==================== param_sequencer_flat
**param_sequencer_flat: routing congestion map**

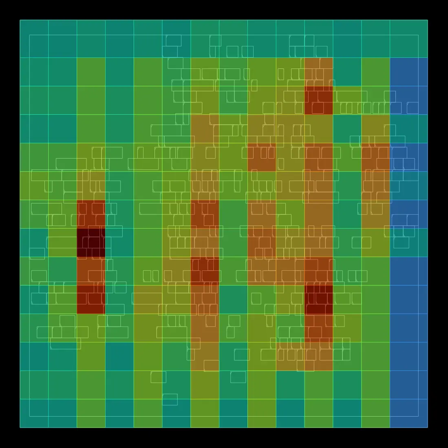

**config.mk**
```make
export PLATFORM = sky130hd
export DESIGN_NAME = param_sequencer_flat
export DESIGN_NICKNAME = d
export VERILOG_FILES = /design/src/rtl/seq_pkg.sv /design/src/rtl/param_sequencer_if.sv /design/src/rtl/seq_edge_det.sv /design/src/rtl/param_sequencer.sv /design/src/flat_wrapper.sv
export SDC_FILE = /design/constraint.sdc
export NUM_CORES = 1
export LEC_CHECK = 0
export CAP_MARGIN = 20
export CORE_MARGIN = 2
export CORE_UTILIZATION = 25
export CTS_CLUSTER_SIZE = 16
export DETAILED_ROUTE_END_ITERATION = 6
export PLACE_DENSITY = 0.48
export SKIP_CTS_REPAIR_TIMING = 1
export SLEW_MARGIN = 10
export SYNTH_ARGS = -nofsm -noshare
export SYNTH_HDL_FRONTEND = slang
export SYNTH_HIERARCHICAL = 1
export SYNTH_SLANG_ARGS = --single-unit
export TNS_END_PERCENT = 10
```
**constraint.sdc**
```tcl
create_clock -name CLK -period 9.1 [get_ports CLK]
set_input_delay 1.82 -clock CLK [delete_from_list [all_inputs] [get_ports CLK]]
set_output_delay 1.82 -clock CLK [all_outputs]
set_load 0.1 [all_outputs]
```
**src/rtl/seq_pkg.sv**
```systemverilog
// Shared types and slot constants for the parametrised PDP-8 major-state sequencer.
package seq_pkg;

   typedef enum logic [1:0] {STOPPED, RUN_CONT, RUN_STEPI} seq_state_e;

   localparam int unsigned SLOT_FETCH = 0;
   localparam int unsigned SLOT_OPT0  = 1;

   function automatic int unsigned slot_exec0(input int unsigned nopt);
      return SLOT_OPT0 + nopt;
   endfunction

   function automatic int unsigned seq_nstep(input int unsigned phases, input int unsigned nopt,
                                             input int unsigned nexec, input int unsigned tail);
      return phases * (1 + nopt + nexec) + tail;
   endfunction

endpackage

```
**src/rtl/param_sequencer_if.sv**
```systemverilog
// Control/status bundle of param_sequencer; SEQ_BKPT_EN adds the breakpoint inputs.
interface param_sequencer_if #(
   parameter int unsigned PHASES = 3,
   parameter int unsigned NOPT   = 3,
   parameter int unsigned NEXEC  = 6,
   parameter int unsigned TAIL   = 2
) ();
   localparam int unsigned NSLOT = 1 + NOPT + NEXEC;
   localparam int unsigned SW    = $clog2(seq_pkg::seq_nstep(PHASES, NOPT, NEXEC, TAIL));

   logic              RUN;
   logic              HALT;
   logic              STEPI;
   logic              STEPM;
   logic [NOPT-1:0]   SKIP;
   logic              END_REQ;
   logic [PHASES-1:0] PH;
   logic [NSLOT-1:0]  CK;
   logic [NSLOT-1:0]  STB;
   logic [SW-1:0]     STEP_CNT;
   logic              RUNNING;
   logic              INSTR_DONE;

`ifdef SEQ_BKPT_EN
   logic                     BKPT_EN;
   logic [$clog2(NSLOT)-1:0] BKPT_SLOT;

   modport master (output RUN, HALT, STEPI, STEPM, SKIP, END_REQ, BKPT_EN, BKPT_SLOT,
                   input  PH, CK, STB, STEP_CNT, RUNNING, INSTR_DONE);
   modport slave  (input  RUN, HALT, STEPI, STEPM, SKIP, END_REQ, BKPT_EN, BKPT_SLOT,
                   output PH, CK, STB, STEP_CNT, RUNNING, INSTR_DONE);
`else
   modport master (output RUN, HALT, STEPI, STEPM, SKIP, END_REQ,
                   input  PH, CK, STB, STEP_CNT, RUNNING, INSTR_DONE);
   modport slave  (input  RUN, HALT, STEPI, STEPM, SKIP, END_REQ,
                   output PH, CK, STB, STEP_CNT, RUNNING, INSTR_DONE);
`endif

endinterface

```
**src/rtl/seq_edge_det.sv**
```systemverilog
// Per-bit rising-edge detector for pre-synchronised control inputs.
module seq_edge_det #(
   parameter int unsigned WIDTH = 4
) (
   input  logic             CLK,
   input  logic             CLEAR,
   input  logic [WIDTH-1:0] sig_i,
   output logic [WIDTH-1:0] rise_o
);

   logic [WIDTH-1:0] prev_q;

   always_ff @(posedge CLK) begin
      if (CLEAR) prev_q <= '0;
      else       prev_q <= sig_i;
   end

   assign rise_o = sig_i & ~prev_q;

endmodule

```
**src/rtl/param_sequencer.sv**
```systemverilog
// Parametrised PDP-8 major-state/phase sequencer with run/halt/step control.
// Optional breakpoint support is compiled in with `define SEQ_BKPT_EN.
module param_sequencer
   import seq_pkg::*;
#(
   parameter int unsigned PHASES    = 3,
   parameter int unsigned NOPT      = 3,
   parameter int unsigned NEXEC     = 6,
   parameter int unsigned TAIL      = 2,
   parameter int unsigned STB_PHASE = 1
) (
   input logic               CLK,
   input logic               CLEAR,
   param_sequencer_if.slave  bus
);

   localparam int unsigned NSLOT      = 1 + NOPT + NEXEC;
   localparam int unsigned NBODY      = PHASES * NSLOT;
   localparam int unsigned NSTEP      = seq_nstep(PHASES, NOPT, NEXEC, TAIL);
   localparam int unsigned SW         = $clog2(NSTEP);
   localparam int unsigned SLOT_EXEC0 = slot_exec0(NOPT);

   seq_state_e      state_q;
   logic [SW-1:0]   step_q, step_nxt;
   logic [NOPT-1:0] skip_q;
   logic            halt_pend_q, done_q;
   logic [3:0]      rise;
   logic            halt_e, run_e, stepi_e, stepm_e;
   int unsigned     step_i, slot_i, phase_i, nxt;
   logic            fetch_end, wrap, adv, bkpt_hit;

   seq_edge_det #(
      .WIDTH (4)
   ) u_edge (
      .CLK    (CLK),
      .CLEAR  (CLEAR),
      .sig_i  ({bus.HALT, bus.RUN, bus.STEPI, bus.STEPM}),
      .rise_o (rise)
   );

   assign {halt_e, run_e, stepi_e, stepm_e} = rise;

   // Lowest-numbered optional slot above `from` that is not skipped, else the first exec slot.
   function automatic int unsigned next_opt(input int unsigned from, input logic [NOPT-1:0] sk);
      next_opt = SLOT_EXEC0;
      for (int unsigned k = NOPT; k >= 1; k--) begin
         if (k > from && !sk[k-1]) next_opt = k;
      end
   endfunction

   always_comb begin
      step_i  = 32'(step_q);
      slot_i  = step_i / PHASES;
      phase_i = step_i % PHASES;
      for (int unsigned p = 0; p < PHASES; p++) bus.PH[p] = (phase_i == p);
      for (int unsigned s = 0; s < NSLOT; s++) begin
         bus.CK[s]  = (step_i < NBODY) && (slot_i == s);
         bus.STB[s] = (step_i < NBODY) && (slot_i == s) && (phase_i == STB_PHASE);
      end
   end

   always_comb begin
      nxt       = step_i + 1;
      fetch_end = 1'b0;
      if (step_i < NBODY && phase_i == PHASES - 1) begin
         if (slot_i == SLOT_FETCH) begin
            fetch_end = 1'b1;
            nxt       = PHASES * next_opt(SLOT_FETCH, bus.SKIP);
         end else if (slot_i < SLOT_EXEC0) begin
            nxt = PHASES * next_opt(slot_i, skip_q);
         end else if (bus.END_REQ) begin
            nxt = NBODY;
         end else begin
            nxt = PHASES * (slot_i + 1);
         end
      end
      // Covers both the last TAIL step and TAIL=0 exits from the exec slots.
      if (nxt >= NSTEP) nxt = 0;
      wrap     = (nxt == 0);
      step_nxt = SW'(nxt);
   end

`ifdef SEQ_BKPT_EN
   logic bkpt_resume_q;

   // The resume flag lets the first advance after a breakpoint stop enter the slot.
   assign bkpt_hit = (state_q != STOPPED) && bus.BKPT_EN && !bkpt_resume_q &&
                     (nxt == PHASES * 32'(bus.BKPT_SLOT));

   always_ff @(posedge CLK) begin
      if (CLEAR)         bkpt_resume_q <= 1'b0;
      else if (bkpt_hit) bkpt_resume_q <= 1'b1;
      else if (adv)      bkpt_resume_q <= 1'b0;
   end
`else
   assign bkpt_hit = 1'b0;
`endif

   assign adv = !bkpt_hit &&
                ((state_q != STOPPED) || (!halt_e && !run_e && !stepi_e && stepm_e));

   always_ff @(posedge CLK) begin
      if (CLEAR) begin
         state_q     <= STOPPED;
         step_q      <= '0;
         skip_q      <= '0;
         halt_pend_q <= 1'b0;
         done_q      <= 1'b0;
      end else begin
         done_q <= adv && wrap;
         if (adv) begin
            step_q <= step_nxt;
            if (fetch_end) skip_q <= bus.SKIP;
         end
         case (state_q)
            STOPPED: begin
               if (!halt_e && run_e)        state_q <= RUN_CONT;
               else if (!halt_e && stepi_e) state_q <= RUN_STEPI;
            end
            RUN_CONT: begin
               if (halt_e) halt_pend_q <= 1'b1;
               if (adv && wrap && (halt_pend_q || halt_e)) begin
                  state_q     <= STOPPED;
                  halt_pend_q <= 1'b0;
               end
            end
            RUN_STEPI: begin
               if (halt_e) halt_pend_q <= 1'b1;
               if (!halt_e && run_e) begin
                  state_q <= RUN_CONT;
               end else if (adv && wrap) begin
                  state_q     <= STOPPED;
                  halt_pend_q <= 1'b0;
               end
            end
            default: state_q <= STOPPED;
         endcase
         if (bkpt_hit) state_q <= STOPPED;
      end
   end

   assign bus.STEP_CNT   = step_q;
   assign bus.RUNNING    = (state_q != STOPPED);
   assign bus.INSTR_DONE = done_q;

endmodule

```
**src/flat_wrapper.sv**
```systemverilog
// flat-port wrapper written by rule: the top's interface ports become plain ports
module param_sequencer_flat import seq_pkg::*;
#(
   parameter int unsigned PHASES    = 3,
   parameter int unsigned NOPT      = 3,
   parameter int unsigned NEXEC     = 6,
   parameter int unsigned TAIL      = 2,
   parameter int unsigned STB_PHASE = 1
)
  (CLK, CLEAR, bus_RUN, bus_HALT, bus_STEPI, bus_STEPM, bus_SKIP, bus_END_REQ, bus_PH, bus_CK, bus_STB, bus_STEP_CNT, bus_RUNNING, bus_INSTR_DONE);
  param_sequencer_if #(.PHASES(PHASES), .NOPT(NOPT), .NEXEC(NEXEC), .TAIL(TAIL)) bus_i ();
  input logic CLK;
  input logic CLEAR;
  input wire logic [$bits(bus_i.RUN)-1:0] bus_RUN;
  input wire logic [$bits(bus_i.HALT)-1:0] bus_HALT;
  input wire logic [$bits(bus_i.STEPI)-1:0] bus_STEPI;
  input wire logic [$bits(bus_i.STEPM)-1:0] bus_STEPM;
  input wire logic [$bits(bus_i.SKIP)-1:0] bus_SKIP;
  input wire logic [$bits(bus_i.END_REQ)-1:0] bus_END_REQ;
  output wire logic [$bits(bus_i.PH)-1:0] bus_PH;
  output wire logic [$bits(bus_i.CK)-1:0] bus_CK;
  output wire logic [$bits(bus_i.STB)-1:0] bus_STB;
  output wire logic [$bits(bus_i.STEP_CNT)-1:0] bus_STEP_CNT;
  output wire logic [$bits(bus_i.RUNNING)-1:0] bus_RUNNING;
  output wire logic [$bits(bus_i.INSTR_DONE)-1:0] bus_INSTR_DONE;
  assign bus_i.RUN = bus_RUN;
  assign bus_i.HALT = bus_HALT;
  assign bus_i.STEPI = bus_STEPI;
  assign bus_i.STEPM = bus_STEPM;
  assign bus_i.SKIP = bus_SKIP;
  assign bus_i.END_REQ = bus_END_REQ;
  assign bus_PH = bus_i.PH;
  assign bus_CK = bus_i.CK;
  assign bus_STB = bus_i.STB;
  assign bus_STEP_CNT = bus_i.STEP_CNT;
  assign bus_RUNNING = bus_i.RUNNING;
  assign bus_INSTR_DONE = bus_i.INSTR_DONE;
  param_sequencer #(.PHASES(PHASES), .NOPT(NOPT), .NEXEC(NEXEC), .TAIL(TAIL), .STB_PHASE(STB_PHASE)) u_core (.CLK(CLK), .CLEAR(CLEAR), .bus(bus_i));
endmodule
```
==================== edetect_multi
## src/rtl/edetect_multi.sv

```systemverilog
// edetect_multi: per-channel synchroniser, debounce, rise/fall classification,
// sticky flags, saturating edge counters and a combined interrupt.  rev 1.0
`default_nettype none

module edetect_multi #(
   parameter int                NUM_CH      = 8,
   parameter int                SYNC_STAGES = 2,
   parameter int                DEBOUNCE    = 4,
   parameter logic [NUM_CH-1:0] DEFAULT     = '0,
   parameter int                CNT_W       = 16
) (
   input  logic                    clk,
   input  logic                    rst_n,
   input  logic [NUM_CH-1:0]       val,
   input  logic [2*NUM_CH-1:0]     edge_mode,
   input  logic [NUM_CH-1:0]       sticky_clr,
   input  logic                    cnt_clr,
   output logic [NUM_CH-1:0]       level_out,
   output logic [2*NUM_CH-1:0]     edge_out,
   output logic [NUM_CH-1:0]       sticky,
   output logic [NUM_CH*CNT_W-1:0] edge_cnt,
   output logic                    irq
);

   localparam int               DB_W    = $clog2(DEBOUNCE + 1);
   localparam logic [DB_W-1:0]  DB_LAST = DB_W'(DEBOUNCE - 1);
   localparam logic [CNT_W-1:0] CNT_MAX = '1;

   logic [NUM_CH-1:0] sync_w;
   logic [NUM_CH-1:0] sticky_d;
   logic              irq_q;

   if (SYNC_STAGES == 0) begin : g_nosync
      assign sync_w = val;
   end else begin : g_sync
      logic [NUM_CH-1:0] sync_q [SYNC_STAGES];

      always_ff @(posedge clk or negedge rst_n) begin
         if (!rst_n) begin
            for (int j = 0; j < SYNC_STAGES; j++) begin
               sync_q[j] <= DEFAULT;
            end
         end else begin
            sync_q[0] <= val;
            for (int j = 1; j < SYNC_STAGES; j++) begin
               sync_q[j] <= sync_q[j-1];
            end
         end
      end

      assign sync_w = sync_q[SYNC_STAGES-1];
   end

   for (genvar i = 0; i < NUM_CH; i++) begin : g_ch
      logic [DB_W-1:0]  db_q, db_d;
      logic             lvl_q, lvl_d;
      logic             stk_q, stk_d;
      logic [1:0]       edg_q;
      logic [CNT_W-1:0] cnt_q, cnt_d;
      logic             rise, fall, qual;

      // A new level is accepted only after DEBOUNCE consecutive differing samples.
      always_comb begin
         db_d  = db_q;
         lvl_d = lvl_q;
         if (sync_w[i] == lvl_q) begin
            db_d = '0;
         end else if (db_q == DB_LAST) begin
            lvl_d = sync_w[i];
            db_d  = '0;
         end else begin
            db_d = db_q + DB_W'(1);
         end
      end

      assign rise  = lvl_d & ~lvl_q;
      assign fall  = ~lvl_d & lvl_q;
      assign qual  = (rise & edge_mode[2*i]) | (fall & edge_mode[2*i+1]);
      assign stk_d = qual | (stk_q & ~sticky_clr[i]);

      always_comb begin
         cnt_d = cnt_q;
         if (cnt_clr) begin
            cnt_d = qual ? CNT_W'(1) : '0;
         end else if (qual && (cnt_q != CNT_MAX)) begin
            cnt_d = cnt_q + CNT_W'(1);
         end
      end

      always_ff @(posedge clk or negedge rst_n) begin
         if (!rst_n) begin
            db_q  <= '0;
            lvl_q <= DEFAULT[i];
            edg_q <= 2'b00;
            stk_q <= 1'b0;
            cnt_q <= '0;
         end else begin
            db_q  <= db_d;
            lvl_q <= lvl_d;
            edg_q <= {fall, rise};
            stk_q <= stk_d;
            cnt_q <= cnt_d;
         end
      end

      assign sticky_d[i]                  = stk_d;
      assign level_out[i]                 = lvl_q;
      assign edge_out[2*i +: 2]           = edg_q;
      assign sticky[i]                    = stk_q;
      assign edge_cnt[i*CNT_W +: CNT_W]   = cnt_q;
   end

   always_ff @(posedge clk or negedge rst_n) begin
      if (!rst_n) begin
         irq_q <= 1'b0;
      end else begin
         irq_q <= |sticky_d;
      end
   end

   assign irq = irq_q;

endmodule

`default_nettype wire

```

## config.mk

```make
export PLATFORM = sky130hd
export DESIGN_NAME = edetect_multi
export DESIGN_NICKNAME = d
export VERILOG_FILES = /design/src/rtl/edetect_multi.sv
export SDC_FILE = /design/constraint.sdc
export NUM_CORES = 1
export LEC_CHECK = 0
export CORE_ASPECT_RATIO = 1.5
export CORE_UTILIZATION = 40
export CTS_BUF_LIST = sky130_fd_sc_hd__clkbuf_4 sky130_fd_sc_hd__clkbuf_8
export DETAILED_ROUTE_END_ITERATION = 12
export MAX_ROUTING_LAYER = met4
export PLACE_DENSITY = 0.6
export RECOVER_POWER = 25
export SLEW_MARGIN = 20
export SYNTH_ARGS = -nofsm -noshare
export SYNTH_HDL_FRONTEND = slang
export SYNTH_SLANG_ARGS = --single-unit
```

## constraint.sdc

```tcl
create_clock -name clk -period 2.3 [get_ports clk]
set_input_delay 0.69 -clock clk [delete_from_list [all_inputs] [get_ports clk]]
set_output_delay 0.69 -clock clk [all_outputs]
set_load 0.02 [all_outputs]
```

==================== tx_rd_req_arb
## src/rtl/tx_rd_req_arb.sv

```systemverilog
// Read-request arbiter: merges new DMA chunk reads and timeout retries onto the TX
// read-TLP generator and owns the read-tag pool. Grant statistics under TX_RD_ARB_STATS_EN.
module tx_rd_req_arb #(
  parameter int NUM_TAGS     = 4,
  parameter int TAG_W        = 4,
  parameter int STARVE_LIMIT = 8
) (
  input  logic             trn_clk,
  input  logic             reset,
  input  logic             rd_req,
  input  logic [63:0]      rd_addr,
  input  logic [8:0]       rd_qwords,
  output logic             rd_req_ack,
  output logic [TAG_W-1:0] rd_tag,
  input  logic             retry_req,
  input  logic [63:0]      retry_addr,
  input  logic [9:0]       retry_dwords,
  input  logic [TAG_W-1:0] retry_tag,
  output logic             retry_req_ack,
  output logic             gen_req,
  output logic [63:0]      gen_addr,
  output logic [9:0]       gen_dwords,
  output logic [TAG_W-1:0] gen_tag,
  input  logic             gen_ack,
  input  logic             tag_release,
  input  logic [TAG_W-1:0] tag_release_id,
  output logic [4:0]       tags_free,
  output logic [15:0]      stat_retries,
  output logic [15:0]      stat_new
);

  // Handshake: each source holds req and its data stable until it sees its one-cycle
  // ack; the generator sees gen_req with stable data until it pulses gen_ack once.

  typedef enum logic [1:0] {
    ST_IDLE  = 2'd0,
    ST_ISSUE = 2'd1,
    ST_GAP   = 2'd2
  } state_t;

  state_t              state;
  state_t              state_nxt;

  logic [NUM_TAGS-1:0] busy_q;
  logic [NUM_TAGS-1:0] busy_nxt;
  logic [4:0]          free_nxt;
  logic [TAG_W-1:0]    free_idx;
  logic                any_free;
  logic                new_ok;
  logic                take_retry;
  logic                take_new;
  logic                win_new_q;
  logic [7:0]          starve_cnt;

  // Lowest-index free tag; the descending scan leaves the smallest hit in place.
  always_comb begin
    free_idx = '0;
    any_free = 1'b0;
    for (int i = NUM_TAGS - 1; i >= 0; i--) begin
      if (!busy_q[i]) begin
        free_idx = TAG_W'(i);
        any_free = 1'b1;
      end
    end
  end

  always_comb begin
    new_ok     = rd_req && any_free;
    take_retry = 1'b0;
    take_new   = 1'b0;
    if (state == ST_IDLE) begin
      if (retry_req && new_ok) begin
        if (starve_cnt == 8'(STARVE_LIMIT)) take_new = 1'b1;
        else                                take_retry = 1'b1;
      end else if (retry_req) begin
        take_retry = 1'b1;
      end else if (new_ok) begin
        take_new = 1'b1;
      end
    end
  end

  // FSM state register
  always_ff @(posedge trn_clk or posedge reset) begin
    if (reset) state <= ST_IDLE;
    else       state <= state_nxt;
  end

  // FSM next state
  always_comb begin
    state_nxt = state;
    case (state)
      ST_IDLE:  if (take_retry || take_new) state_nxt = ST_ISSUE;
      ST_ISSUE: if (gen_ack) state_nxt = ST_GAP;
      ST_GAP:   state_nxt = ST_IDLE;
      default:  state_nxt = ST_IDLE;
    endcase
  end

  // FSM outputs
  always_comb begin
    gen_req       = (state == ST_ISSUE);
    rd_req_ack    = (state == ST_GAP) && win_new_q;
    retry_req_ack = (state == ST_GAP) && !win_new_q;
    rd_tag        = rd_req_ack ? gen_tag : '0;
  end

  // Release and allocation may coincide; they never name the same tag because the
  // tag being allocated is still free until this edge.
  always_comb begin
    busy_nxt = busy_q;
    for (int i = 0; i < NUM_TAGS; i++) begin
      if (tag_release && int'(tag_release_id) == i) busy_nxt[i] = 1'b0;
      if ((state == ST_ISSUE) && gen_ack && win_new_q && int'(gen_tag) == i)
        busy_nxt[i] = 1'b1;
    end
    free_nxt = '0;
    for (int i = 0; i < NUM_TAGS; i++) begin
      free_nxt = free_nxt + 5'(!busy_nxt[i]);
    end
  end

  always_ff @(posedge trn_clk or posedge reset) begin
    if (reset) begin
      busy_q     <= '0;
      tags_free  <= 5'(NUM_TAGS);
      starve_cnt <= '0;
      win_new_q  <= 1'b0;
      gen_addr   <= '0;
      gen_dwords <= '0;
      gen_tag    <= '0;
    end else begin
      busy_q    <= busy_nxt;
      tags_free <= free_nxt;
      if (take_retry) begin
        win_new_q  <= 1'b0;
        gen_addr   <= retry_addr;
        gen_dwords <= retry_dwords;
        gen_tag    <= retry_tag;
        starve_cnt <= new_ok ? starve_cnt + 8'd1 : 8'd0;
      end else if (take_new) begin
        win_new_q  <= 1'b1;
        gen_addr   <= rd_addr;
        gen_dwords <= {rd_qwords, 1'b0};
        gen_tag    <= free_idx;
        starve_cnt <= 8'd0;
      end
    end
  end

`ifdef TX_RD_ARB_STATS_EN
  // Counted on the ack pulse so an aborted (reset) transaction is never counted.
  always_ff @(posedge trn_clk or posedge reset) begin
    if (reset) begin
      stat_retries <= '0;
      stat_new     <= '0;
    end else begin
      if (retry_req_ack && stat_retries != 16'hFFFF) stat_retries <= stat_retries + 16'd1;
      if (rd_req_ack && stat_new != 16'hFFFF)        stat_new     <= stat_new + 16'd1;
    end
  end
`else
  assign stat_retries = '0;
  assign stat_new     = '0;
`endif

`ifndef SYNTHESIS
  a_ack_onehot: assert property (@(posedge trn_clk) disable iff (reset)
    !(rd_req_ack && retry_req_ack));
  a_gen_hold: assert property (@(posedge trn_clk) disable iff (reset)
    gen_req && !gen_ack |=> gen_req && $stable(gen_addr) && $stable(gen_dwords) && $stable(gen_tag));
  a_starve_bound: assert property (@(posedge trn_clk) disable iff (reset)
    starve_cnt <= 8'(STARVE_LIMIT));
  a_free_bound: assert property (@(posedge trn_clk) disable iff (reset)
    tags_free <= 5'(NUM_TAGS));
`endif

endmodule

```

## config.mk

```make
export PLATFORM = sky130hd
export DESIGN_NAME = tx_rd_req_arb
export DESIGN_NICKNAME = d
export VERILOG_FILES = /design/src/rtl/tx_rd_req_arb.sv
export SDC_FILE = /design/constraint.sdc
export NUM_CORES = 1
export LEC_CHECK = 0
export CAP_MARGIN = 0
export CORE_UTILIZATION = 34
export DETAILED_ROUTE_END_ITERATION = 7
export PLACE_DENSITY = 0.84
export SETUP_SLACK_MARGIN = 0.1
export SLEW_MARGIN = 20
export SYNTH_ARGS = -nofsm -noshare
export SYNTH_HDL_FRONTEND = slang
export SYNTH_SLANG_ARGS = --single-unit
```

## constraint.sdc

```tcl
create_clock -name trn_clk -period 2.6 [get_ports trn_clk]
set_input_delay 0.26 -clock trn_clk [delete_from_list [all_inputs] [get_ports trn_clk]]
set_output_delay 0.26 -clock trn_clk [all_outputs]
set_load 0.005 [all_outputs]
```

**edetect_multi: clock network drawn from the DEF**

Scale: 2 px per um.
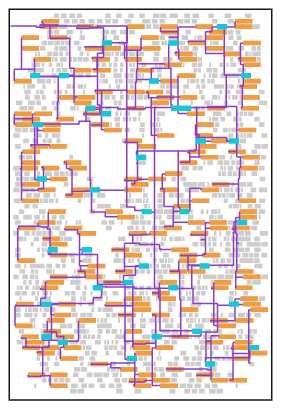
Purple is clock wires, length 3080 um. Cyan is clock drivers, count 36. Orange is flip-flops, count 201.
There are 37 routed clock nets. Position of the flops: all over the die.
P_clk: 0.00335 W
clk latency late pin: 0.54 ns
clock share of power: 38.5%

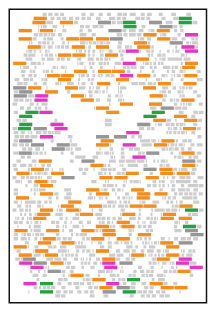
**Above:** edetect_multi (sequential cells coloured by netlist name).
Scale: 1.5 px per um. Other sequential cells in the stronger grey, the rest of the logic in the fainter grey.
Green is g_ch.edg_q, placed flops 16, where all over the die. Orange is g_ch.cnt_q, placed flops 128, where all over the die. Magenta is g_ch.db_q, placed flops 24, where all over the die.
Another 33 sequential cells are not coloured.
Flop+latch power: 0.00404 W
final core area utilization: 53.7%
register area: 5030 um^2
Seq area share: 38.5%

==> metrics.yaml, edetect_multi <==
outcome:
  status: "finished with violations"
  violations: "capacitance limit, slew limit"
power_and_ir_drop:
  finalPower_w: 0.00869
  pg_comb_w: 0.00130
  p_comb_share_pct: 15.0
setup_path:
  cp_max_fo: 4
  cp_num_cells: 1
  worstPathCellList: "clkdlybuf4s50_1"
  arrival_ns: 1.55
  ff2ff_path_depth: 6
yosys:
  syn_area_per_cell_um2: 10.5
  synthCells: 939
  synthSimpleGateAreaFrac_pct: 26.2
  synth_nets: 990
  yosysWarnings: 0
timing:
  final_max_slew_viol_count: 30
  max_freq_mhz: 446
  min_period_ns: 2.24
placed_design:
  hpwl_um: 17400
  placed_cells: 1470
detailed_routing:
  viasPerCell: 5.18
  ant_nets: 0
flow_run:
  cap_violations: 1
clocking:
  cts_root_buf: "clkbuf_8"
cells_and_area:
  nFillCells: 2299
  design_area_um2: 13100
floorplanning:
  die.size.y_um: 195
  ios: 196
global_routing:
  grt_overflow_total: 0
-- edetect_multi: layer usage --
| layer | wire length, um | GRT usage [%] | up-vias |
|---|---|---|---|
| met5 | 0 | - | - |
| met2 | 12400 | 35.1 | 186 |
| met1 | 10100 | 23.9 | 3815 |
| li1 | - | - | 3867 |
| met3 | 1380 | 4.62 | 50 |
| met4 | 653 | 7.58 | 0 |
-- edetect_multi: flip-flops by register name, indices dropped and copies added (netlist names) --
signal	cells
g_ch.edg_q	16
g_ch.lvl_q	8
irq	1
g_ch.db_q	24
g_ch.cnt_q	128
g_ch.stk_q	8
sync_w	8
g_sync.sync_q	8
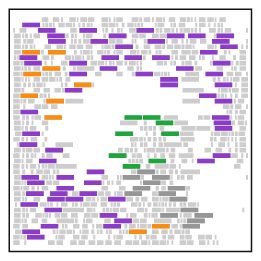
**Above:** tx_rd_req_arb (sequential cells coloured by netlist name).
Scale: 2 px per um. Other sequential cells in the stronger grey, the rest of the logic in the fainter grey.
Orange is gen_dwords, placed flops 10. Purple is gen_addr, placed flops 64, where all over the die. Green is starve_cnt, placed flops 8, where centre.
Another 14 sequential cells are not coloured.
final core area utilization: 57.6%
Seq area share: 31.0%

==> metrics.yaml, tx_rd_req_arb <==
floorplanning:
  chipArea_um2: 14500
  fp.coreArea_um2: 13500
yosys:
  synthAdderAreaFrac_pct: 1.47
  ys_cells: 556
  ys_ff: 96
  synth_top_flop_cell: "dfrtp_1"
  synthSimpleGateAreaFrac_pct: 16.8
timing:
  fin_crit_sh_pct: 90.5
  rsz0062_at_grt: "true"
  min_period_ns: 2.35
  hold_slack_ns: 0.302
cells_and_area:
  lay_top_cells: "clkdlybuf4s50_1 (248), a21oi_1 (145), dfrtp_1 (95)"
  nFillCells: 1215
  design_area_um2: 7750
setup_path:
  arrival_ns: 2.58
  r2r_end: "gen_dwords[9]"
power_and_ir_drop:
  p_comb_share_pct: 48.7
clocking:
  cts_setup_buffers: 0
  clock_sinks: 96
global_routing:
  grt.total_usage_pct: 20.8
outcome:
  status: "completed"
detailed_routing:
  wl_met3_um: 1080
placed_design:
  port_buffers: 248
[tx_rd_req_arb: state kept, by name, summed over array words and instances, names as in the netlist]
register,count
gen_addr,64
gen_dwords,10
starve_cnt,8
busy_q,4
gen_tag,4
tags_free,3
state,2
win_new_q,1
[tx_rd_req_arb: final cells by class]
cell class                 instances  area, um^2  area share (%)
timing repair buffer             262        2690            34.7
sequential                        96        2400            31.0
multi-input combinational        413        2040            26.3
clock buffer                      11         253            3.26
tap                              176         220            2.84
clock inverter                     5         103            1.32
inverter                          11        45.0           0.581
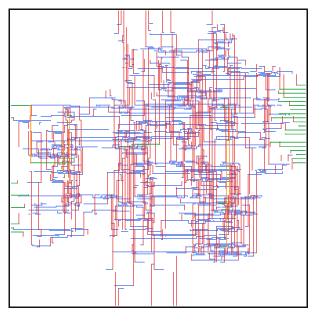
**Above:** param_sequencer_flat (wiring by layer).
Scale: 3 px per um.
Red is metal 2, wire length 3130 um. Orange is metal 4, wire length 120 um. Blue is metal 1, wire length 3010 um. Green is metal 3, wire length 194 um.
routed wire length per instance: 14.5 um
drt total wl: 6450 um
via count: 2217
total track usage: 13.0%

Notes on 'routing congestion map' of param_sequencer_flat above:
GR Util met1: 17.0%
grt met2 use: 22.9%
final core area utilization: 31.6%
GRT Max-Usage Layer: met2

==> metrics.yaml, param_sequencer_flat <==
yosys:
  ys_async_sr_fraction_pct: 0
  most_common_cell: "nor2_1"
  largest_area_cell: "dfxtp_1"
timing:
  finalHoldViolations: 0
  fin_tns_setup_ns: 0
clocking:
  ctsHtreeMaxLevel: 1
  path_clk_slew_ns: 0.06
power_and_ir_drop:
  p_clk_w: 0.0000624
  p_int_w: 0.000165
  pg_comb_w: 0.000182
  finalPower_w: 0.000325
detailed_routing:
  wirelength_met1_um: 3010
  drtIter0Drc: 66
  wl_met2_um: 3130
setup_path:
  worstPathCellList: "ha_1, and3b_1, nor3b_2, nor2_1, inv_1, ha_1, nand3b_1, a21oi_1, nor2_1, nor3_1, nor2_1, ha_1, or3_1, o21bai_4, a211oi_4, inv_1, ha_1, and2_1, nor2b_1, clkdlybuf4s50_1"
  crit_required_ns: 7.28
  r2r_slack_ns: 1.08
floorplanning:
  taps: 108
hold_path:
  holdCritPathClass: "flop to flop"
cells_and_area:
  clock_buffers: 4
outcome:
  status: "completed"
placed_design:
  placed_cells: 442
param_sequencer_flat: cells by family after synthesis:
family,after synthesis,synth area share [%]
AND/OR/NAND/NOR,140,34.7
AND-OR/OR-AND,74,22.3
buffers and inverters,34,6.18
adder cells (fa/ha/maj),24,14.4
flip-flops,16,14.2
multiplexers,12,5.51
XOR/XNOR,7,2.73
param_sequencer_flat: flip-flops by register name, indices dropped and copies added (netlist names):
signal and count:
u_core/bus.INSTR_DONE 1, u_core/bus.STEP_CNT 5, u_core/halt_pend_q 1, u_core/skip_q 3
u_core/state_q 2, u_core/u_edge/prev_q 4

==================== sr_ff_bank
**sr_ff_bank: clock network drawn from the DEF**

Scale: 4 px per um.
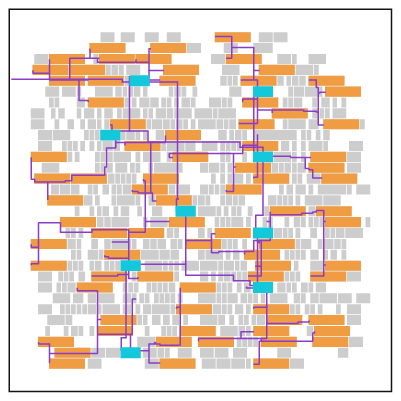

**config.mk**
```make
export PLATFORM = sky130hd
export DESIGN_NAME = sr_ff_bank
export DESIGN_NICKNAME = d
export VERILOG_FILES = /design/src/rtl/sr_pkg.sv /design/src/rtl/sr_cmd_filter.sv /design/src/rtl/sr_ff_bank.sv
export SDC_FILE = /design/constraint.sdc
export NUM_CORES = 1
export LEC_CHECK = 0
export ABC_AREA = 1
export CAP_MARGIN = 20
export CORE_MARGIN = 5
export CORE_UTILIZATION = 60
export CTS_CLUSTER_SIZE = 30
export DETAILED_ROUTE_END_ITERATION = 6
export PLACE_DENSITY = 0.9
export SLEW_MARGIN = 25
export SYNTH_ARGS = -nofsm -noshare
export SYNTH_HDL_FRONTEND = slang
export SYNTH_SLANG_ARGS = --single-unit
```
**constraint.sdc**
```tcl
create_clock -name clk -period 2.2 [get_ports clk]
set_input_delay 0.44 -clock clk [delete_from_list [all_inputs] [get_ports clk]]
set_output_delay 0.44 -clock clk [all_outputs]
set_load 0.03 [all_outputs]
```
**src/rtl/sr_pkg.sv**
```systemverilog
// Shared constants, command encoding and next-state rule for the SR flip-flop bank.
// The conflict-mode constants select what a qualified S=R=1 command does.
package sr_pkg;

  localparam int SR_HOLD    = 0;
  localparam int SR_SET_DOM = 1;
  localparam int SR_RST_DOM = 2;
  localparam int SR_TOGGLE  = 3;

  localparam int CNT_W = 4;

  // Command is the {s,r} pair of one channel.
  typedef logic [1:0] sr_cmd_t;

  localparam sr_cmd_t CMD_NOP      = 2'b00;
  localparam sr_cmd_t CMD_RST      = 2'b01;
  localparam sr_cmd_t CMD_SET      = 2'b10;
  localparam sr_cmd_t CMD_CONFLICT = 2'b11;

  // Next channel state for a qualified command. A toggle only acts on the
  // first qualified edge, so a sustained conflict flips q exactly once.
  function automatic logic sr_next(input sr_cmd_t cmd, input int mode,
                                   input logic cur, input logic first);
    logic nxt;
    nxt = cur;
    case (cmd)
      CMD_SET: nxt = 1'b1;
      CMD_RST: nxt = 1'b0;
      CMD_CONFLICT: begin
        case (mode)
          SR_SET_DOM: nxt = 1'b1;
          SR_RST_DOM: nxt = 1'b0;
          SR_TOGGLE:  nxt = first ? ~cur : cur;
          default:    nxt = cur;
        endcase
      end
      default: nxt = cur;
    endcase
    return nxt;
  endfunction

endpackage

```
**src/rtl/sr_cmd_filter.sv**
```systemverilog
// Per-channel stability filter: a {s,r} command qualifies once it has been
// sampled FILTER times in a row; any change restarts the run at 1.
module sr_cmd_filter
  import sr_pkg::*;
#(
  parameter int FILTER = 1
) (
  input  logic    clk,
  input  logic    rst_n,
  input  logic    i_en,
  input  logic    i_clr,
  input  sr_cmd_t i_cmd,
  output logic    o_active,
  output logic    o_first,
  output sr_cmd_t o_cmd
);

  localparam logic [CNT_W-1:0] FILT_C = CNT_W'(FILTER);
  localparam logic [CNT_W-1:0] ONE_C  = CNT_W'(1);

  generate
    if (FILTER < 1 || FILTER > 15) begin : g_bad_filter
      $error("sr_cmd_filter: FILTER must be in 1..15");
    end
  endgenerate

  sr_cmd_t          r_last;
  logic [CNT_W-1:0] r_cnt;

  logic             w_same;
  logic [CNT_W-1:0] w_new_cnt;

  always_comb begin
    w_same    = (i_cmd == r_last);
    w_new_cnt = ONE_C;
    if (w_same) begin
      // Saturate at FILTER so a held command stays qualified indefinitely.
      w_new_cnt = (r_cnt >= FILT_C) ? FILT_C : r_cnt + ONE_C;
    end
  end

  assign o_active = i_en && !i_clr && (w_new_cnt == FILT_C);
  assign o_first  = o_active && !(w_same && (r_cnt == FILT_C));
  assign o_cmd    = i_cmd;

  always_ff @(posedge clk or negedge rst_n) begin
    if (!rst_n) begin
      r_last <= CMD_NOP;
      r_cnt  <= '0;
    end else if (i_clr) begin
      r_last <= CMD_NOP;
      r_cnt  <= '0;
    end else if (i_en) begin
      r_last <= i_cmd;
      r_cnt  <= w_new_cnt;
    end
  end

endmodule

```
**src/rtl/sr_ff_bank.sv**
```systemverilog
// Bank of WIDTH independent filtered SR flip-flops with registered
// rise/fall/conflict event pulses aligned to the cycle q changes.
module sr_ff_bank
  import sr_pkg::*;
#(
  parameter int               WIDTH         = 8,
  parameter int               CONFLICT_MODE = SR_HOLD,
  parameter int               FILTER        = 1,
  parameter logic [WIDTH-1:0] RESET_VAL     = {WIDTH{1'b0}}
) (
  input  logic             clk,
  input  logic             rst_n,
  input  logic             en,
  input  logic             clr,
  input  logic [WIDTH-1:0] s,
  input  logic [WIDTH-1:0] r,
  output logic [WIDTH-1:0] q,
  output logic [WIDTH-1:0] q_rise,
  output logic [WIDTH-1:0] q_fall,
  output logic [WIDTH-1:0] conflict
);

  generate
    if (CONFLICT_MODE < SR_HOLD || CONFLICT_MODE > SR_TOGGLE) begin : g_bad_mode
      $error("sr_ff_bank: CONFLICT_MODE must be in 0..3");
    end
    if (WIDTH < 1) begin : g_bad_width
      $error("sr_ff_bank: WIDTH must be at least 1");
    end
  endgenerate

  logic [WIDTH-1:0] r_q;
  logic [WIDTH-1:0] r_rise;
  logic [WIDTH-1:0] r_fall;
  logic [WIDTH-1:0] r_conf;

  logic [WIDTH-1:0] w_active;
  logic [WIDTH-1:0] w_first;
  sr_cmd_t          w_cmd [WIDTH];
  logic [WIDTH-1:0] w_q_next;
  logic [WIDTH-1:0] w_conf;

  generate
    for (genvar gi = 0; gi < WIDTH; gi++) begin : g_chan
      sr_cmd_filter #(
        .FILTER (FILTER)
      ) u_filt (
        .clk      (clk),
        .rst_n    (rst_n),
        .i_en     (en),
        .i_clr    (clr),
        .i_cmd    ({s[gi], r[gi]}),
        .o_active (w_active[gi]),
        .o_first  (w_first[gi]),
        .o_cmd    (w_cmd[gi])
      );

      assign w_q_next[gi] = w_active[gi]
                          ? sr_next(w_cmd[gi], CONFLICT_MODE, r_q[gi], w_first[gi])
                          : r_q[gi];
      // Conflict is reported in every mode, including HOLD.
      assign w_conf[gi]   = w_first[gi] && (w_cmd[gi] == CMD_CONFLICT);
    end
  endgenerate

  always_ff @(posedge clk or negedge rst_n) begin
    if (!rst_n) begin
      r_q    <= RESET_VAL;
      r_rise <= '0;
      r_fall <= '0;
      r_conf <= '0;
    end else if (clr) begin
      // A clear is not an event: no rise/fall pulse even if q changes.
      r_q    <= RESET_VAL;
      r_rise <= '0;
      r_fall <= '0;
      r_conf <= '0;
    end else if (en) begin
      r_q    <= w_q_next;
      r_rise <= w_q_next & ~r_q;
      r_fall <= ~w_q_next & r_q;
      r_conf <= w_conf;
    end else begin
      r_rise <= '0;
      r_fall <= '0;
      r_conf <= '0;
    end
  end

  assign q        = r_q;
  assign q_rise   = r_rise;
  assign q_fall   = r_fall;
  assign conflict = r_conf;

endmodule

```
==================== gate_truth_sweeper
File: src/rtl/gate_truth_sweeper.sv
// rtl/gate_truth_sweeper.sv - truth-table sweep driver/checker around a combinational gate; optional STOP_ON_FAIL_EN
module gate_truth_sweeper #(
    parameter int N_IN          = 2,
    parameter int SETTLE_CYCLES = 1
) (
    input  logic            clk,
    input  logic            rst_n,
    input  logic            start,
    input  logic [2:0]      op,
    output logic [N_IN-1:0] dut_in,
    input  logic            dut_out,
    output logic            row_valid,
    input  logic            row_ready,
    output logic [N_IN-1:0] row_vec,
    output logic            row_out,
    output logic            row_exp,
    output logic            busy,
    output logic            done,
    output logic            pass,
    output logic [N_IN:0]   err_count,
    output logic [N_IN-1:0] fail_vec
);

    typedef enum logic [2:0] {
        IDLE   = 3'd0,
        DRIVE  = 3'd1,
        SAMPLE = 3'd2,
        EMIT   = 3'd3,
        DONE   = 3'd4
    } state_t;

    state_t          state;
    state_t          state_nx;
    logic [N_IN-1:0] vec;
    logic [3:0]      settle_cnt;
    logic [2:0]      op_q;
    logic            exp_bit;
    logic            last_vec;
    logic            stop_now;

    // The vector register is what the gate sees; it only moves at start, handshake or reset.
    assign dut_in   = vec;
    assign row_vec  = vec;
    assign last_vec = (vec == {N_IN{1'b1}});

`ifdef STOP_ON_FAIL_EN
    // Any error recorded so far can only be the row being emitted, since we stop on the first.
    assign stop_now = (err_count != '0);
`else
    assign stop_now = 1'b0;
`endif

    // Expected gate response for the latched operation over the current vector.
    always_comb begin
        exp_bit = 1'b0;
        case (op_q)
            3'd0:    exp_bit = &vec;
            3'd1:    exp_bit = |vec;
            3'd2:    exp_bit = ~(&vec);
            3'd3:    exp_bit = ~(|vec);
            3'd4:    exp_bit = ^vec;
            3'd5:    exp_bit = ~(^vec);
            3'd6:    exp_bit = ~vec[0];
            default: exp_bit = |vec;
        endcase
    end

    // State register.
    always_ff @(posedge clk or negedge rst_n) begin
        if (!rst_n) begin
            state <= IDLE;
        end else begin
            state <= state_nx;
        end
    end

    // Next-state and status outputs decoded from the current state.
    always_comb begin
        state_nx  = state;
        busy      = (state != IDLE);
        done      = (state == DONE);
        row_valid = (state == EMIT);
        case (state)
            IDLE:    if (start) state_nx = DRIVE;
            DRIVE:   if (settle_cnt == 4'(SETTLE_CYCLES - 1)) state_nx = SAMPLE;
            SAMPLE:  state_nx = EMIT;
            EMIT:    if (row_ready) state_nx = (last_vec || stop_now) ? DONE : DRIVE;
            DONE:    state_nx = IDLE;
            default: state_nx = IDLE;
        endcase
    end

    // Sweep datapath: vector stepping, settle timing, sampling and error bookkeeping.
    always_ff @(posedge clk or negedge rst_n) begin
        if (!rst_n) begin
            vec        <= '0;
            settle_cnt <= '0;
            op_q       <= 3'd1;
            row_out    <= 1'b0;
            row_exp    <= 1'b0;
            err_count  <= '0;
            fail_vec   <= '0;
            pass       <= 1'b0;
        end else begin
            case (state)
                IDLE: begin
                    if (start) begin
                        op_q       <= op;
                        vec        <= '0;
                        settle_cnt <= '0;
                        err_count  <= '0;
                        fail_vec   <= '0;
                        pass       <= 1'b0;
                    end
                end
                DRIVE: begin
                    settle_cnt <= settle_cnt + 4'd1;
                end
                SAMPLE: begin
                    row_out <= dut_out;
                    row_exp <= exp_bit;
                    if (dut_out != exp_bit) begin
                        err_count <= err_count + (N_IN+1)'(1);
                        if (err_count == '0) begin
                            fail_vec <= vec;
                        end
                    end
                end
                EMIT: begin
                    if (row_ready) begin
                        settle_cnt <= '0;
                        if (last_vec || stop_now) begin
                            pass <= (err_count == '0);
                        end else begin
                            vec <= vec + N_IN'(1);
                        end
                    end
                end
                default: begin
                end
            endcase
        end
    end

endmodule

File: config.mk
export PLATFORM = sky130hd
export DESIGN_NAME = gate_truth_sweeper
export DESIGN_NICKNAME = d
export VERILOG_FILES = /design/src/rtl/gate_truth_sweeper.sv
export SDC_FILE = /design/constraint.sdc
export NUM_CORES = 1
export LEC_CHECK = 0
export CAP_MARGIN = 15
export CORE_UTILIZATION = 30
export CTS_CLUSTER_SIZE = 14
export DETAILED_ROUTE_END_ITERATION = 12
export SLEW_MARGIN = 15
export SYNTH_ARGS = -nofsm -noshare
export SYNTH_HDL_FRONTEND = slang
export SYNTH_SLANG_ARGS = --single-unit
File: constraint.sdc
create_clock -name clk -period 4.7 [get_ports clk]
set_input_delay 0.94 -clock clk [delete_from_list [all_inputs] [get_ports clk]]
set_output_delay 0.94 -clock clk [all_outputs]
set_load 0.01 [all_outputs]
**gate_truth_sweeper: sequential cells coloured by netlist name**

Scale: 4 px per um. Other sequential cells in the stronger grey, the rest of the logic in the fainter grey.
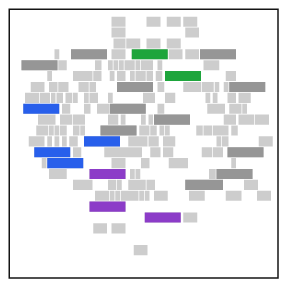
Green is dut_in, placed flops 2. Blue is settle_cnt, placed flops 4, where middle left. Purple is err_count, placed flops 3.
Another 11 sequential cells are not coloured.
Seq area share: 32.2%
Flop+latch power: 0.000340 W

==> metrics.yaml, gate_truth_sweeper <==
clocking:
  clock_sinks: 20
  ctsHtreeMaxLevel: 1
global_routing:
  antenna_found_initial: 0
  grt_pass1_vias: 990
setup_path:
  crit_start: "state[0]"
floorplanning:
  ios: 23
  die_w_um: 66.8
outcome:
  status: "completed"
power_and_ir_drop:
  p_int_w: 0.000609
  ir_worst_vdd_uv: 251
hold_path:
  hold_depth: 1
timing:
  maxSlewHeadroom_pct: 36.6
  hold_slack_ns: 0.514
detailed_routing:
  wl_um: 2840
  ant_nets: 0
yosys:
  ys_ff: 20
gate_truth_sweeper: final cells by class:
class / instances / area, um^2 / area share [%]
Multi-Input combinational cell: 99 / 676 / 43.4
Inverter: 11 / 41.3 / 2.65
Timing Repair Buffer: 22 / 220 / 14.1
Clock buffer: 4 / 55.1 / 3.54
Tap cell: 50 / 62.6 / 4.02
Sequential cell: 20 / 502 / 32.2
gate_truth_sweeper: routing by layer:
layer	wire length (um)	GRT usage [%]
met1	1210	15.6
met2	1470	24.7
met3	114	3.60
met4	44	6.12
met5	0	0
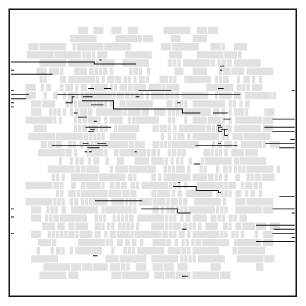
**Above:** sr_ff_bank (met3 routing).
Scale: 3 px per um. Cells faint in the background.
50 nets have wire on it. The longest straight run is 60.7 um. The layer holds 4.7% of the routed length. The wires run mostly horizontal. The layer carries 429 um of wire.
drt total wl: 9120 um
GR Util met3: 4.81%

## Picture notes: 'clock network drawn from the DEF' of sr_ff_bank
Purple is clock wires, length 955 um. Orange is flip-flops, count 80. Cyan is clock drivers, count 9.
Position of the flops: all over the die. There are 10 routed clock nets.
skew final: 0.00480 ns
clk latency late pin: 0.35 ns
P_clk: 0.00109 W
clock share of power: 33.3%

==> metrics.yaml, sr_ff_bank <==
outcome:
  status: "completed"
clocking:
  cts_setup_buffers: 0
  cts_root_buf: "clkbuf_8"
  clock_sinks: 80
setup_path:
  crit_required_ns: 1.76
  max_stage_delay_ns: 0.68
  worstPathCellList: "clkdlybuf4s50_1"
  cp_num_cells: 1
  critPathBufInv: 1
  cp_max_fo: 2
yosys:
  topCellsByArea: "dfrtp_1 (46%), ha_1 (11%), nand2_1 (9.9%)"
  synth.logic.top_family: "simple AND/OR/NAND/NOR gates"
  yosysWarnings: 0
  synth-edff-count: 0
  ys_types: 29
  syn_area_per_cell_um2: 8.22
floorplanning:
  taps: 99
  placement_rows: 31
timing:
  tightest_slew_ns: 0.588
  fin_tns_setup_ns: 0
  maxSlewHeadroom_pct: 60.8
  rsz0062_at_grt: "false"
power_and_ir_drop:
  ir_worst_vdd_uv: 393
  p_seq_w: 0.00158
  sequentialPowerShare_pct: 47.9
detailed_routing:
  wl_met2_um: 4800
  top_layer_used: "met4"
  wl_met3_um: 429
cells_and_area:
  buffers: 57
  logic_area_um2: 1870
  final-clk-cell-share_pct: 3.85
global_routing:
  grt.total_usage_pct: 22.5
hold_path:
  holdCritPathClass: "input port to asynchronous set/reset pin"
sr_ff_bank: layer usage:
metal	track usage (%)	up-vias
met2	40.5	92
met4	10.7	0
li1	-	1773
met1	25.0	1656
met3	4.81	28
met5	0	-
sr_ff_bank: sequential cells by signal, summed over array words and instances (netlist names):
register,flops
g_chan.u_filt.r_cnt,32
g_chan.u_filt.r_last,16
conflict,8
q,8
q_fall,8
q_rise,8

==> notes/layouts.md <==
Pictures saved along the way, in no particular order.

Wiring by layer.
shot_01.png
Scale: 4 px per um.
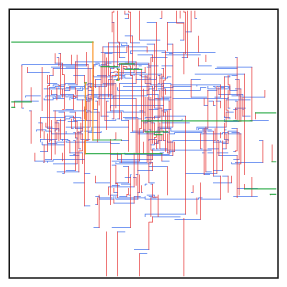
shot_02.png
Scale: 3 px per um.
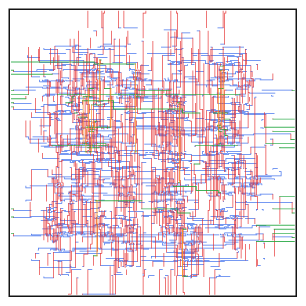
Of these, most wire: shot_02.png
Of these, largest die: shot_02.png
shot_01.png is gate_truth_sweeper.
shot_02.png is sr_ff_bank.

Key to shot_02.png:
Orange is metal 4, wire length 229 um. Red is metal 2, wire length 4800 um. Blue is metal 1, wire length 3660 um. Green is metal 3, wire length 429 um.


==================== gray_step_generator
**gray_step_generator: routing congestion map**

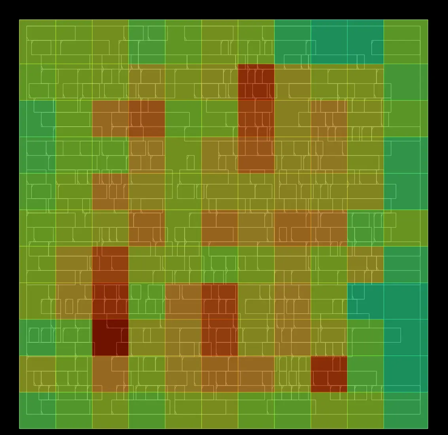

==> src/rtl/gray_step_generator.sv <==
// Gray-code stimulus source: a 4-bit up/down counter advanced by a
// prescaled free-run tick or a debounced single-step button.
module gray_step_generator #(
  parameter int PRESCALE        = 27000000,
  parameter int DEBOUNCE_CYCLES = 270000
) (
  input  logic       clk,
  input  logic       rst_n,
  input  logic       run_sw,
  input  logic       step_btn,
  input  logic       dir,
  input  logic       load,
  input  logic [3:0] load_val,
  output logic       ag,
  output logic       bg,
  output logic       cg,
  output logic       dg,
  output logic [3:0] bin,
  output logic       step_pulse
);

  localparam int PW = $clog2(PRESCALE);
  localparam int DW = $clog2(DEBOUNCE_CYCLES + 1);
  localparam logic [PW-1:0] PMAX = PW'(PRESCALE - 1);
  localparam logic [DW-1:0] DMAX = DW'(DEBOUNCE_CYCLES);

  typedef enum logic [1:0] {
    IDLE_LO,
    WAIT_HI,
    IDLE_HI,
    WAIT_LO
  } db_e;

  logic          r_run_s1, r_run_s2;
  logic          r_dir_s1, r_dir_s2;
  logic          r_btn_s1, r_btn_s2;
  db_e           r_db;
  logic [DW-1:0] r_cnt;
  logic [PW-1:0] r_pre;
  logic [3:0]    r_bin;
  logic [3:0]    r_gray;
  logic          r_pulse;

  logic          w_run, w_dir, w_btn;
  logic          w_tick, w_step_req, w_adv;
  logic [3:0]    w_next;

  assign w_run = r_run_s2;
  assign w_dir = r_dir_s2;
  assign w_btn = r_btn_s2;

  always_ff @(posedge clk or negedge rst_n) begin
    if (!rst_n) begin
      r_run_s1 <= 1'b0;
      r_run_s2 <= 1'b0;
      r_dir_s1 <= 1'b0;
      r_dir_s2 <= 1'b0;
      r_btn_s1 <= 1'b0;
      r_btn_s2 <= 1'b0;
    end else begin
      r_run_s1 <= run_sw;
      r_run_s2 <= r_run_s1;
      r_dir_s1 <= dir;
      r_dir_s2 <= r_dir_s1;
      r_btn_s1 <= step_btn;
      r_btn_s2 <= r_btn_s1;
    end
  end

  // The state itself holds the accepted button level (IDLE_HI/WAIT_LO = high).
  always_ff @(posedge clk or negedge rst_n) begin
    if (!rst_n) begin
      r_db  <= IDLE_LO;
      r_cnt <= '0;
    end else begin
      unique case (r_db)
        IDLE_LO: begin
          if (w_btn) begin
            r_db  <= WAIT_HI;
            r_cnt <= DW'(1);
          end
        end
        WAIT_HI: begin
          if (!w_btn) begin
            r_db  <= IDLE_LO;
            r_cnt <= '0;
          end else if (r_cnt == DMAX) begin
            r_db  <= IDLE_HI;
            r_cnt <= '0;
          end else begin
            r_cnt <= r_cnt + 1'b1;
          end
        end
        IDLE_HI: begin
          if (!w_btn) begin
            r_db  <= WAIT_LO;
            r_cnt <= DW'(1);
          end
        end
        WAIT_LO: begin
          if (w_btn) begin
            r_db  <= IDLE_HI;
            r_cnt <= '0;
          end else if (r_cnt == DMAX) begin
            r_db  <= IDLE_LO;
            r_cnt <= '0;
          end else begin
            r_cnt <= r_cnt + 1'b1;
          end
        end
      endcase
    end
  end

  assign w_step_req = (r_db == WAIT_HI) && w_btn && (r_cnt == DMAX);

  always_ff @(posedge clk or negedge rst_n) begin
    if (!rst_n) begin
      r_pre <= '0;
    end else if (!w_run || r_pre == PMAX) begin
      r_pre <= '0;
    end else begin
      r_pre <= r_pre + 1'b1;
    end
  end

  assign w_tick = w_run && (r_pre == PMAX);

  always_comb begin
    w_adv  = w_run ? w_tick : w_step_req;
    w_next = r_bin;
    if (load) begin
      w_next = load_val;
    end else if (w_adv) begin
      w_next = w_dir ? r_bin - 4'd1 : r_bin + 4'd1;
    end
  end

  // Gray is encoded from the next count so bin and gray move together.
  always_ff @(posedge clk or negedge rst_n) begin
    if (!rst_n) begin
      r_bin   <= 4'd0;
      r_gray  <= 4'd0;
      r_pulse <= 1'b0;
    end else begin
      r_bin   <= w_next;
      r_gray  <= w_next ^ (w_next >> 1);
      r_pulse <= load | w_adv;
    end
  end

  assign bin        = r_bin;
  assign ag         = r_gray[3];
  assign bg         = r_gray[2];
  assign cg         = r_gray[1];
  assign dg         = r_gray[0];
  assign step_pulse = r_pulse;

endmodule

==> config.mk <==
export PLATFORM = sky130hd
export DESIGN_NAME = gray_step_generator
export DESIGN_NICKNAME = d
export VERILOG_FILES = /design/src/rtl/gray_step_generator.sv
export SDC_FILE = /design/constraint.sdc
export NUM_CORES = 1
export LEC_CHECK = 0
export CORE_MARGIN = 1
export CORE_UTILIZATION = 53
export DETAILED_ROUTE_END_ITERATION = 10
export PLACE_DENSITY_LB_ADDON = 0.05
export SETUP_SLACK_MARGIN = 0.15
export SLEW_MARGIN = 20
export SYNTH_ARGS = -nofsm -noshare
export SYNTH_HDL_FRONTEND = slang
export SYNTH_SLANG_ARGS = --single-unit
==> constraint.sdc <==
create_clock -name clk -period 2.2 [get_ports clk]
set_clock_uncertainty 0.05 [all_clocks]
set_input_delay 0.44 -clock clk [delete_from_list [all_inputs] [get_ports clk]]
set_output_delay 0.44 -clock clk [all_outputs]
set_load 0.01 [all_outputs]
==================== counter_job_ctrl
$ cat src/rtl/counter_job_ctrl_pkg.sv
// Shared types and constants for the counter job controller.
//   STEP_W    : width of the shared counter datapath and of a job's step value
//   JOB_LEN_W : width of the run-length field held in a latched job
//   JOB_ID_W  : id field width, wide enough for the largest supported NREQ (8)
//   state_t   : controller states
//   job_t     : job fields captured at grant time
package counter_job_ctrl_pkg;

  localparam int STEP_W    = 4;
  localparam int JOB_LEN_W = 8;
  localparam int JOB_ID_W  = 3;

  typedef enum logic [1:0] {
    IDLE,
    CLEAR,
    RUN,
    DONE
  } state_t;

  typedef struct packed {
    logic [JOB_ID_W-1:0]  id;
    logic [STEP_W-1:0]    step;
    logic [JOB_LEN_W-1:0] len;
  } job_t;

endpackage

$ cat src/rtl/rr_arbiter.sv
// Combinational round-robin arbiter.
//   req     : per-requester request bits
//   pointer : highest-priority requester index (register lives in the parent)
//   enable  : when low, no grant is issued
//   gnt     : one-hot grant to the first set request at or after pointer, wrapping
//   id      : binary index of the winner (meaningful when gnt != 0)
module rr_arbiter #(
  parameter  int NREQ = 4,
  localparam int IDW  = $clog2(NREQ)
) (
  input  logic [NREQ-1:0] req,
  input  logic [IDW-1:0]  pointer,
  input  logic            enable,
  output logic [NREQ-1:0] gnt,
  output logic [IDW-1:0]  id
);

  // Requests at or above the pointer take precedence; if there are none the
  // search wraps, which is the same as taking the lowest set bit of req.
  logic [NREQ-1:0] upper;
  logic [NREQ-1:0] pick;

  generate
    for (genvar gi = 0; gi < NREQ; gi++) begin : g_upper
      assign upper[gi] = req[gi] && (IDW'(gi) >= pointer);
    end
  endgenerate

  assign pick = (|upper) ? upper : req;

  always_comb begin
    gnt = '0;
    id  = '0;
    // Descending scan so the lowest set bit wins.
    for (int i = NREQ - 1; i >= 0; i--) begin
      if (pick[i]) begin
        id = IDW'(i);
      end
    end
    if (enable && (|req)) begin
      gnt[id] = 1'b1;
    end
  end

endmodule

$ cat src/rtl/counter_job_ctrl.sv
// Shares one 4-bit accumulating counter between NREQ requesters.
// A granted job clears the counter, drives its increment input with the
// job's step for len cycles, then reports the final count and flags a
// mismatch against an internally accumulated expected value.
//   clk, reset     : clock, asynchronous active-high reset
//   req            : per-requester job request (level, held until gnt)
//   step, len      : packed per-requester step (4 bits) and run length (LEN_W)
//   gnt            : one-hot single-cycle grant, fields captured that cycle
//   busy           : high whenever a job is being processed
//   ctr_reset      : counter synchronous reset (also follows reset)
//   ctr_count_in   : counter increment input
//   ctr_count_out  : counter current value
//   done, done_id  : single-cycle completion pulse and the job's requester id
//   result, err    : final count and expected-value mismatch flag (with done)
// LEN_W must not exceed JOB_LEN_W, the length field held in a latched job.
module counter_job_ctrl
  import counter_job_ctrl_pkg::*;
#(
  parameter  int NREQ  = 4,
  parameter  int LEN_W = JOB_LEN_W,
  localparam int IDW   = $clog2(NREQ)
) (
  input  logic                    clk,
  input  logic                    reset,
  input  logic [NREQ-1:0]         req,
  input  logic [NREQ*STEP_W-1:0]  step,
  input  logic [NREQ*LEN_W-1:0]   len,
  output logic [NREQ-1:0]         gnt,
  output logic                    busy,
  output logic                    ctr_reset,
  output logic [STEP_W-1:0]       ctr_count_in,
  input  logic [STEP_W-1:0]       ctr_count_out,
  output logic                    done,
  output logic [IDW-1:0]          done_id,
  output logic [STEP_W-1:0]       result,
  output logic                    err
);

  state_t            state_reg;
  logic [IDW-1:0]    ptr_reg;
  job_t              job_reg;
  logic [LEN_W-1:0]  rem_reg;
  logic [STEP_W-1:0] exp_reg;

  logic [NREQ-1:0]   arb_gnt;
  logic [IDW-1:0]    arb_id;
  logic              arb_en;

  logic [STEP_W-1:0] step_arr [NREQ];
  logic [LEN_W-1:0]  len_arr  [NREQ];

  generate
    for (genvar gi = 0; gi < NREQ; gi++) begin : g_unpack
      assign step_arr[gi] = step[gi*STEP_W +: STEP_W];
      assign len_arr[gi]  = len[gi*LEN_W +: LEN_W];
    end
  endgenerate

  // Reset is folded into the enable so gnt stays low while reset is held,
  // even though the grant path is combinational from req.
  assign arb_en = (state_reg == IDLE) && !reset;

  rr_arbiter #(
    .NREQ (NREQ)
  ) u_arb (
    .req     (req),
    .pointer (ptr_reg),
    .enable  (arb_en),
    .gnt     (arb_gnt),
    .id      (arb_id)
  );

  always_ff @(posedge clk or posedge reset) begin
    if (reset) begin
      state_reg <= IDLE;
      ptr_reg   <= '0;
      job_reg   <= '0;
      rem_reg   <= '0;
      exp_reg   <= '0;
    end else begin
      case (state_reg)
        IDLE: begin
          if (|arb_gnt) begin
            job_reg.id   <= JOB_ID_W'(arb_id);
            job_reg.step <= step_arr[arb_id];
            job_reg.len  <= JOB_LEN_W'(len_arr[arb_id]);
            ptr_reg      <= (arb_id == IDW'(NREQ - 1)) ? '0 : arb_id + 1'b1;
            state_reg    <= CLEAR;
          end
        end
        CLEAR: begin
          rem_reg   <= LEN_W'(job_reg.len);
          exp_reg   <= '0;
          state_reg <= (job_reg.len != '0) ? RUN : DONE;
        end
        RUN: begin
          // exp wraps mod 16 exactly like the 4-bit counter it shadows.
          exp_reg <= exp_reg + job_reg.step;
          rem_reg <= rem_reg - 1'b1;
          if (rem_reg == LEN_W'(1)) begin
            state_reg <= DONE;
          end
        end
        DONE: begin
          state_reg <= IDLE;
        end
        default: begin
          state_reg <= IDLE;
        end
      endcase
    end
  end

  // Outputs decode only the state register, so they are glitch-free apart
  // from gnt (intentionally same-cycle) and ctr_reset (follows reset).
  assign gnt          = arb_gnt;
  assign busy         = (state_reg != IDLE);
  assign ctr_reset    = reset | (state_reg == CLEAR);
  assign ctr_count_in = (state_reg == RUN) ? job_reg.step : '0;
  assign done         = (state_reg == DONE);
  assign done_id      = done ? IDW'(job_reg.id) : '0;
  assign result       = done ? ctr_count_out : '0;
  assign err          = done && (ctr_count_out != exp_reg);

endmodule

$ cat config.mk
export PLATFORM = sky130hd
export DESIGN_NAME = counter_job_ctrl
export DESIGN_NICKNAME = d
export VERILOG_FILES = /design/src/rtl/counter_job_ctrl_pkg.sv /design/src/rtl/rr_arbiter.sv /design/src/rtl/counter_job_ctrl.sv
export SDC_FILE = /design/constraint.sdc
export NUM_CORES = 1
export LEC_CHECK = 0
export CORE_AREA = 2 2 72 74
export CTS_BUF_LIST = sky130_fd_sc_hd__clkbuf_8 sky130_fd_sc_hd__clkbuf_16
export DETAILED_ROUTE_END_ITERATION = 7
export DIE_AREA = 0 0 74 76
export GPL_ROUTABILITY_DRIVEN = 0
export PLACE_DENSITY = 0.93
export SYNTH_ARGS = -nofsm -noshare
export SYNTH_HDL_FRONTEND = slang
export SYNTH_SLANG_ARGS = --single-unit
export TNS_END_PERCENT = 20
$ cat constraint.sdc
create_clock -name clk -period 8 [get_ports clk]
set_clock_uncertainty 0.1 [all_clocks]
set_input_delay 2.4 -clock clk [delete_from_list [all_inputs] [get_ports clk]]
set_output_delay 2.4 -clock clk [all_outputs]
set_load 0.1 [all_outputs]
**gray_step_generator: met3 routing**

Scale: 4 px per um. Cells faint in the background.
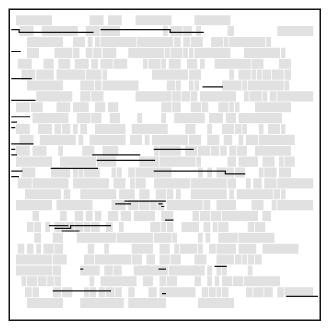
The longest straight run is 18.4 um. The layer holds 3.5% of the routed length. The layer carries 219 um of wire. The wires run mostly horizontal.
GR Util met3: 5.29%
via count: 2363
drt total wl: 6230 um

About 'routing congestion map' of gray_step_generator:
GR Util met1: 31.6%
total track usage: 22.7%

==> metrics.yaml, gray_step_generator <==
setup_path:
  crit_path_end_kind: "flop"
  critPathLaunchType: "flop"
  worstPathCellList: "and4bb_1, nand4b_2, o41ai_4, buf_6, a21oi_1, or3_4, xor2_1"
  crit_path_end: "r_gray[2]"
power_and_ir_drop:
  p_seq_w: 0.00125
  pg_comb_w: 0.000749
  switchingPower_w: 0.000902
detailed_routing:
  top_layer_used: "met4"
  drtIter0Drc: 156
yosys:
  synth_nets: 317
  synthAdderAreaFrac_pct: 2.74
  yosysWarnings: 0
  synth-edff-count: 0
  topCellsByArea: "dfrtp_1 (50%), xor2_1 (6.7%), nor2_1 (5.1%)"
  syn_area_um2: 3010
  ys_top_cells_by_count: "dfrtp_1 (60), nor2_1 (41), nand2_1 (27)"
  compound_area_share_pct: 13.7
  most_common_cell: "dfrtp_1"
  xor_share_pct: 8.44
  ys_ff: 60
outcome:
  status: "completed"
clocking:
  path_clk_slew_ns: 0.07
  ctsHtreeMaxLevel: 3
  cts_resized: 0
  worstSkewPairLatency_ns: 0.34
cells_and_area:
  final_util_pct: 68.1
  nFillCells: 451
  nets: 366
  diodes: 0
floorplanning:
  fp_util_pct: 55.0
  die.size.y_um: 77.4
flow_run:
  cap_violations: 0
global_routing:
  antenna_found_initial: 0
placed_design:
  placed_cells: 401
-- gray_step_generator: per-stage QoR --
stage	cell area, um^2	hold WS [ns]
final	3720	0.0432
after global routing	3720	0.0786
after CTS	3620	0.0545
after detailed placement	3400	0.285
after global placement	3400	0.284
after floorplan	3020	0.0944
-- gray_step_generator: layout make-up --
type                    count  area share [%]
clock buffers              11            3.80
clock inverters             5            2.02
inverters                   6           0.605
multi-input cells         223            39.1
flip-flops and latches     60            40.3
well taps                  72            2.42
repair buffers             50            11.7
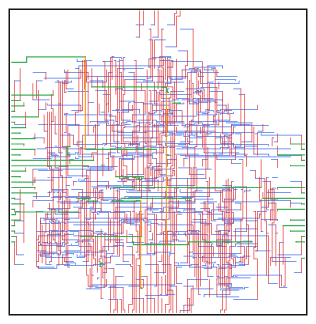
**Above:** counter_job_ctrl (wiring by layer).
Scale: 4 px per um.
Orange is metal 4, wire length 83.0 um. Green is metal 3, wire length 378 um. Blue is metal 1, wire length 2450 um. Red is metal 2, wire length 3150 um.
total track usage: 23.5%
routed wire length per instance: 15.6 um
drt total wl: 6050 um
via count: 2204

==> metrics.yaml, counter_job_ctrl <==
outcome:
  status: "completed"
floorplanning:
  placement_rows: 26
  chipArea_um2: 5620
  fp_util_pct: 47.9
setup_path:
  critPathBufInv: 3
  worstPathCellList: "clkdlybuf4s50_1, nand2b_1, a21oi_1, nor3_2, inv_2, ha_1, and3_1, buf_4"
  crit_type: "input port to output pin"
power_and_ir_drop:
  p_leak_nw: 1.33
  switching_share_pct: 53.2
  p_clk_w: 0.000128
  p_comb_share_pct: 64.3
yosys:
  most_common_cell: "dfrtp_1"
  synth-edff-count: 0
  ys_top_cells_by_count: "dfrtp_1 (30), nor2_1 (20), a21oi_1 (18)"
  xor_share_pct: 2.23
  synth_top_flop_cell: "dfrtp_1"
cells_and_area:
  clock_buffers: 6
  diodes: 0
  logic_area_um2: 1450
  seq_share_pct: 23.5
  seq_area_um2: 751
  n_all_inverters: 16
placed_design:
  placedInstanceArea_um2: 3100
clocking:
  hold_buffers: 0
  ctsHtreeMaxLevel: 2
  cts_setup_buffers: 0
  cts_buffer_depth: 2
global_routing:
  use_met3_pct: 6.88
  antenna_found_initial: 0
timing:
  final_max_slew_viol_count: 0
  fin_tns_setup_ns: 0
  fin_ws_ns: 0.880
  rsz0062_at_grt: "false"
  maxSlewHeadroom_pct: 16.8
  tightest_slew_ns: 1.24
detailed_routing:
  ant_nets: 0
[counter_job_ctrl: final timing paths]
| kind | from | endpoint | depth (start not counted) |
|---|---|---|---|
| setup / recovery | req[2] | gnt[2] | 8 |
| hold / removal | job_reg[13] | job_reg[13] | 1 |
| setup reg to reg | ptr_reg[1] | job_reg[1] | 9 |
| hold reg to reg | job_reg[13] | job_reg[13] | 1 |
| max in group asynchronous | reset | job_reg[11] | 3 |
| min in group asynchronous | reset | job_reg[5] | 3 |

==> notes/layouts.md <==
Pictures saved along the way, in no particular order.

Sequential cells coloured by netlist name.
Scale: 4 px per um. Other sequential cells in the stronger grey, the rest of the logic in the fainter grey.
panel A
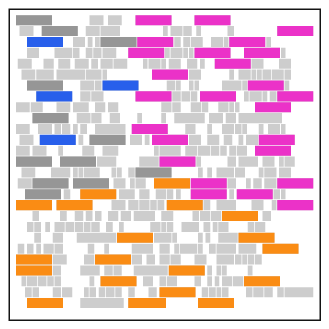
panel B
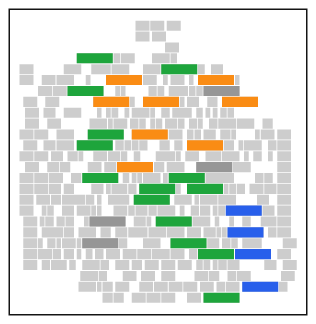
Panel B is counter_job_ctrl.
Panel A is gray_step_generator.
The one with the most sequential cells is panel A.


==================== uart_axis_param
**uart_axis_param: clock network drawn from the DEF**

Scale: 2 px per um.
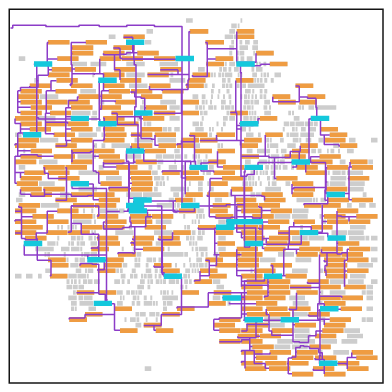

===== src/rtl/uart_axis_param.sv =====
// Parametrised full-duplex UART with AXI4-Stream TX input and RX output.
// Configurable payload width, parity, stop bits and baud divisor, with a
// first-word fall-through FIFO on each direction and RX error pulses.
module uart_axis_param #(
    parameter int unsigned DIVISOR    = 868,
    parameter int unsigned DATA_BITS  = 8,
    parameter int unsigned PARITY     = 0,
    parameter int unsigned STOP_BITS  = 1,
    parameter int unsigned FIFO_DEPTH = 16
) (
    input  logic                 clk,
    input  logic                 resetn,
    input  logic                 rxd,
    output logic                 txd,
    input  logic [DATA_BITS-1:0] s_tdata,
    input  logic                 s_tvalid,
    output logic                 s_tready,
    output logic [DATA_BITS-1:0] m_tdata,
    output logic                 m_tvalid,
    input  logic                 m_tready,
    output logic                 tx_busy,
    output logic                 rx_frame_err,
    output logic                 rx_parity_err,
    output logic                 rx_overrun
);

    localparam int unsigned AW = $clog2(FIFO_DEPTH);
    localparam int unsigned TW = $clog2(STOP_BITS * DIVISOR) + 1;
    localparam logic [TW-1:0] BitLoad  = TW'(DIVISOR - 1);
    localparam logic [TW-1:0] HalfLoad = TW'(DIVISOR / 2);
    localparam logic [TW-1:0] StopLoad = TW'(STOP_BITS * DIVISOR - 1);
    localparam logic [AW:0]   FullCnt  = (AW + 1)'(FIFO_DEPTH);
    localparam logic [3:0]    LastBit  = 4'(DATA_BITS - 1);

    typedef enum logic [2:0] {StIdle, StStart, StData, StParity, StStop} state_e;

    // ---------------- TX FIFO ----------------
    logic [DATA_BITS-1:0] tx_mem [FIFO_DEPTH];
    logic [AW-1:0]        tx_wr_q, tx_rd_q;
    logic [AW:0]          tx_cnt_q;
    logic                 tx_push, tx_pop, tx_nonempty;
    logic [DATA_BITS-1:0] tx_head;

    assign s_tready    = (tx_cnt_q != FullCnt);
    assign tx_push     = s_tvalid & s_tready;
    assign tx_nonempty = (tx_cnt_q != '0);
    assign tx_head     = tx_mem[tx_rd_q];

    // TX FIFO storage (no reset needed, contents qualified by count)
    always_ff @(posedge clk) begin
        if (tx_push) tx_mem[tx_wr_q] <= s_tdata;
    end

    // TX FIFO pointers and occupancy
    always_ff @(posedge clk or negedge resetn) begin
        if (!resetn) begin
            tx_wr_q  <= '0;
            tx_rd_q  <= '0;
            tx_cnt_q <= '0;
        end else begin
            if (tx_push) tx_wr_q <= tx_wr_q + AW'(1);
            if (tx_pop)  tx_rd_q <= tx_rd_q + AW'(1);
            if (tx_push && !tx_pop)      tx_cnt_q <= tx_cnt_q + (AW + 1)'(1);
            else if (!tx_push && tx_pop) tx_cnt_q <= tx_cnt_q - (AW + 1)'(1);
        end
    end

    // ---------------- TX FSM ----------------
    state_e               tx_state_q, tx_state_d;
    logic [TW-1:0]        tx_timer_q, tx_timer_d;
    logic [DATA_BITS-1:0] tx_sh_q, tx_sh_d;
    logic [3:0]           tx_bit_q, tx_bit_d;
    logic                 tx_par_q, tx_par_d;
    logic                 txd_q, txd_d;
    logic                 tx_load;

    assign tx_pop  = tx_load;
    assign txd     = txd_q;
    assign tx_busy = (tx_state_q != StIdle) || tx_nonempty;

    // TX next state; STOP chains straight into the next START when data waits
    always_comb begin
        tx_state_d = tx_state_q;
        tx_timer_d = tx_timer_q;
        tx_sh_d    = tx_sh_q;
        tx_bit_d   = tx_bit_q;
        tx_par_d   = tx_par_q;
        tx_load    = 1'b0;
        unique case (tx_state_q)
            StIdle: tx_load = tx_nonempty;
            StStart: begin
                if (tx_timer_q == '0) begin
                    tx_state_d = StData;
                    tx_timer_d = BitLoad;
                    tx_bit_d   = '0;
                end else tx_timer_d = tx_timer_q - TW'(1);
            end
            StData: begin
                if (tx_timer_q == '0) begin
                    tx_sh_d    = tx_sh_q >> 1;
                    tx_timer_d = BitLoad;
                    tx_bit_d   = tx_bit_q + 4'd1;
                    if (tx_bit_q == LastBit) begin
                        if (PARITY != 0) tx_state_d = StParity;
                        else begin
                            tx_state_d = StStop;
                            tx_timer_d = StopLoad;
                        end
                    end
                end else tx_timer_d = tx_timer_q - TW'(1);
            end
            StParity: begin
                if (tx_timer_q == '0) begin
                    tx_state_d = StStop;
                    tx_timer_d = StopLoad;
                end else tx_timer_d = tx_timer_q - TW'(1);
            end
            StStop: begin
                if (tx_timer_q == '0) begin
                    if (tx_nonempty) tx_load = 1'b1;
                    else             tx_state_d = StIdle;
                end else tx_timer_d = tx_timer_q - TW'(1);
            end
            default: tx_state_d = StIdle;
        endcase
        if (tx_load) begin
            tx_state_d = StStart;
            tx_timer_d = BitLoad;
            tx_sh_d    = tx_head;
            tx_par_d   = (PARITY == 1) ? ~^tx_head : ^tx_head;
        end
    end

    // Line level follows the current state, registered so txd is glitch-free
    always_comb begin
        txd_d = 1'b1;
        unique case (tx_state_q)
            StStart:  txd_d = 1'b0;
            StData:   txd_d = tx_sh_q[0];
            StParity: txd_d = tx_par_q;
            default:  txd_d = 1'b1;
        endcase
    end

    // TX state register; reset forces the line idle immediately
    always_ff @(posedge clk or negedge resetn) begin
        if (!resetn) begin
            tx_state_q <= StIdle;
            tx_timer_q <= '0;
            tx_sh_q    <= '0;
            tx_bit_q   <= '0;
            tx_par_q   <= 1'b0;
            txd_q      <= 1'b1;
        end else begin
            tx_state_q <= tx_state_d;
            tx_timer_q <= tx_timer_d;
            tx_sh_q    <= tx_sh_d;
            tx_bit_q   <= tx_bit_d;
            tx_par_q   <= tx_par_d;
            txd_q      <= txd_d;
        end
    end

    // ---------------- RX FIFO ----------------
    logic [DATA_BITS-1:0] rx_mem [FIFO_DEPTH];
    logic [AW-1:0]        rx_wr_q, rx_rd_q;
    logic [AW:0]          rx_cnt_q;
    logic                 rx_push, rx_pop, rx_full;
    logic [DATA_BITS-1:0] rx_sh_q, rx_sh_d;

    assign m_tvalid = (rx_cnt_q != '0);
    assign m_tdata  = m_tvalid ? rx_mem[rx_rd_q] : '0;
    assign rx_pop   = m_tvalid & m_tready;
    assign rx_full  = (rx_cnt_q == FullCnt);

    // RX FIFO storage
    always_ff @(posedge clk) begin
        if (rx_push) rx_mem[rx_wr_q] <= rx_sh_q;
    end

    // RX FIFO pointers and occupancy
    always_ff @(posedge clk or negedge resetn) begin
        if (!resetn) begin
            rx_wr_q  <= '0;
            rx_rd_q  <= '0;
            rx_cnt_q <= '0;
        end else begin
            if (rx_push) rx_wr_q <= rx_wr_q + AW'(1);
            if (rx_pop)  rx_rd_q <= rx_rd_q + AW'(1);
            if (rx_push && !rx_pop)      rx_cnt_q <= rx_cnt_q + (AW + 1)'(1);
            else if (!rx_push && rx_pop) rx_cnt_q <= rx_cnt_q - (AW + 1)'(1);
        end
    end

    // ---------------- RX FSM ----------------
    state_e        rx_state_q, rx_state_d;
    logic [TW-1:0] rx_timer_q, rx_timer_d;
    logic [3:0]    rx_bit_q, rx_bit_d;
    logic          rx_par_q, rx_par_d, rx_par_ok;
    logic          rx_s1_q, rxs_q, rx_prev_q;
    logic          fe_q, fe_d, pe_q, pe_d, ov_q, ov_d;

    assign rx_frame_err  = fe_q;
    assign rx_parity_err = pe_q;
    assign rx_overrun    = ov_q;

    // Parity check over payload plus received parity bit
    always_comb begin
        rx_par_ok = 1'b1;
        if (PARITY == 1)      rx_par_ok = ^{rx_sh_q, rx_par_q};
        else if (PARITY == 2) rx_par_ok = ~^{rx_sh_q, rx_par_q};
    end

    // RX next state; only the first stop bit is sampled so it re-arms early
    always_comb begin
        rx_state_d = rx_state_q;
        rx_timer_d = rx_timer_q;
        rx_sh_d    = rx_sh_q;
        rx_bit_d   = rx_bit_q;
        rx_par_d   = rx_par_q;
        rx_push    = 1'b0;
        fe_d       = 1'b0;
        pe_d       = 1'b0;
        ov_d       = 1'b0;
        unique case (rx_state_q)
            StIdle: begin
                // Edge detect needs a prior high, so a held break never re-arms
                if (rx_prev_q && !rxs_q) begin
                    rx_state_d = StStart;
                    rx_timer_d = HalfLoad;
                end
            end
            StStart: begin
                if (rx_timer_q == '0) begin
                    if (rxs_q) rx_state_d = StIdle;
                    else begin
                        rx_state_d = StData;
                        rx_timer_d = BitLoad;
                        rx_bit_d   = '0;
                    end
                end else rx_timer_d = rx_timer_q - TW'(1);
            end
            StData: begin
                if (rx_timer_q == '0) begin
                    rx_sh_d    = {rxs_q, rx_sh_q[DATA_BITS-1:1]};
                    rx_timer_d = BitLoad;
                    rx_bit_d   = rx_bit_q + 4'd1;
                    if (rx_bit_q == LastBit) rx_state_d = (PARITY != 0) ? StParity : StStop;
                end else rx_timer_d = rx_timer_q - TW'(1);
            end
            StParity: begin
                if (rx_timer_q == '0) begin
                    rx_par_d   = rxs_q;
                    rx_state_d = StStop;
                    rx_timer_d = BitLoad;
                end else rx_timer_d = rx_timer_q - TW'(1);
            end
            StStop: begin
                if (rx_timer_q == '0) begin
                    rx_state_d = StIdle;
                    if (!rxs_q)                 fe_d = 1'b1;
                    else if (!rx_par_ok)        pe_d = 1'b1;
                    else if (rx_full && !rx_pop) ov_d = 1'b1;
                    else                        rx_push = 1'b1;
                end else rx_timer_d = rx_timer_q - TW'(1);
            end
            default: rx_state_d = StIdle;
        endcase
    end

    // RX synchroniser, edge-detect history and state register
    always_ff @(posedge clk or negedge resetn) begin
        if (!resetn) begin
            rx_s1_q    <= 1'b1;
            rxs_q      <= 1'b1;
            rx_prev_q  <= 1'b1;
            rx_state_q <= StIdle;
            rx_timer_q <= '0;
            rx_sh_q    <= '0;
            rx_bit_q   <= '0;
            rx_par_q   <= 1'b0;
            fe_q       <= 1'b0;
            pe_q       <= 1'b0;
            ov_q       <= 1'b0;
        end else begin
            rx_s1_q    <= rxd;
            rxs_q      <= rx_s1_q;
            rx_prev_q  <= rxs_q;
            rx_state_q <= rx_state_d;
            rx_timer_q <= rx_timer_d;
            rx_sh_q    <= rx_sh_d;
            rx_bit_q   <= rx_bit_d;
            rx_par_q   <= rx_par_d;
            fe_q       <= fe_d;
            pe_q       <= pe_d;
            ov_q       <= ov_d;
        end
    end

endmodule


===== config.mk =====
export PLATFORM = sky130hd
export DESIGN_NAME = uart_axis_param
export DESIGN_NICKNAME = d
export VERILOG_FILES = /design/src/rtl/uart_axis_param.sv
export SDC_FILE = /design/constraint.sdc
export NUM_CORES = 1
export LEC_CHECK = 0
export CORE_MARGIN = 2
export CORE_UTILIZATION = 44
export DETAILED_ROUTE_END_ITERATION = 6
export PLACE_DENSITY_LB_ADDON = 0.3
export SLEW_MARGIN = 20
export SYNTH_ARGS = -nofsm -noshare
export SYNTH_HDL_FRONTEND = slang
export SYNTH_SLANG_ARGS = --single-unit

===== constraint.sdc =====
create_clock -name clk -period 5.25 [get_ports clk]
set_input_delay 0.525 -clock clk [delete_from_list [all_inputs] [get_ports clk]]
set_output_delay 0.525 -clock clk [all_outputs]
set_load 0.1 [all_outputs]

==================== pc_gen
<file path="src/rtl/pc_gen.sv">
// pc_gen: MIPS fetch-stage program counter with redirect priority exception > branch > held branch > +4.
// Latency: redirects land on pc_o one edge later; fetch_req_o held high while stalled or not ready.
// Optional PC_BRANCH_HOLD_EN keeps a branch seen while blocked and applies it on the next advance.
module pc_gen #(
    parameter logic [31:0] RESET_PC = 32'hbfc0_0000,
    parameter int          STALL_W  = 4
) (
    input  logic               clk,
    input  logic               rst,
    input  logic [STALL_W-1:0] stall,
    input  logic               exception,
    input  logic [31:0]        exception_pc_i,
    input  logic               branch_enable_i,
    input  logic [31:0]        branch_addr_i,
    input  logic               fetch_ready_i,
    output logic               fetch_req_o,
    output logic [31:0]        pc_o,
    output logic [31:0]        exception_type_o,
    output logic               pend_o
);

    logic [31:0] pc_q;
    logic [31:0] pc_d;
    logic        req_q;
    logic        adv;

    assign adv = req_q & fetch_ready_i & ~(|stall);

    always_ff @(posedge clk) begin
        if (!rst) begin
            pc_q  <= RESET_PC;
            req_q <= 1'b0;
        end else begin
            pc_q  <= pc_d;
            req_q <= 1'b1;
        end
    end

`ifdef PC_BRANCH_HOLD_EN
    typedef enum logic {RUN, PEND} state_t;

    state_t      state_q;
    state_t      state_d;
    logic [31:0] pend_q;
    logic [31:0] pend_d;

    always_ff @(posedge clk) begin
        if (!rst) begin
            state_q <= RUN;
            pend_q  <= 32'h0;
        end else begin
            state_q <= state_d;
            pend_q  <= pend_d;
        end
    end

    always_comb begin
        pc_d    = pc_q;
        state_d = state_q;
        pend_d  = pend_q;
        if (exception) begin
            pc_d    = exception_pc_i;
            state_d = RUN;
            pend_d  = 32'h0;
        end else if (adv && branch_enable_i) begin
            pc_d    = branch_addr_i;
            state_d = RUN;
        end else if (adv && (state_q == PEND)) begin
            pc_d    = pend_q;
            state_d = RUN;
        end else if (adv) begin
            pc_d = pc_q + 32'd4;
        end else if (branch_enable_i) begin
            // Newest blocked branch wins over any earlier held target.
            pend_d  = branch_addr_i;
            state_d = PEND;
        end
    end

    assign pend_o = (state_q == PEND);
`else
    // Legacy behaviour: a branch arriving while blocked is dropped.
    always_comb begin
        pc_d = pc_q;
        if (exception) begin
            pc_d = exception_pc_i;
        end else if (adv && branch_enable_i) begin
            pc_d = branch_addr_i;
        end else if (adv) begin
            pc_d = pc_q + 32'd4;
        end
    end

    assign pend_o = 1'b0;
`endif

    assign pc_o             = pc_q;
    assign fetch_req_o      = req_q;
    assign exception_type_o = {(pc_q[1:0] != 2'b00), 31'h0};

endmodule

</file>
<file path="config.mk">
export PLATFORM = sky130hd
export DESIGN_NAME = pc_gen
export DESIGN_NICKNAME = d
export VERILOG_FILES = /design/src/rtl/pc_gen.sv
export SDC_FILE = /design/constraint.sdc
export NUM_CORES = 1
export LEC_CHECK = 0
export CORE_ASPECT_RATIO = 1.25
export CORE_MARGIN = 2
export CORE_UTILIZATION = 40
export CTS_CLUSTER_SIZE = 14
export DETAILED_ROUTE_END_ITERATION = 16
export GPL_TIMING_DRIVEN = 0
export HOLD_SLACK_MARGIN = 0.02
export PLACE_DENSITY = 0.9
export RECOVER_POWER = 25
export SYNTH_ARGS = -nofsm -noshare
export SYNTH_HDL_FRONTEND = slang
export SYNTH_SLANG_ARGS = --single-unit
</file>
<file path="constraint.sdc">
create_clock -name clk -period 2.1 [get_ports clk]
set_clock_uncertainty 0.15 [all_clocks]
set_input_delay 0.315 -clock clk [delete_from_list [all_inputs] [get_ports clk]]
set_output_delay 0.315 -clock clk [all_outputs]
set_load 0.005 [all_outputs]
</file>
==================== uart_tx_controller
===== src/rtl/uart_tx_controller.sv =====
// UART transmit controller: one start bit, N data bits LSB first, one stop bit,
// each bit held for 16 oversample ticks. Tx, done and all counters are registered.
module uart_tx_controller #(
  parameter int N = 8
) (
  input  logic         clk,
  input  logic         arst_n,
  input  logic         rst,
  input  logic         tx_en,
  input  logic         tick,
  input  logic         tx_start,
  input  logic [N-1:0] tx_data,
  output logic         Tx,
  output logic         busy,
  output logic         done
);

  typedef enum logic [1:0] {
    IDLE  = 2'd0,
    START = 2'd1,
    DATA  = 2'd2,
    STOP  = 2'd3
  } state_t;

  localparam logic [3:0] LAST_BIT = 4'(N - 1);

  state_t       state_q, state_d;
  logic [3:0]   tick_cnt_q, tick_cnt_d;
  logic [3:0]   bit_cnt_q, bit_cnt_d;
  logic [N-1:0] shreg_q, shreg_d, shreg_shift;
  logic         tx_q, tx_d;
  logic         done_q, done_d;
  logic         abort, accept, bit_end, last_bit;

  // A soft reset or a disabled transmitter abandons the frame outright.
  assign abort       = rst | ~tx_en;
  assign accept      = (state_q == IDLE) & tx_start & ~abort;
  assign bit_end     = (state_q != IDLE) & tick & (tick_cnt_q == 4'd15);
  assign last_bit    = (bit_cnt_q == LAST_BIT);
  assign shreg_shift = shreg_q >> 1;

  always_ff @(posedge clk or negedge arst_n) begin
    if (!arst_n) begin
      state_q    <= IDLE;
      tick_cnt_q <= '0;
      bit_cnt_q  <= '0;
      shreg_q    <= '0;
      tx_q       <= 1'b1;
      done_q     <= 1'b0;
    end else begin
      state_q    <= state_d;
      tick_cnt_q <= tick_cnt_d;
      bit_cnt_q  <= bit_cnt_d;
      shreg_q    <= shreg_d;
      tx_q       <= tx_d;
      done_q     <= done_d;
    end
  end

  always_comb begin
    state_d = state_q;
    if (abort) begin
      state_d = IDLE;
    end else begin
      case (state_q)
        IDLE:    if (accept) state_d = START;
        START:   if (bit_end) state_d = DATA;
        DATA:    if (bit_end && last_bit) state_d = STOP;
        STOP:    if (bit_end) state_d = IDLE;
        default: state_d = IDLE;
      endcase
    end
  end

  always_comb begin
    tick_cnt_d = tick_cnt_q;
    bit_cnt_d  = bit_cnt_q;
    shreg_d    = shreg_q;
    tx_d       = tx_q;
    done_d     = 1'b0;
    if (abort) begin
      tick_cnt_d = '0;
      bit_cnt_d  = '0;
      tx_d       = 1'b1;
    end else if (state_q == IDLE) begin
      // tick is ignored while idle so every frame starts on a fresh bit period.
      tick_cnt_d = '0;
      tx_d       = 1'b1;
      if (accept) begin
        shreg_d   = tx_data;
        bit_cnt_d = '0;
        tx_d      = 1'b0;
      end
    end else begin
      if (tick) tick_cnt_d = tick_cnt_q + 4'd1;
      if (bit_end) begin
        case (state_q)
          START: tx_d = shreg_q[0];
          DATA: begin
            shreg_d   = shreg_shift;
            bit_cnt_d = bit_cnt_q + 4'd1;
            tx_d      = last_bit ? 1'b1 : shreg_shift[0];
          end
          STOP: begin
            tx_d   = 1'b1;
            done_d = 1'b1;
          end
          default: tx_d = 1'b1;
        endcase
      end
    end
  end

  assign busy = (state_q != IDLE);
  assign Tx   = tx_q;
  assign done = done_q;

endmodule


===== config.mk =====
export PLATFORM = sky130hd
export DESIGN_NAME = uart_tx_controller
export DESIGN_NICKNAME = d
export VERILOG_FILES = /design/src/rtl/uart_tx_controller.sv
export SDC_FILE = /design/constraint.sdc
export NUM_CORES = 1
export LEC_CHECK = 0
export ABC_AREA = 1
export CORE_MARGIN = 8
export CORE_UTILIZATION = 53
export CTS_CLUSTER_SIZE = 20
export DETAILED_ROUTE_END_ITERATION = 8
export PLACE_DENSITY = 0.78
export SLEW_MARGIN = 20
export SYNTH_ARGS = -nofsm -noshare
export SYNTH_HDL_FRONTEND = slang
export SYNTH_SLANG_ARGS = --single-unit

===== constraint.sdc =====
create_clock -name clk -period 1.6 [get_ports clk]
set_input_delay 0.32 -clock clk [delete_from_list [all_inputs] [get_ports clk]]
set_output_delay 0.32 -clock clk [all_outputs]
set_load 0.05 [all_outputs]

==================== load_unit
### src/rtl/load_unit.sv
// Load unit: issues one word-aligned memory read per request, then extracts,
// extends and registers a byte, halfword or word result.
`timescale 1ns/1ps
module load_unit #(
  parameter int MEM_LATENCY = 2
) (
  input  logic        clk,
  input  logic        reset,
  input  logic        start,
  input  logic [1:0]  LoadControl,
  input  logic        sign_ext,
  input  logic [31:0] addr,
  output logic        mem_rd,
  output logic [31:0] mem_addr,
  input  logic [31:0] mem_rdata,
  output logic [31:0] load_out,
  output logic        busy,
  output logic        done,
  output logic        error
);

  typedef enum logic [2:0] {
    IDLE = 3'd0,
    REQ  = 3'd1,
    WAIT = 3'd2,
    CAPT = 3'd3,
    DONE = 3'd4,
    ERR  = 3'd5
  } state_t;

  localparam logic [1:0] SZ_BYTE = 2'd1;
  localparam logic [1:0] SZ_HALF = 2'd2;
  localparam logic [1:0] SZ_WORD = 2'd3;

  // WAIT covers MEM_LATENCY-1 cycles; the counter runs 0..WAIT_LAST.
  localparam logic [3:0] WAIT_LAST = (MEM_LATENCY > 1) ? 4'(MEM_LATENCY - 2) : 4'd0;

  state_t      state_q, state_d;
  logic [1:0]  size_q, size_d;
  logic        sext_q, sext_d;
  logic [1:0]  lane_q, lane_d;
  logic [3:0]  cnt_q, cnt_d;
  logic [31:0] mem_addr_q, mem_addr_d;
  logic [31:0] load_out_q, load_out_d;

  function automatic logic misaligned(input logic [1:0] size, input logic [1:0] a_lo);
    logic bad;
    case (size)
      SZ_BYTE: bad = 1'b0;
      SZ_HALF: bad = a_lo[0];
      SZ_WORD: bad = (a_lo != 2'b00);
      default: bad = 1'b1;
    endcase
    return bad;
  endfunction

  function automatic logic [31:0] extract(input logic [1:0]  size,
                                          input logic        sext,
                                          input logic [1:0]  lane,
                                          input logic [31:0] word);
    logic signed [7:0]  b;
    logic signed [15:0] h;
    logic [31:0]        res;
    case (lane)
      2'd0:    b = word[7:0];
      2'd1:    b = word[15:8];
      2'd2:    b = word[23:16];
      default: b = word[31:24];
    endcase
    h = lane[1] ? word[31:16] : word[15:0];
    case (size)
      SZ_BYTE: res = sext ? 32'($signed(b)) : {24'd0, b};
      SZ_HALF: res = sext ? 32'($signed(h)) : {16'd0, h};
      default: res = word;
    endcase
    return res;
  endfunction

  always_comb begin
    state_d    = state_q;
    size_d     = size_q;
    sext_d     = sext_q;
    lane_d     = lane_q;
    cnt_d      = cnt_q;
    mem_addr_d = mem_addr_q;
    load_out_d = load_out_q;
    mem_rd     = 1'b0;
    done       = 1'b0;
    error      = 1'b0;
    busy       = (state_q != IDLE);

    case (state_q)
      IDLE: begin
        if (start) begin
          size_d = LoadControl;
          sext_d = sign_ext;
          lane_d = addr[1:0];
          if (misaligned(LoadControl, addr[1:0])) begin
            state_d = ERR;
          end else begin
            mem_addr_d = {addr[31:2], 2'b00};
            state_d    = REQ;
          end
        end
      end
      REQ: begin
        mem_rd  = 1'b1;
        cnt_d   = 4'd0;
        state_d = (MEM_LATENCY == 1) ? CAPT : WAIT;
      end
      WAIT: begin
        if (cnt_q == WAIT_LAST) begin
          state_d = CAPT;
        end else begin
          cnt_d = cnt_q + 4'd1;
        end
      end
      CAPT: begin
        load_out_d = extract(size_q, sext_q, lane_q, mem_rdata);
        state_d    = DONE;
      end
      DONE: begin
        done    = 1'b1;
        state_d = IDLE;
      end
      ERR: begin
        error   = 1'b1;
        state_d = IDLE;
      end
      default: state_d = IDLE;
    endcase
  end

  always_ff @(posedge clk or negedge reset) begin
    if (!reset) begin
      state_q    <= IDLE;
      size_q     <= 2'd0;
      sext_q     <= 1'b0;
      lane_q     <= 2'd0;
      cnt_q      <= 4'd0;
      mem_addr_q <= 32'd0;
      load_out_q <= 32'd0;
    end else begin
      state_q    <= state_d;
      size_q     <= size_d;
      sext_q     <= sext_d;
      lane_q     <= lane_d;
      cnt_q      <= cnt_d;
      mem_addr_q <= mem_addr_d;
      load_out_q <= load_out_d;
    end
  end

  assign mem_addr = mem_addr_q;
  assign load_out = load_out_q;

endmodule

### config.mk
export PLATFORM = sky130hd
export DESIGN_NAME = load_unit
export DESIGN_NICKNAME = d
export VERILOG_FILES = /design/src/rtl/load_unit.sv
export SDC_FILE = /design/constraint.sdc
export NUM_CORES = 1
export LEC_CHECK = 0
export CORE_AREA = 2 2 91 93
export CTS_CLUSTER_DIAMETER = 200
export DETAILED_ROUTE_END_ITERATION = 8
export DIE_AREA = 0 0 93 95
export MAX_ROUTING_LAYER = met4
export PLACE_DENSITY = 0.93
export REMOVE_ABC_BUFFERS = 1
export SETUP_SLACK_MARGIN = 0.4
export SLEW_MARGIN = 40
export SYNTH_ARGS = -nofsm -noshare
export SYNTH_HDL_FRONTEND = slang
export SYNTH_SLANG_ARGS = --single-unit
### constraint.sdc
create_clock -name clk -period 5.4 [get_ports clk]
set_input_delay 1.08 -clock clk [delete_from_list [all_inputs] [get_ports clk]]
set_output_delay 1.08 -clock clk [all_outputs]
set_load 0.03 [all_outputs]
**uart_tx_controller: clock network drawn from the DEF**

Scale: 6 px per um.
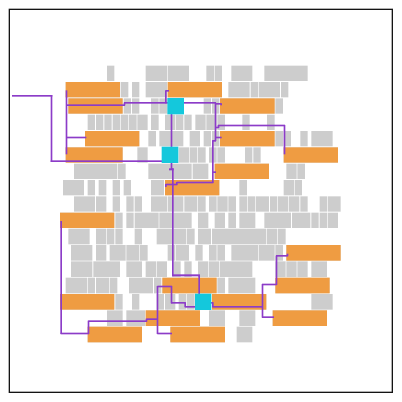
Cyan is clock drivers, count 3. Purple is clock wires, length 242 um. Orange is flip-flops, count 20.
There are 4 routed clock nets.
skew final: 0.00460 ns
P_clk: 0.000244 W
clk latency late pin: 0.30 ns
clock share of power: 20.6%

==> metrics.yaml, uart_tx_controller <==
yosys:
  xor_share_pct: 1.46
  syn_area_per_cell_um2: 7.55
  most_common_cell: "nand2_1"
  yosysWarnings: 0
  syn_area_um2: 1200
  top_cell_area_share_pct: 39.6
cells_and_area:
  nets: 207
  dominant-cell-class: "multi-input combinational cells"
  comb_share_pct: 42.1
outcome:
  status: "completed"
placed_design:
  placed_cells: 209
  port_buffers: 16
global_routing:
  grt_overflow_total: 0
  grt_pass1_wl_um: 4640
  antenna_found_initial: 0
  grt_pass1_vias: 1101
clocking:
  clock_sinks: 20
  cts_buffer_depth: 2
  hold_buffers: 0
setup_path:
  r2r_slack_ns: 0.13
  critPathBufInv: 3
  crit_path_end_kind: "output pin"
power_and_ir_drop:
  finalPower_w: 0.00118
  p_leak_nw: 0.791
flow_run:
  openroad.warnings: 29
timing:
  fin_tns_setup_ns: 0
  tightest_slew_ns: 0.264
  maxSlewHeadroom_pct: 82.4
detailed_routing:
  top_layer_used: "met4"
  wirelength_met1_um: 1190
  wl_per_cell_um: 12.0
## uart_tx_controller: power breakdown
| part | switching (W) | internal [W] | total (W) |
|---|---|---|---|
| clock network | 0.000147 | 0.0000971 | 0.000244 |
| registers | 0.0000413 | 0.000573 | 0.000614 |
| logic | 0.000184 | 0.000139 | 0.000323 |
## uart_tx_controller: layer usage
metal | GRT usage, % | vias up
met5 | 0 | -
met4 | 5.01 | 0
met3 | 2.83 | 4
met2 | 23.7 | 23
met1 | 16.5 | 492
li1 | - | 562
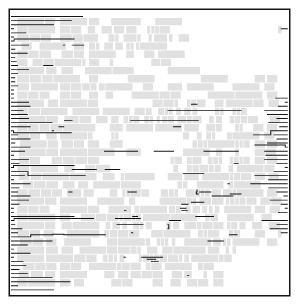
**Above:** load_unit (met3 routing).
Scale: 3 px per um. Cells faint in the background.
The layer carries 843 um of wire. The layer holds 8.2% of the routed length.
GR Util met3: 6.62%
via count: 3161

==> metrics.yaml, load_unit <==
clocking:
  clock_sinks: 74
yosys:
  syn_area_per_cell_um2: 10.8
  topCellsByArea: "dfrtp_1 (50%), mux2_2 (13%), nand2_1 (4.7%)"
  xor_share_pct: 0.238
  largest_area_cell: "dfrtp_1"
setup_path:
  crit_path_end: "mem_rd"
  critPathLaunchType: "flop"
  max_stage_delay_ns: 0.67
  worstPathCellList: "inv_1, nand3b_1, inv_1, clkdlybuf4s50_1"
  crit_required_ns: 4.32
  crit_family: "buffers and inverters"
cells_and_area:
  clock_buffers: 10
  largest_reg_flops: 32
  buffers: 140
  comb_cells: 228
  dominant-cell-class: "registers"
  lay_top_cells: "clkdlybuf4s50_1 (134), dfrtp_1 (74), nand2_1 (46)"
  seq_area_um2: 1850
  seq_cells: 74
hold_path:
  hold_depth: 1
  min-delay-start: "mem_addr[5]"
timing:
  max_freq_mhz: 330
  maxSlewHeadroom_pct: 51.9
power_and_ir_drop:
  pg_comb_w: 0.00201
  switchingPower_w: 0.00157
  ir_worst_vdd_uv: 439
  power.density_nw_per_um2: 677
  finalPower_w: 0.00361
floorplanning:
  ios: 138
outcome:
  status: "completed"
-- load_unit: per-layer routing --
| metal | share of wire (%) | vias to the layer above | GRT usage [%] |
|---|---|---|---|
| met5 | 0 | - | - |
| met4 | 1.8 | 0 | 8.46 |
| met3 | 8.2 | 18 | 6.62 |
| met2 | 50 | 174 | 39.8 |
| met1 | 40 | 1501 | 28.7 |
| li1 | - | 1468 | - |
-- load_unit: worst register-to-register path, delay by kind of cell (launching register included) --
family / cells / cell delay, ns
AOI/OAI and AO/OA: 3 / 1.10
DFF: 1 / 0.38
buffers and inverters: 2 / 0.31
adders and majority gates: 1 / 0.28
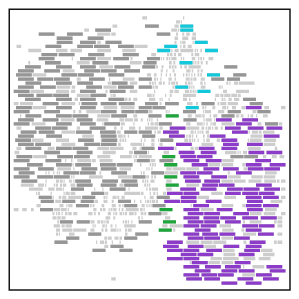
**Above:** uart_axis_param (sequential cells coloured by netlist name).
Scale: 1.5 px per um. Other sequential cells in the stronger grey, the rest of the logic in the fainter grey.
Green is rx_sh_q, placed flops 8. Cyan is rx_timer_q, placed flops 11. Purple is rx_mem, placed flops 128.
register area: 9820 um^2
Seq area share: 59.5%
Flop+latch power: 0.00336 W

About 'clock network drawn from the DEF' of uart_axis_param:
Purple is clock wires, length 3860 um. Cyan is clock drivers, count 37. Orange is flip-flops, count 341.
Position of the flops: all over the die.
clk latency late pin: 0.51 ns
P_clk: 0.00249 W
skew final: 0.0147 ns
clock share of power: 35.3%

==> metrics.yaml, uart_axis_param <==
outcome:
  status: "completed"
yosys:
  syn_area_per_cell_um2: 16.1
  most_common_cell: "edfxtp_1"
  ys_types: 65
  synth.area.mux_share_pct: 13.1
  synthAdderAreaFrac_pct: 2.25
  topCellsByArea: "edfxtp_1 (53%), dfrtp_1 (14%), mux4_2 (8.0%)"
  ys_seq_share_pct: 67.3
  largest_area_cell: "edfxtp_1"
  ys_top_cells_by_count: "edfxtp_1 (256), dfrtp_1 (81), nand2_1 (71)"
  synth-edff-count: 256
setup_path:
  cp_slowest_cell: "clkdlybuf4s50_1"
  crit_path_end: "m_tdata[7]"
  critPathBufInv: 2
  critPathLaunchType: "flop"
  r2r_end: "rx_cnt_q[4]"
  ff2ff_path_depth: 15
  crit_required_ns: 4.72
detailed_routing:
  viasPerCell: 5.50
  ant_nets: 0
  wl_met2_um: 13700
  drc: 0
  vias: 7809
timing:
  hold_slack_ns: 0.365
  min_period_ns: 4.23
  setup_violations: 0
  fin_tns_setup_ns: 0
global_routing:
  grt_pass1_vias: 7921
  antenna_found_initial: 0
  grt_pass1_wl_um: 43900
  grt_max_degree: 61
cells_and_area:
  final_util_pct: 50.6
  nFillCells: 2672
  area_delta_synth_final_pct: 13.2
floorplanning:
  fp.coreArea_um2: 32600
  fp_util_pct: 44.7
  ios: 28
clocking:
  cts_root_buf: "clkbuf_16"
  hold_buffers: 1
  cts_tree: "yes"
  numCtsBuffers: 37
power_and_ir_drop:
  finalPower_w: 0.00704
flow_run:
  cap_violations: 0
==> uart_axis_param: power breakdown <==
group / internal, W / leakage, nW / total, W / switching (W)
combinational: 0.000518 / 1.86 / 0.00120 / 0.000682
sequential: 0.00311 / 3.38 / 0.00336 / 0.000250
clock: 0.00146 / 0.575 / 0.00249 / 0.00102
total: 0.00509 / 5.82 / 0.00704 / 0.00195
==> uart_axis_param: area by class of cell <==
cell class	count	area share, %
inverter	23	0.523
multi-input combinational	504	27.2
tap	442	3.35
clock inverter	24	1.29
sequential	341	59.5
timing repair buffer	44	2.39
clock buffer	43	5.80
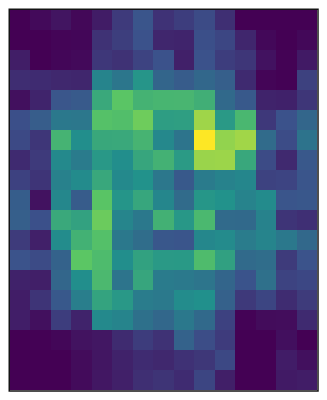
**Above:** pc_gen (wiring heat map).
Scale: 4 px per um. 15 x 19 tiles, from dark purple (low) to yellow (high), scaled to the fullest tile. Values are wire area over tile area, all layers added.
19% of the tiles are over half the peak. 11% of the tiles are nearly empty. The emptiest ninth of the die: lower right. The mean over all tiles is 0.25.
routed wire length per instance: 17.3 um
total track usage: 27.4%
drt total wl: 10300 um
via count: 3468

==> metrics.yaml, pc_gen <==
cells_and_area:
  diodes: 0
  largest_reg_flops: 32
  layout_top_cell: "clkdlybuf4s50_1"
  comb_cells: 296
  logic_area_um2: 1860
  dominant-cell-class: "multi-input combinational cells"
  final_util_pct: 65.5
setup_path:
  crit_required_ns: 2.13
  max_stage_delay_ns: 0.67
  arrival_ns: 2.08
  critPathBufInv: 3
  crit_type: "input port to flop"
  cp_slowest_cell: "clkdlybuf4s50_1"
  crit_start: "branch_enable_i"
  crit_path_end_kind: "flop"
yosys:
  synth.logic.top_family: "simple AND/OR/NAND/NOR gates"
  ys_ff: 33
  synth-edff-count: 0
  largest_area_cell: "dfxtp_1"
global_routing:
  grtUsageMet2_pct: 46.0
  antenna_found_initial: 0
  use_met3_pct: 5.87
  grt_max_degree: 11
  grt_busiest_layer: "met2"
hold_path:
  min-delay-start: "pc_o[30]"
detailed_routing:
  top_layer_used: "met4"
  dr.pass1.iters: 5
floorplanning:
  taps: 87
  die.size.y_um: 95.0
timing:
  fin_crit_sh_pct: 97.2
  tightest_slew_ns: 0.608
power_and_ir_drop:
  clkPwrFrac_pct: 33.8
  switching_share_pct: 27.8
  pg_comb_w: 0.000524
  p_int_w: 0.00136
  p_comb_share_pct: 27.8
clocking:
  worstSkewPairLatency_ns: 0.29
  ctsHtreeMaxLevel: 2
  cts_root_buf: "clkbuf_8"
  cts_setup_buffers: 5
  hold_buffers: 0
  clock_sinks: 33
  cts_resized: 30
placed_design:
  hpwl_um: 7430
outcome:
  status: "completed"
## pc_gen: per-stage QoR
| stage | setup TNS (ns) | setup slack, ns | cell area [um^2] | cells |
|---|---|---|---|---|
| global route | -0.00342 | -0.00342 | 4250 | 596 |
| global placement | -15.41 | -0.644 | 3940 | 582 |
| CTS | 0 | 0.00805 | 4180 | 595 |
| detailed placement | -17.32 | -0.763 | 3940 | 582 |
| floorplan | 0 | 0.145 | 2770 | 389 |
| finish | 0 | 0.0584 | 4250 | 596 |

==================== serial_adder_ctrl
**serial_adder_ctrl: clock network drawn from the DEF**

Scale: 6 px per um.
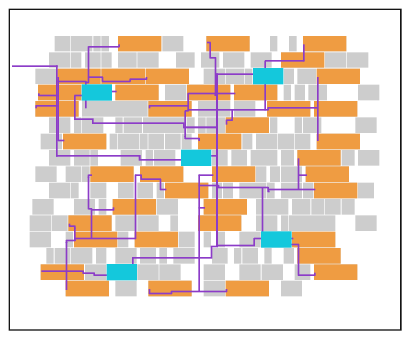

===== config.mk =====
export PLATFORM = sky130hd
export DESIGN_NAME = serial_adder_ctrl
export DESIGN_NICKNAME = d
export VERILOG_FILES = /design/src/rtl/serial_adder_pkg.sv /design/src/rtl/fa_cell.sv /design/src/rtl/serial_adder_ctrl.sv
export SDC_FILE = /design/constraint.sdc
export NUM_CORES = 1
export LEC_CHECK = 0
export ABC_CLOCK_PERIOD_IN_PS = 3700
export CORE_ASPECT_RATIO = 0.8
export CORE_MARGIN = 3
export CORE_UTILIZATION = 57
export CTS_BUF_LIST = sky130_fd_sc_hd__clkbuf_8
export CTS_CLUSTER_SIZE = 16
export DETAILED_ROUTE_END_ITERATION = 8
export HOLD_SLACK_MARGIN = 0.06
export PLACE_DENSITY = 0.87
export SYNTH_ARGS = -nofsm -noshare
export SYNTH_HDL_FRONTEND = slang
export SYNTH_SLANG_ARGS = --single-unit

===== constraint.sdc =====
create_clock -name clk_in -period 3.7 [get_ports clk_in]
set_input_delay 0.37 -clock clk_in [delete_from_list [all_inputs] [get_ports clk_in]]
set_output_delay 0.37 -clock clk_in [all_outputs]
set_load 0.05 [all_outputs]

===== src/rtl/serial_adder_pkg.sv =====
// serial_adder_pkg: shared FSM encoding and counter sizing for the serial adder
package serial_adder_pkg;
  typedef enum logic [1:0] {IDLE, RUN, DONE} state_e;
  function automatic int cnt_width(input int w);
    return $clog2(w) + 1;
  endfunction
endpackage


===== src/rtl/fa_cell.sv =====
// fa_cell: combinational 1-bit full adder
module fa_cell (
  input  logic a,
  input  logic b,
  input  logic cin,
  output logic sum,
  output logic cout
);
  assign sum  = a ^ b ^ cin;
  assign cout = (a & b) | (cin & (a ^ b));
endmodule


===== src/rtl/serial_adder_ctrl.sv =====
// serial_adder_ctrl: bit-serial adder, LSB first, one bit per RUN cycle
module serial_adder_ctrl
  import serial_adder_pkg::*;
#(
  parameter int WIDTH = 8
) (
  input  logic             clk_in,
  input  logic             rst_in,
  input  logic             start_in,
  input  logic [WIDTH-1:0] a_in,
  input  logic [WIDTH-1:0] b_in,
  input  logic             c_in,
  output logic             busy_out,
  output logic             done_out,
  output logic [WIDTH-1:0] sum_out,
  output logic             carry_out
);
  localparam int CW = cnt_width(WIDTH);
  state_e state_q, state_d;
  logic [WIDTH-1:0] a_q, a_d, b_q, b_d, sum_q, sum_d, res_w;
  logic [WIDTH-2:0] res_q, res_d;
  logic [CW-1:0] cnt_q, cnt_d;
  logic cy_q, cy_d, co_q, co_d, busy_q, busy_d, done_q, done_d;
  logic s, cout, accept, run, last;
  fa_cell u_fa (.a(a_q[0]), .b(b_q[0]), .cin(cy_q), .sum(s), .cout(cout));
  // res_w is the result after this cycle's bit enters from the MSB side
  assign res_w  = {s, res_q};
  assign accept = start_in && (state_q != RUN);
  assign run    = state_q == RUN;
  assign last   = run && (cnt_q == CW'(WIDTH - 1));
  always_comb begin
    state_d = accept ? RUN : run ? (last ? DONE : RUN) : IDLE;
    a_d     = accept ? a_in : run ? a_q >> 1 : a_q;
    b_d     = accept ? b_in : run ? b_q >> 1 : b_q;
    cy_d    = accept ? c_in : run ? cout : cy_q;
    cnt_d   = accept ? '0 : run ? cnt_q + 1'b1 : cnt_q;
    res_d   = run ? res_w[WIDTH-1:1] : res_q;
    sum_d   = last ? res_w : sum_q;
    co_d    = last ? cout : co_q;
    busy_d  = state_d == RUN;
    done_d  = state_d == DONE;
  end
  always_ff @(posedge clk_in) begin
    if (rst_in) begin
      state_q <= IDLE;
      a_q     <= '0;
      b_q     <= '0;
      cy_q    <= 1'b0;
      cnt_q   <= '0;
      res_q   <= '0;
      sum_q   <= '0;
      co_q    <= 1'b0;
      busy_q  <= 1'b0;
      done_q  <= 1'b0;
    end else begin
      state_q <= state_d;
      a_q     <= a_d;
      b_q     <= b_d;
      cy_q    <= cy_d;
      cnt_q   <= cnt_d;
      res_q   <= res_d;
      sum_q   <= sum_d;
      co_q    <= co_d;
      busy_q  <= busy_d;
      done_q  <= done_d;
    end
  end
  assign busy_out  = busy_q;
  assign done_out  = done_q;
  assign sum_out   = sum_q;
  assign carry_out = co_q;
endmodule


==================== smart_flit_sink_flat
**config.mk**
```make
export PLATFORM = sky130hd
export DESIGN_NAME = smart_flit_sink_flat
export DESIGN_NICKNAME = d
export VERILOG_FILES = /design/src/rtl/smart_flit_sink_if.sv /design/src/rtl/smart_flit_sink.sv /design/src/flat_wrapper.sv
export SDC_FILE = /design/constraint.sdc
export NUM_CORES = 1
export LEC_CHECK = 0
export ABC_CLOCK_PERIOD_IN_PS = 3770
export CAP_MARGIN = 20
export CORE_ASPECT_RATIO = 2
export CORE_MARGIN = 2
export CORE_UTILIZATION = 50
export CTS_CLUSTER_SIZE = 28
export DETAILED_ROUTE_END_ITERATION = 7
export GPL_ROUTABILITY_DRIVEN = 0
export GPL_TIMING_DRIVEN = 0
export PLACE_DENSITY = 0.75
export SLEW_MARGIN = 20
export SYNTH_ARGS = -nofsm -noshare
export SYNTH_HDL_FRONTEND = slang
export SYNTH_SLANG_ARGS = --single-unit
```
**constraint.sdc**
```tcl
create_clock -name clk -period 3.77 [get_ports clk]
set_clock_uncertainty 0.2 [all_clocks]
set_input_delay 1.131 -clock clk [delete_from_list [all_inputs] [get_ports clk]]
set_output_delay 1.131 -clock clk [all_outputs]
set_load 0.03 [all_outputs]
```
**src/rtl/smart_flit_sink_if.sv**
```systemverilog
// Local-port flit/credit link between the NoC ejection side and the sink,
// plus the valid/ready stream from the sink to the tile consumer.
interface smart_flit_sink_if #(
    parameter int FLIT_WIDTH = 33
);
    logic                  flit_in_valid;
    logic [FLIT_WIDTH-1:0] flit_in;
    logic                  credit_out;
    logic                  flit_out_valid;
    logic [FLIT_WIDTH-1:0] flit_out;
    logic                  flit_out_ready;

    modport master (
        output flit_in_valid,
        output flit_in,
        input  credit_out,
        input  flit_out_valid,
        input  flit_out,
        output flit_out_ready
    );

    modport slave (
        input  flit_in_valid,
        input  flit_in,
        output credit_out,
        input  flit_out_ready,
        output flit_out_valid,
        output flit_out
    );
endinterface

```
**src/rtl/smart_flit_sink.sv**
```systemverilog
// SMART NoC ejection endpoint: credit-managed flit buffer with parity
// checking, run accounting against an expected flit count, and consumer stream.
module smart_flit_sink #(
    parameter int FLIT_WIDTH     = 33,
    parameter int DEPTH          = 4,
    parameter int PERR_CNT_WIDTH = 16
) (
    input  logic                      clk,
    input  logic                      rst_n,
    input  logic                      start,
    input  logic [30:0]               expected_num_flits,
    smart_flit_sink_if.slave          flit_if,
    output logic [30:0]               rx_count,
    output logic [PERR_CNT_WIDTH-1:0] parity_err_count,
    output logic                      overflow_err,
    output logic                      busy,
    output logic                      done
);

    localparam int AW = $clog2(DEPTH);

    localparam logic [1:0] S_IDLE = 2'd0;
    localparam logic [1:0] S_RUN  = 2'd1;
    localparam logic [1:0] S_DONE = 2'd2;

    logic [FLIT_WIDTH-1:0] mem [DEPTH];
    logic [AW-1:0]         wr_ptr;
    logic [AW-1:0]         rd_ptr;
    logic [AW:0]           occ;
    logic [1:0]            state;
    logic                  credit_q;

    logic        not_empty;
    logic        full;
    logic        deq;
    logic        enq;
    logic        drop;
    logic        bad;
    logic        cnt_en;
    logic        hit;
    logic [30:0] rx_next;
    logic [PERR_CNT_WIDTH-1:0] perr_next;

    assign not_empty = (occ != '0);
    assign full      = (occ == (AW+1)'(DEPTH));
    assign deq       = not_empty & flit_if.flit_out_ready;
    // A full buffer still accepts when the head leaves in the same cycle.
    assign enq       = flit_if.flit_in_valid & (~full | deq);
    assign drop      = flit_if.flit_in_valid & full & ~deq;
    assign bad       = ^flit_if.flit_in;

    // The start cycle only clears; flits seen then are never counted.
    assign cnt_en = enq & (state == S_RUN) & ~start;

    assign rx_next = (&rx_count) ? rx_count
                                 : rx_count + 31'd1;

    assign perr_next = (&parity_err_count)
                     ? parity_err_count
                     : parity_err_count + 1'b1;

    assign hit = cnt_en
               & (expected_num_flits != 31'd0)
               & (rx_next == expected_num_flits);

    assign flit_if.flit_out_valid = not_empty;
    assign flit_if.flit_out       = not_empty ? mem[rd_ptr] : '0;
    assign flit_if.credit_out     = credit_q;

    assign busy = (state == S_RUN);
    assign done = (state == S_DONE);

    always_ff @(posedge clk or negedge rst_n) begin
        if (!rst_n) begin
            for (int i = 0; i < DEPTH; i++) begin
                mem[i] <= '0;
            end
        end else if (enq) begin
            mem[wr_ptr] <= flit_if.flit_in;
        end
    end

    always_ff @(posedge clk or negedge rst_n) begin
        if (!rst_n) begin
            wr_ptr   <= '0;
            rd_ptr   <= '0;
            occ      <= '0;
            credit_q <= 1'b0;
        end else begin
            credit_q <= deq;
            if (enq) wr_ptr <= wr_ptr + 1'b1;
            if (deq) rd_ptr <= rd_ptr + 1'b1;
            unique case (1'b1)
                enq & ~deq: occ <= occ + 1'b1;
                deq & ~enq: occ <= occ - 1'b1;
                default:    occ <= occ;
            endcase
        end
    end

    always_ff @(posedge clk or negedge rst_n) begin
        if (!rst_n) begin
            state            <= S_IDLE;
            rx_count         <= '0;
            parity_err_count <= '0;
            overflow_err     <= 1'b0;
        end else if (start) begin
            state            <= S_RUN;
            rx_count         <= '0;
            parity_err_count <= '0;
            overflow_err     <= 1'b0;
        end else begin
            if (drop) overflow_err <= 1'b1;
            if (cnt_en) begin
                rx_count <= rx_next;
                if (bad) parity_err_count <= perr_next;
            end
            if (hit) state <= S_DONE;
        end
    end

endmodule
```
**src/flat_wrapper.sv**
```systemverilog
// flat-port wrapper written by rule: the top's interface ports become plain ports
module smart_flit_sink_flat 
#(
    parameter int FLIT_WIDTH     = 33,
    parameter int DEPTH          = 4,
    parameter int PERR_CNT_WIDTH = 16
)
  (clk, rst_n, start, expected_num_flits, rx_count, parity_err_count, overflow_err, busy, done, flit_if_flit_in_valid, flit_if_flit_in, flit_if_credit_out, flit_if_flit_out_ready, flit_if_flit_out_valid, flit_if_flit_out);
  smart_flit_sink_if #(.FLIT_WIDTH(FLIT_WIDTH)) flit_if_i ();
  input  logic clk;
  input  logic rst_n;
  input  logic start;
  input  logic [30:0] expected_num_flits;
  output logic [30:0] rx_count;
  output logic [PERR_CNT_WIDTH-1:0] parity_err_count;
  output logic overflow_err;
  output logic busy;
  output logic done;
  input wire logic [$bits(flit_if_i.flit_in_valid)-1:0] flit_if_flit_in_valid;
  input wire logic [$bits(flit_if_i.flit_in)-1:0] flit_if_flit_in;
  output wire logic [$bits(flit_if_i.credit_out)-1:0] flit_if_credit_out;
  input wire logic [$bits(flit_if_i.flit_out_ready)-1:0] flit_if_flit_out_ready;
  output wire logic [$bits(flit_if_i.flit_out_valid)-1:0] flit_if_flit_out_valid;
  output wire logic [$bits(flit_if_i.flit_out)-1:0] flit_if_flit_out;
  assign flit_if_i.flit_in_valid = flit_if_flit_in_valid;
  assign flit_if_i.flit_in = flit_if_flit_in;
  assign flit_if_credit_out = flit_if_i.credit_out;
  assign flit_if_i.flit_out_ready = flit_if_flit_out_ready;
  assign flit_if_flit_out_valid = flit_if_i.flit_out_valid;
  assign flit_if_flit_out = flit_if_i.flit_out;
  smart_flit_sink #(.FLIT_WIDTH(FLIT_WIDTH), .DEPTH(DEPTH), .PERR_CNT_WIDTH(PERR_CNT_WIDTH)) u_core (.clk(clk), .rst_n(rst_n), .start(start), .expected_num_flits(expected_num_flits), .flit_if(flit_if_i), .rx_count(rx_count), .parity_err_count(parity_err_count), .overflow_err(overflow_err), .busy(busy), .done(done));
endmodule
```

==> screenshots <==
Met3 routing.
(a)
Scale: 4 px per um. Cells faint in the background.
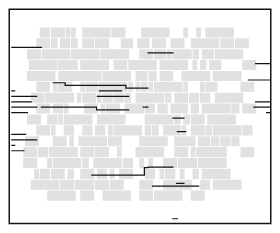
(b)
Scale: 2 px per um. Cells faint in the background.
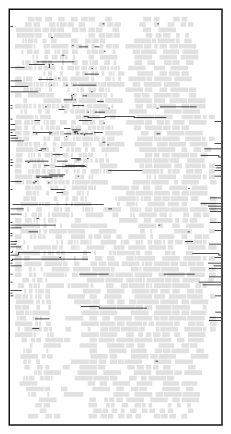
smart_flit_sink_flat is (b).
serial_adder_ctrl is (a).

**smart_flit_sink_flat: clock network drawn from the DEF**

Scale: 2 px per um.
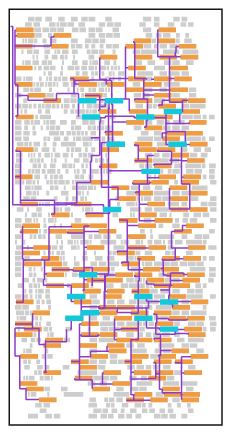
Orange is flip-flops, count 190. Purple is clock wires, length 2310 um. Cyan is clock drivers, count 17.
Position of the flops: all over the die.
clock share of power: 19.0%
P_clk: 0.00179 W
clk latency late pin: 0.43 ns

==> metrics.yaml, smart_flit_sink_flat <==
outcome:
  status: "completed"
cells_and_area:
  diodes: 0
  n_all_inverters: 16
setup_path:
  ff2ff_path_depth: 11
  cp_slowest_cell: "clkdlybuf4s50_1"
power_and_ir_drop:
  p_seq_w: 0.00323
global_routing:
  grt.total_usage_pct: 24.6
yosys:
  synthAdderAreaFrac_pct: 1.04
  ys_cells: 886
detailed_routing:
  wl_met3_um: 815
  drc: 0
clocking:
  cts_resized: 62
  hold_buffers: 0
  cts_root_buf: "clkbuf_16"
floorplanning:
  fp.coreArea_um2: 20400
timing:
  min_period_ns: 3.68
  fin_ws_ns: 0.0858
  max_freq_mhz: 271
## smart_flit_sink_flat: through the flow
stage / hold WS [ns] / util (%) / setup TNS, ns / instance area (um^2)
after floorplan: 0.247 / - / 0 / 10300
after global placement: 0.280 / 59.8 / -1304.36 / 12200
after detailed placement: 0.287 / 60.1 / -42.86 / 12200
after CTS: 0.302 / 63.1 / 0 / 12900
after global routing: 0.309 / 63.7 / -0.0150 / 13000
final: 0.303 / 63.7 / 0 / 13000
## smart_flit_sink_flat: cell families after synthesis
group | count (synthesis)
xor+xnor | 106
mux | 172
buf+inv | 67
flops | 190
compound gates | 79
simple gates | 264
fa+ha+maj | 8
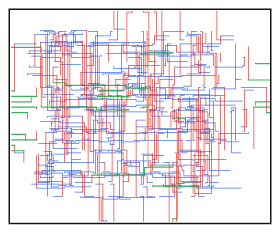
**Above:** serial_adder_ctrl (wiring by layer).
Scale: 4 px per um.
Blue is metal 1, wire length 1470 um. Green is metal 3, wire length 169 um. Orange is metal 4, wire length 65.3 um. Red is metal 2, wire length 1710 um.
total track usage: 22.6%
routed wire length per instance: 15.6 um

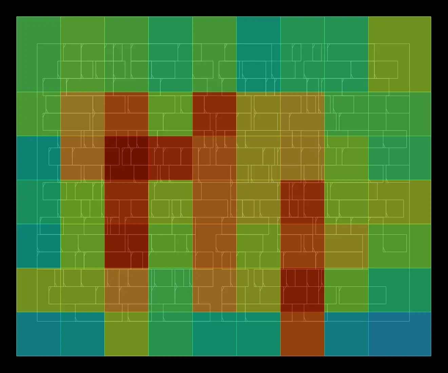
**Above:** serial_adder_ctrl (routing congestion map).
final core area utilization: 78.3%
GR Util met1: 25.7%
GR Util met3: 6.16%

Notes on 'clock network drawn from the DEF' of serial_adder_ctrl above:
Orange is flip-flops, count 40. Cyan is clock drivers, count 5. Purple is clock wires, length 451 um.
Position of the flops: all over the die. There are 6 routed clock nets.
skew final: 0.00836 ns
clock share of power: 38.1%

==> metrics.yaml, serial_adder_ctrl <==
cells_and_area:
  seq_share_pct: 40.2
  layout_top_cell: "dfxtp_1"
  final-clk-cell-share_pct: 5.40
  lay_top_cells: "dfxtp_1 (40), clkdlybuf4s50_1 (30), mux2i_1 (17)"
  diodes: 0
  logic_area_um2: 716
power_and_ir_drop:
  p_seq_w: 0.000462
  power_leader: "sequential cells"
  p_leak_nw: 0.781
outcome:
  status: "completed"
floorplanning:
  die_w_um: 65.0
  fp.coreArea_um2: 2540
  taps: 36
yosys:
  top_cell_area_share_pct: 50.4
  synthCells: 155
  synth_top_flop_cell: "dfxtp_1"
  topCellsByArea: "dfxtp_1 (50%), mux2i_1 (11%), a211oi_1 (7.1%)"
  most_common_cell: "dfxtp_1"
  ys_ff: 40
  synthAdderAreaFrac_pct: 2.05
  synth-edff-count: 0
timing:
  final_max_slew_viol_count: 0
  min_period_ns: 1.97
  fin_ws_ns: 1.73
  hold_slack_ns: 0.468
  max_freq_mhz: 508
  maxSlewHeadroom_pct: 23.2
  fin_tns_setup_ns: 0
  setup_violations: 0
  tightest_slew_ns: 1.15
setup_path:
  crit_path_end_kind: "flop"
  r2r_slack_ns: 1.94
  ff2ff_path_depth: 4
detailed_routing:
  wl_met2_um: 1710
  top_layer_used: "met4"
  drtIter0Drc: 93
  wirelength_met1_um: 1470
  drc: 0
flow_run:
  cap_violations: 0
placed_design:
  pre_cts_ws_ns: 1.45
  hpwl_um: 2290
hold_path:
  hold_end: "res_q[0]"
clocking:
  numCtsBuffers: 5
==> serial_adder_ctrl: per-stage QoR <==
step	instance area (um^2)	instances
6_report	1990	219
3_5_place_dp	1880	211
5_1_grt	1990	219
4_1_cts	1990	219
3_3_place_gp	1880	211
2_1_floorplan	1590	155
==> serial_adder_ctrl: sequential cells by signal, summed over array words and instances, names as in the netlist <==
| signal | count |
|---|---|
| state_q | 2 |
| done_out | 1 |
| cnt_q | 4 |
| res_q | 7 |
| sum_out | 8 |
| a_q | 8 |
| b_q | 8 |
| cy_q | 1 |
| carry_out | 1 |


==> layout pictures side by side <==
Met3 routing.
Plate I
Scale: 3 px per um. Cells faint in the background.
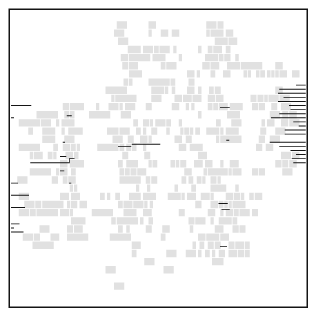
Plate II
Scale: 4 px per um. Cells faint in the background.
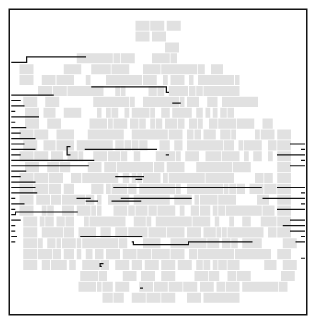
Plate III
Scale: 2 px per um. Cells faint in the background.
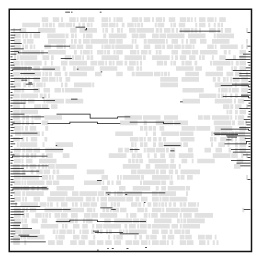
Plate IV
Scale: 4 px per um. Cells faint in the background.
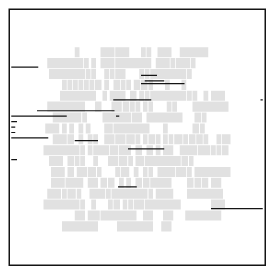
Plate V
Scale: 1.5 px per um. Cells faint in the background.
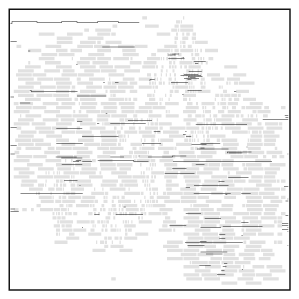
Plate VI
Scale: 3 px per um. Cells faint in the background.
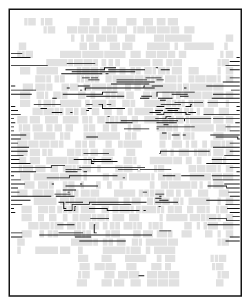
| from | picture |
|---|---|
| param_sequencer_flat | Plate I |
| tx_rd_req_arb | Plate III |
| pc_gen | Plate VI |
| uart_axis_param | Plate V |
| counter_job_ctrl | Plate II |
| uart_tx_controller | Plate IV |
The one with the smallest die is Plate IV.
The one with the largest die is Plate V.

Key to Plate III:
152 nets have wire on it. The wires run mostly horizontal. The layer carries 1080 um of wire.


## Gallery

Sequential cells coloured by netlist name.
picture 1
Scale: 3 px per um. Other sequential cells in the stronger grey, the rest of the logic in the fainter grey.
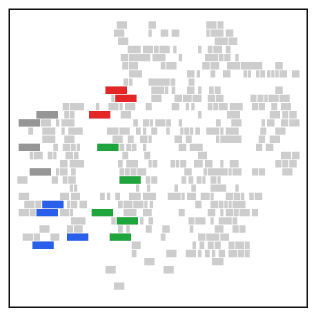
picture 2
Scale: 3 px per um. Other sequential cells in the stronger grey, the rest of the logic in the fainter grey.
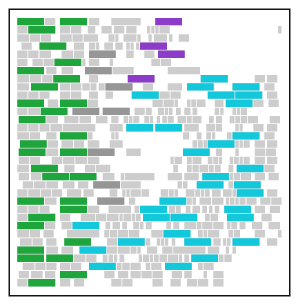
picture 3
Scale: 2 px per um. Other sequential cells in the stronger grey, the rest of the logic in the fainter grey.
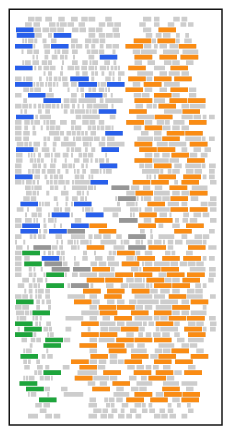
picture 4
Scale: 4 px per um. Other sequential cells in the stronger grey, the rest of the logic in the fainter grey.
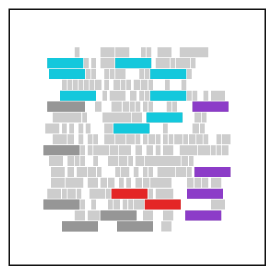
picture 5
Scale: 4 px per um. Other sequential cells in the stronger grey, the rest of the logic in the fainter grey.
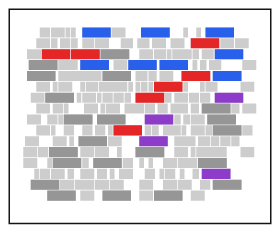
picture 6
Scale: 3 px per um. Other sequential cells in the stronger grey, the rest of the logic in the fainter grey.
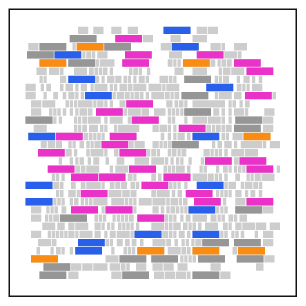
The one with the most cells is picture 3.
The one with the most sequential cells is picture 3.
serial_adder_ctrl -> picture 5
sr_ff_bank -> picture 6
load_unit -> picture 2
param_sequencer_flat -> picture 1
smart_flit_sink_flat -> picture 3
uart_tx_controller -> picture 4

Power and IR drop assume default switching activity.
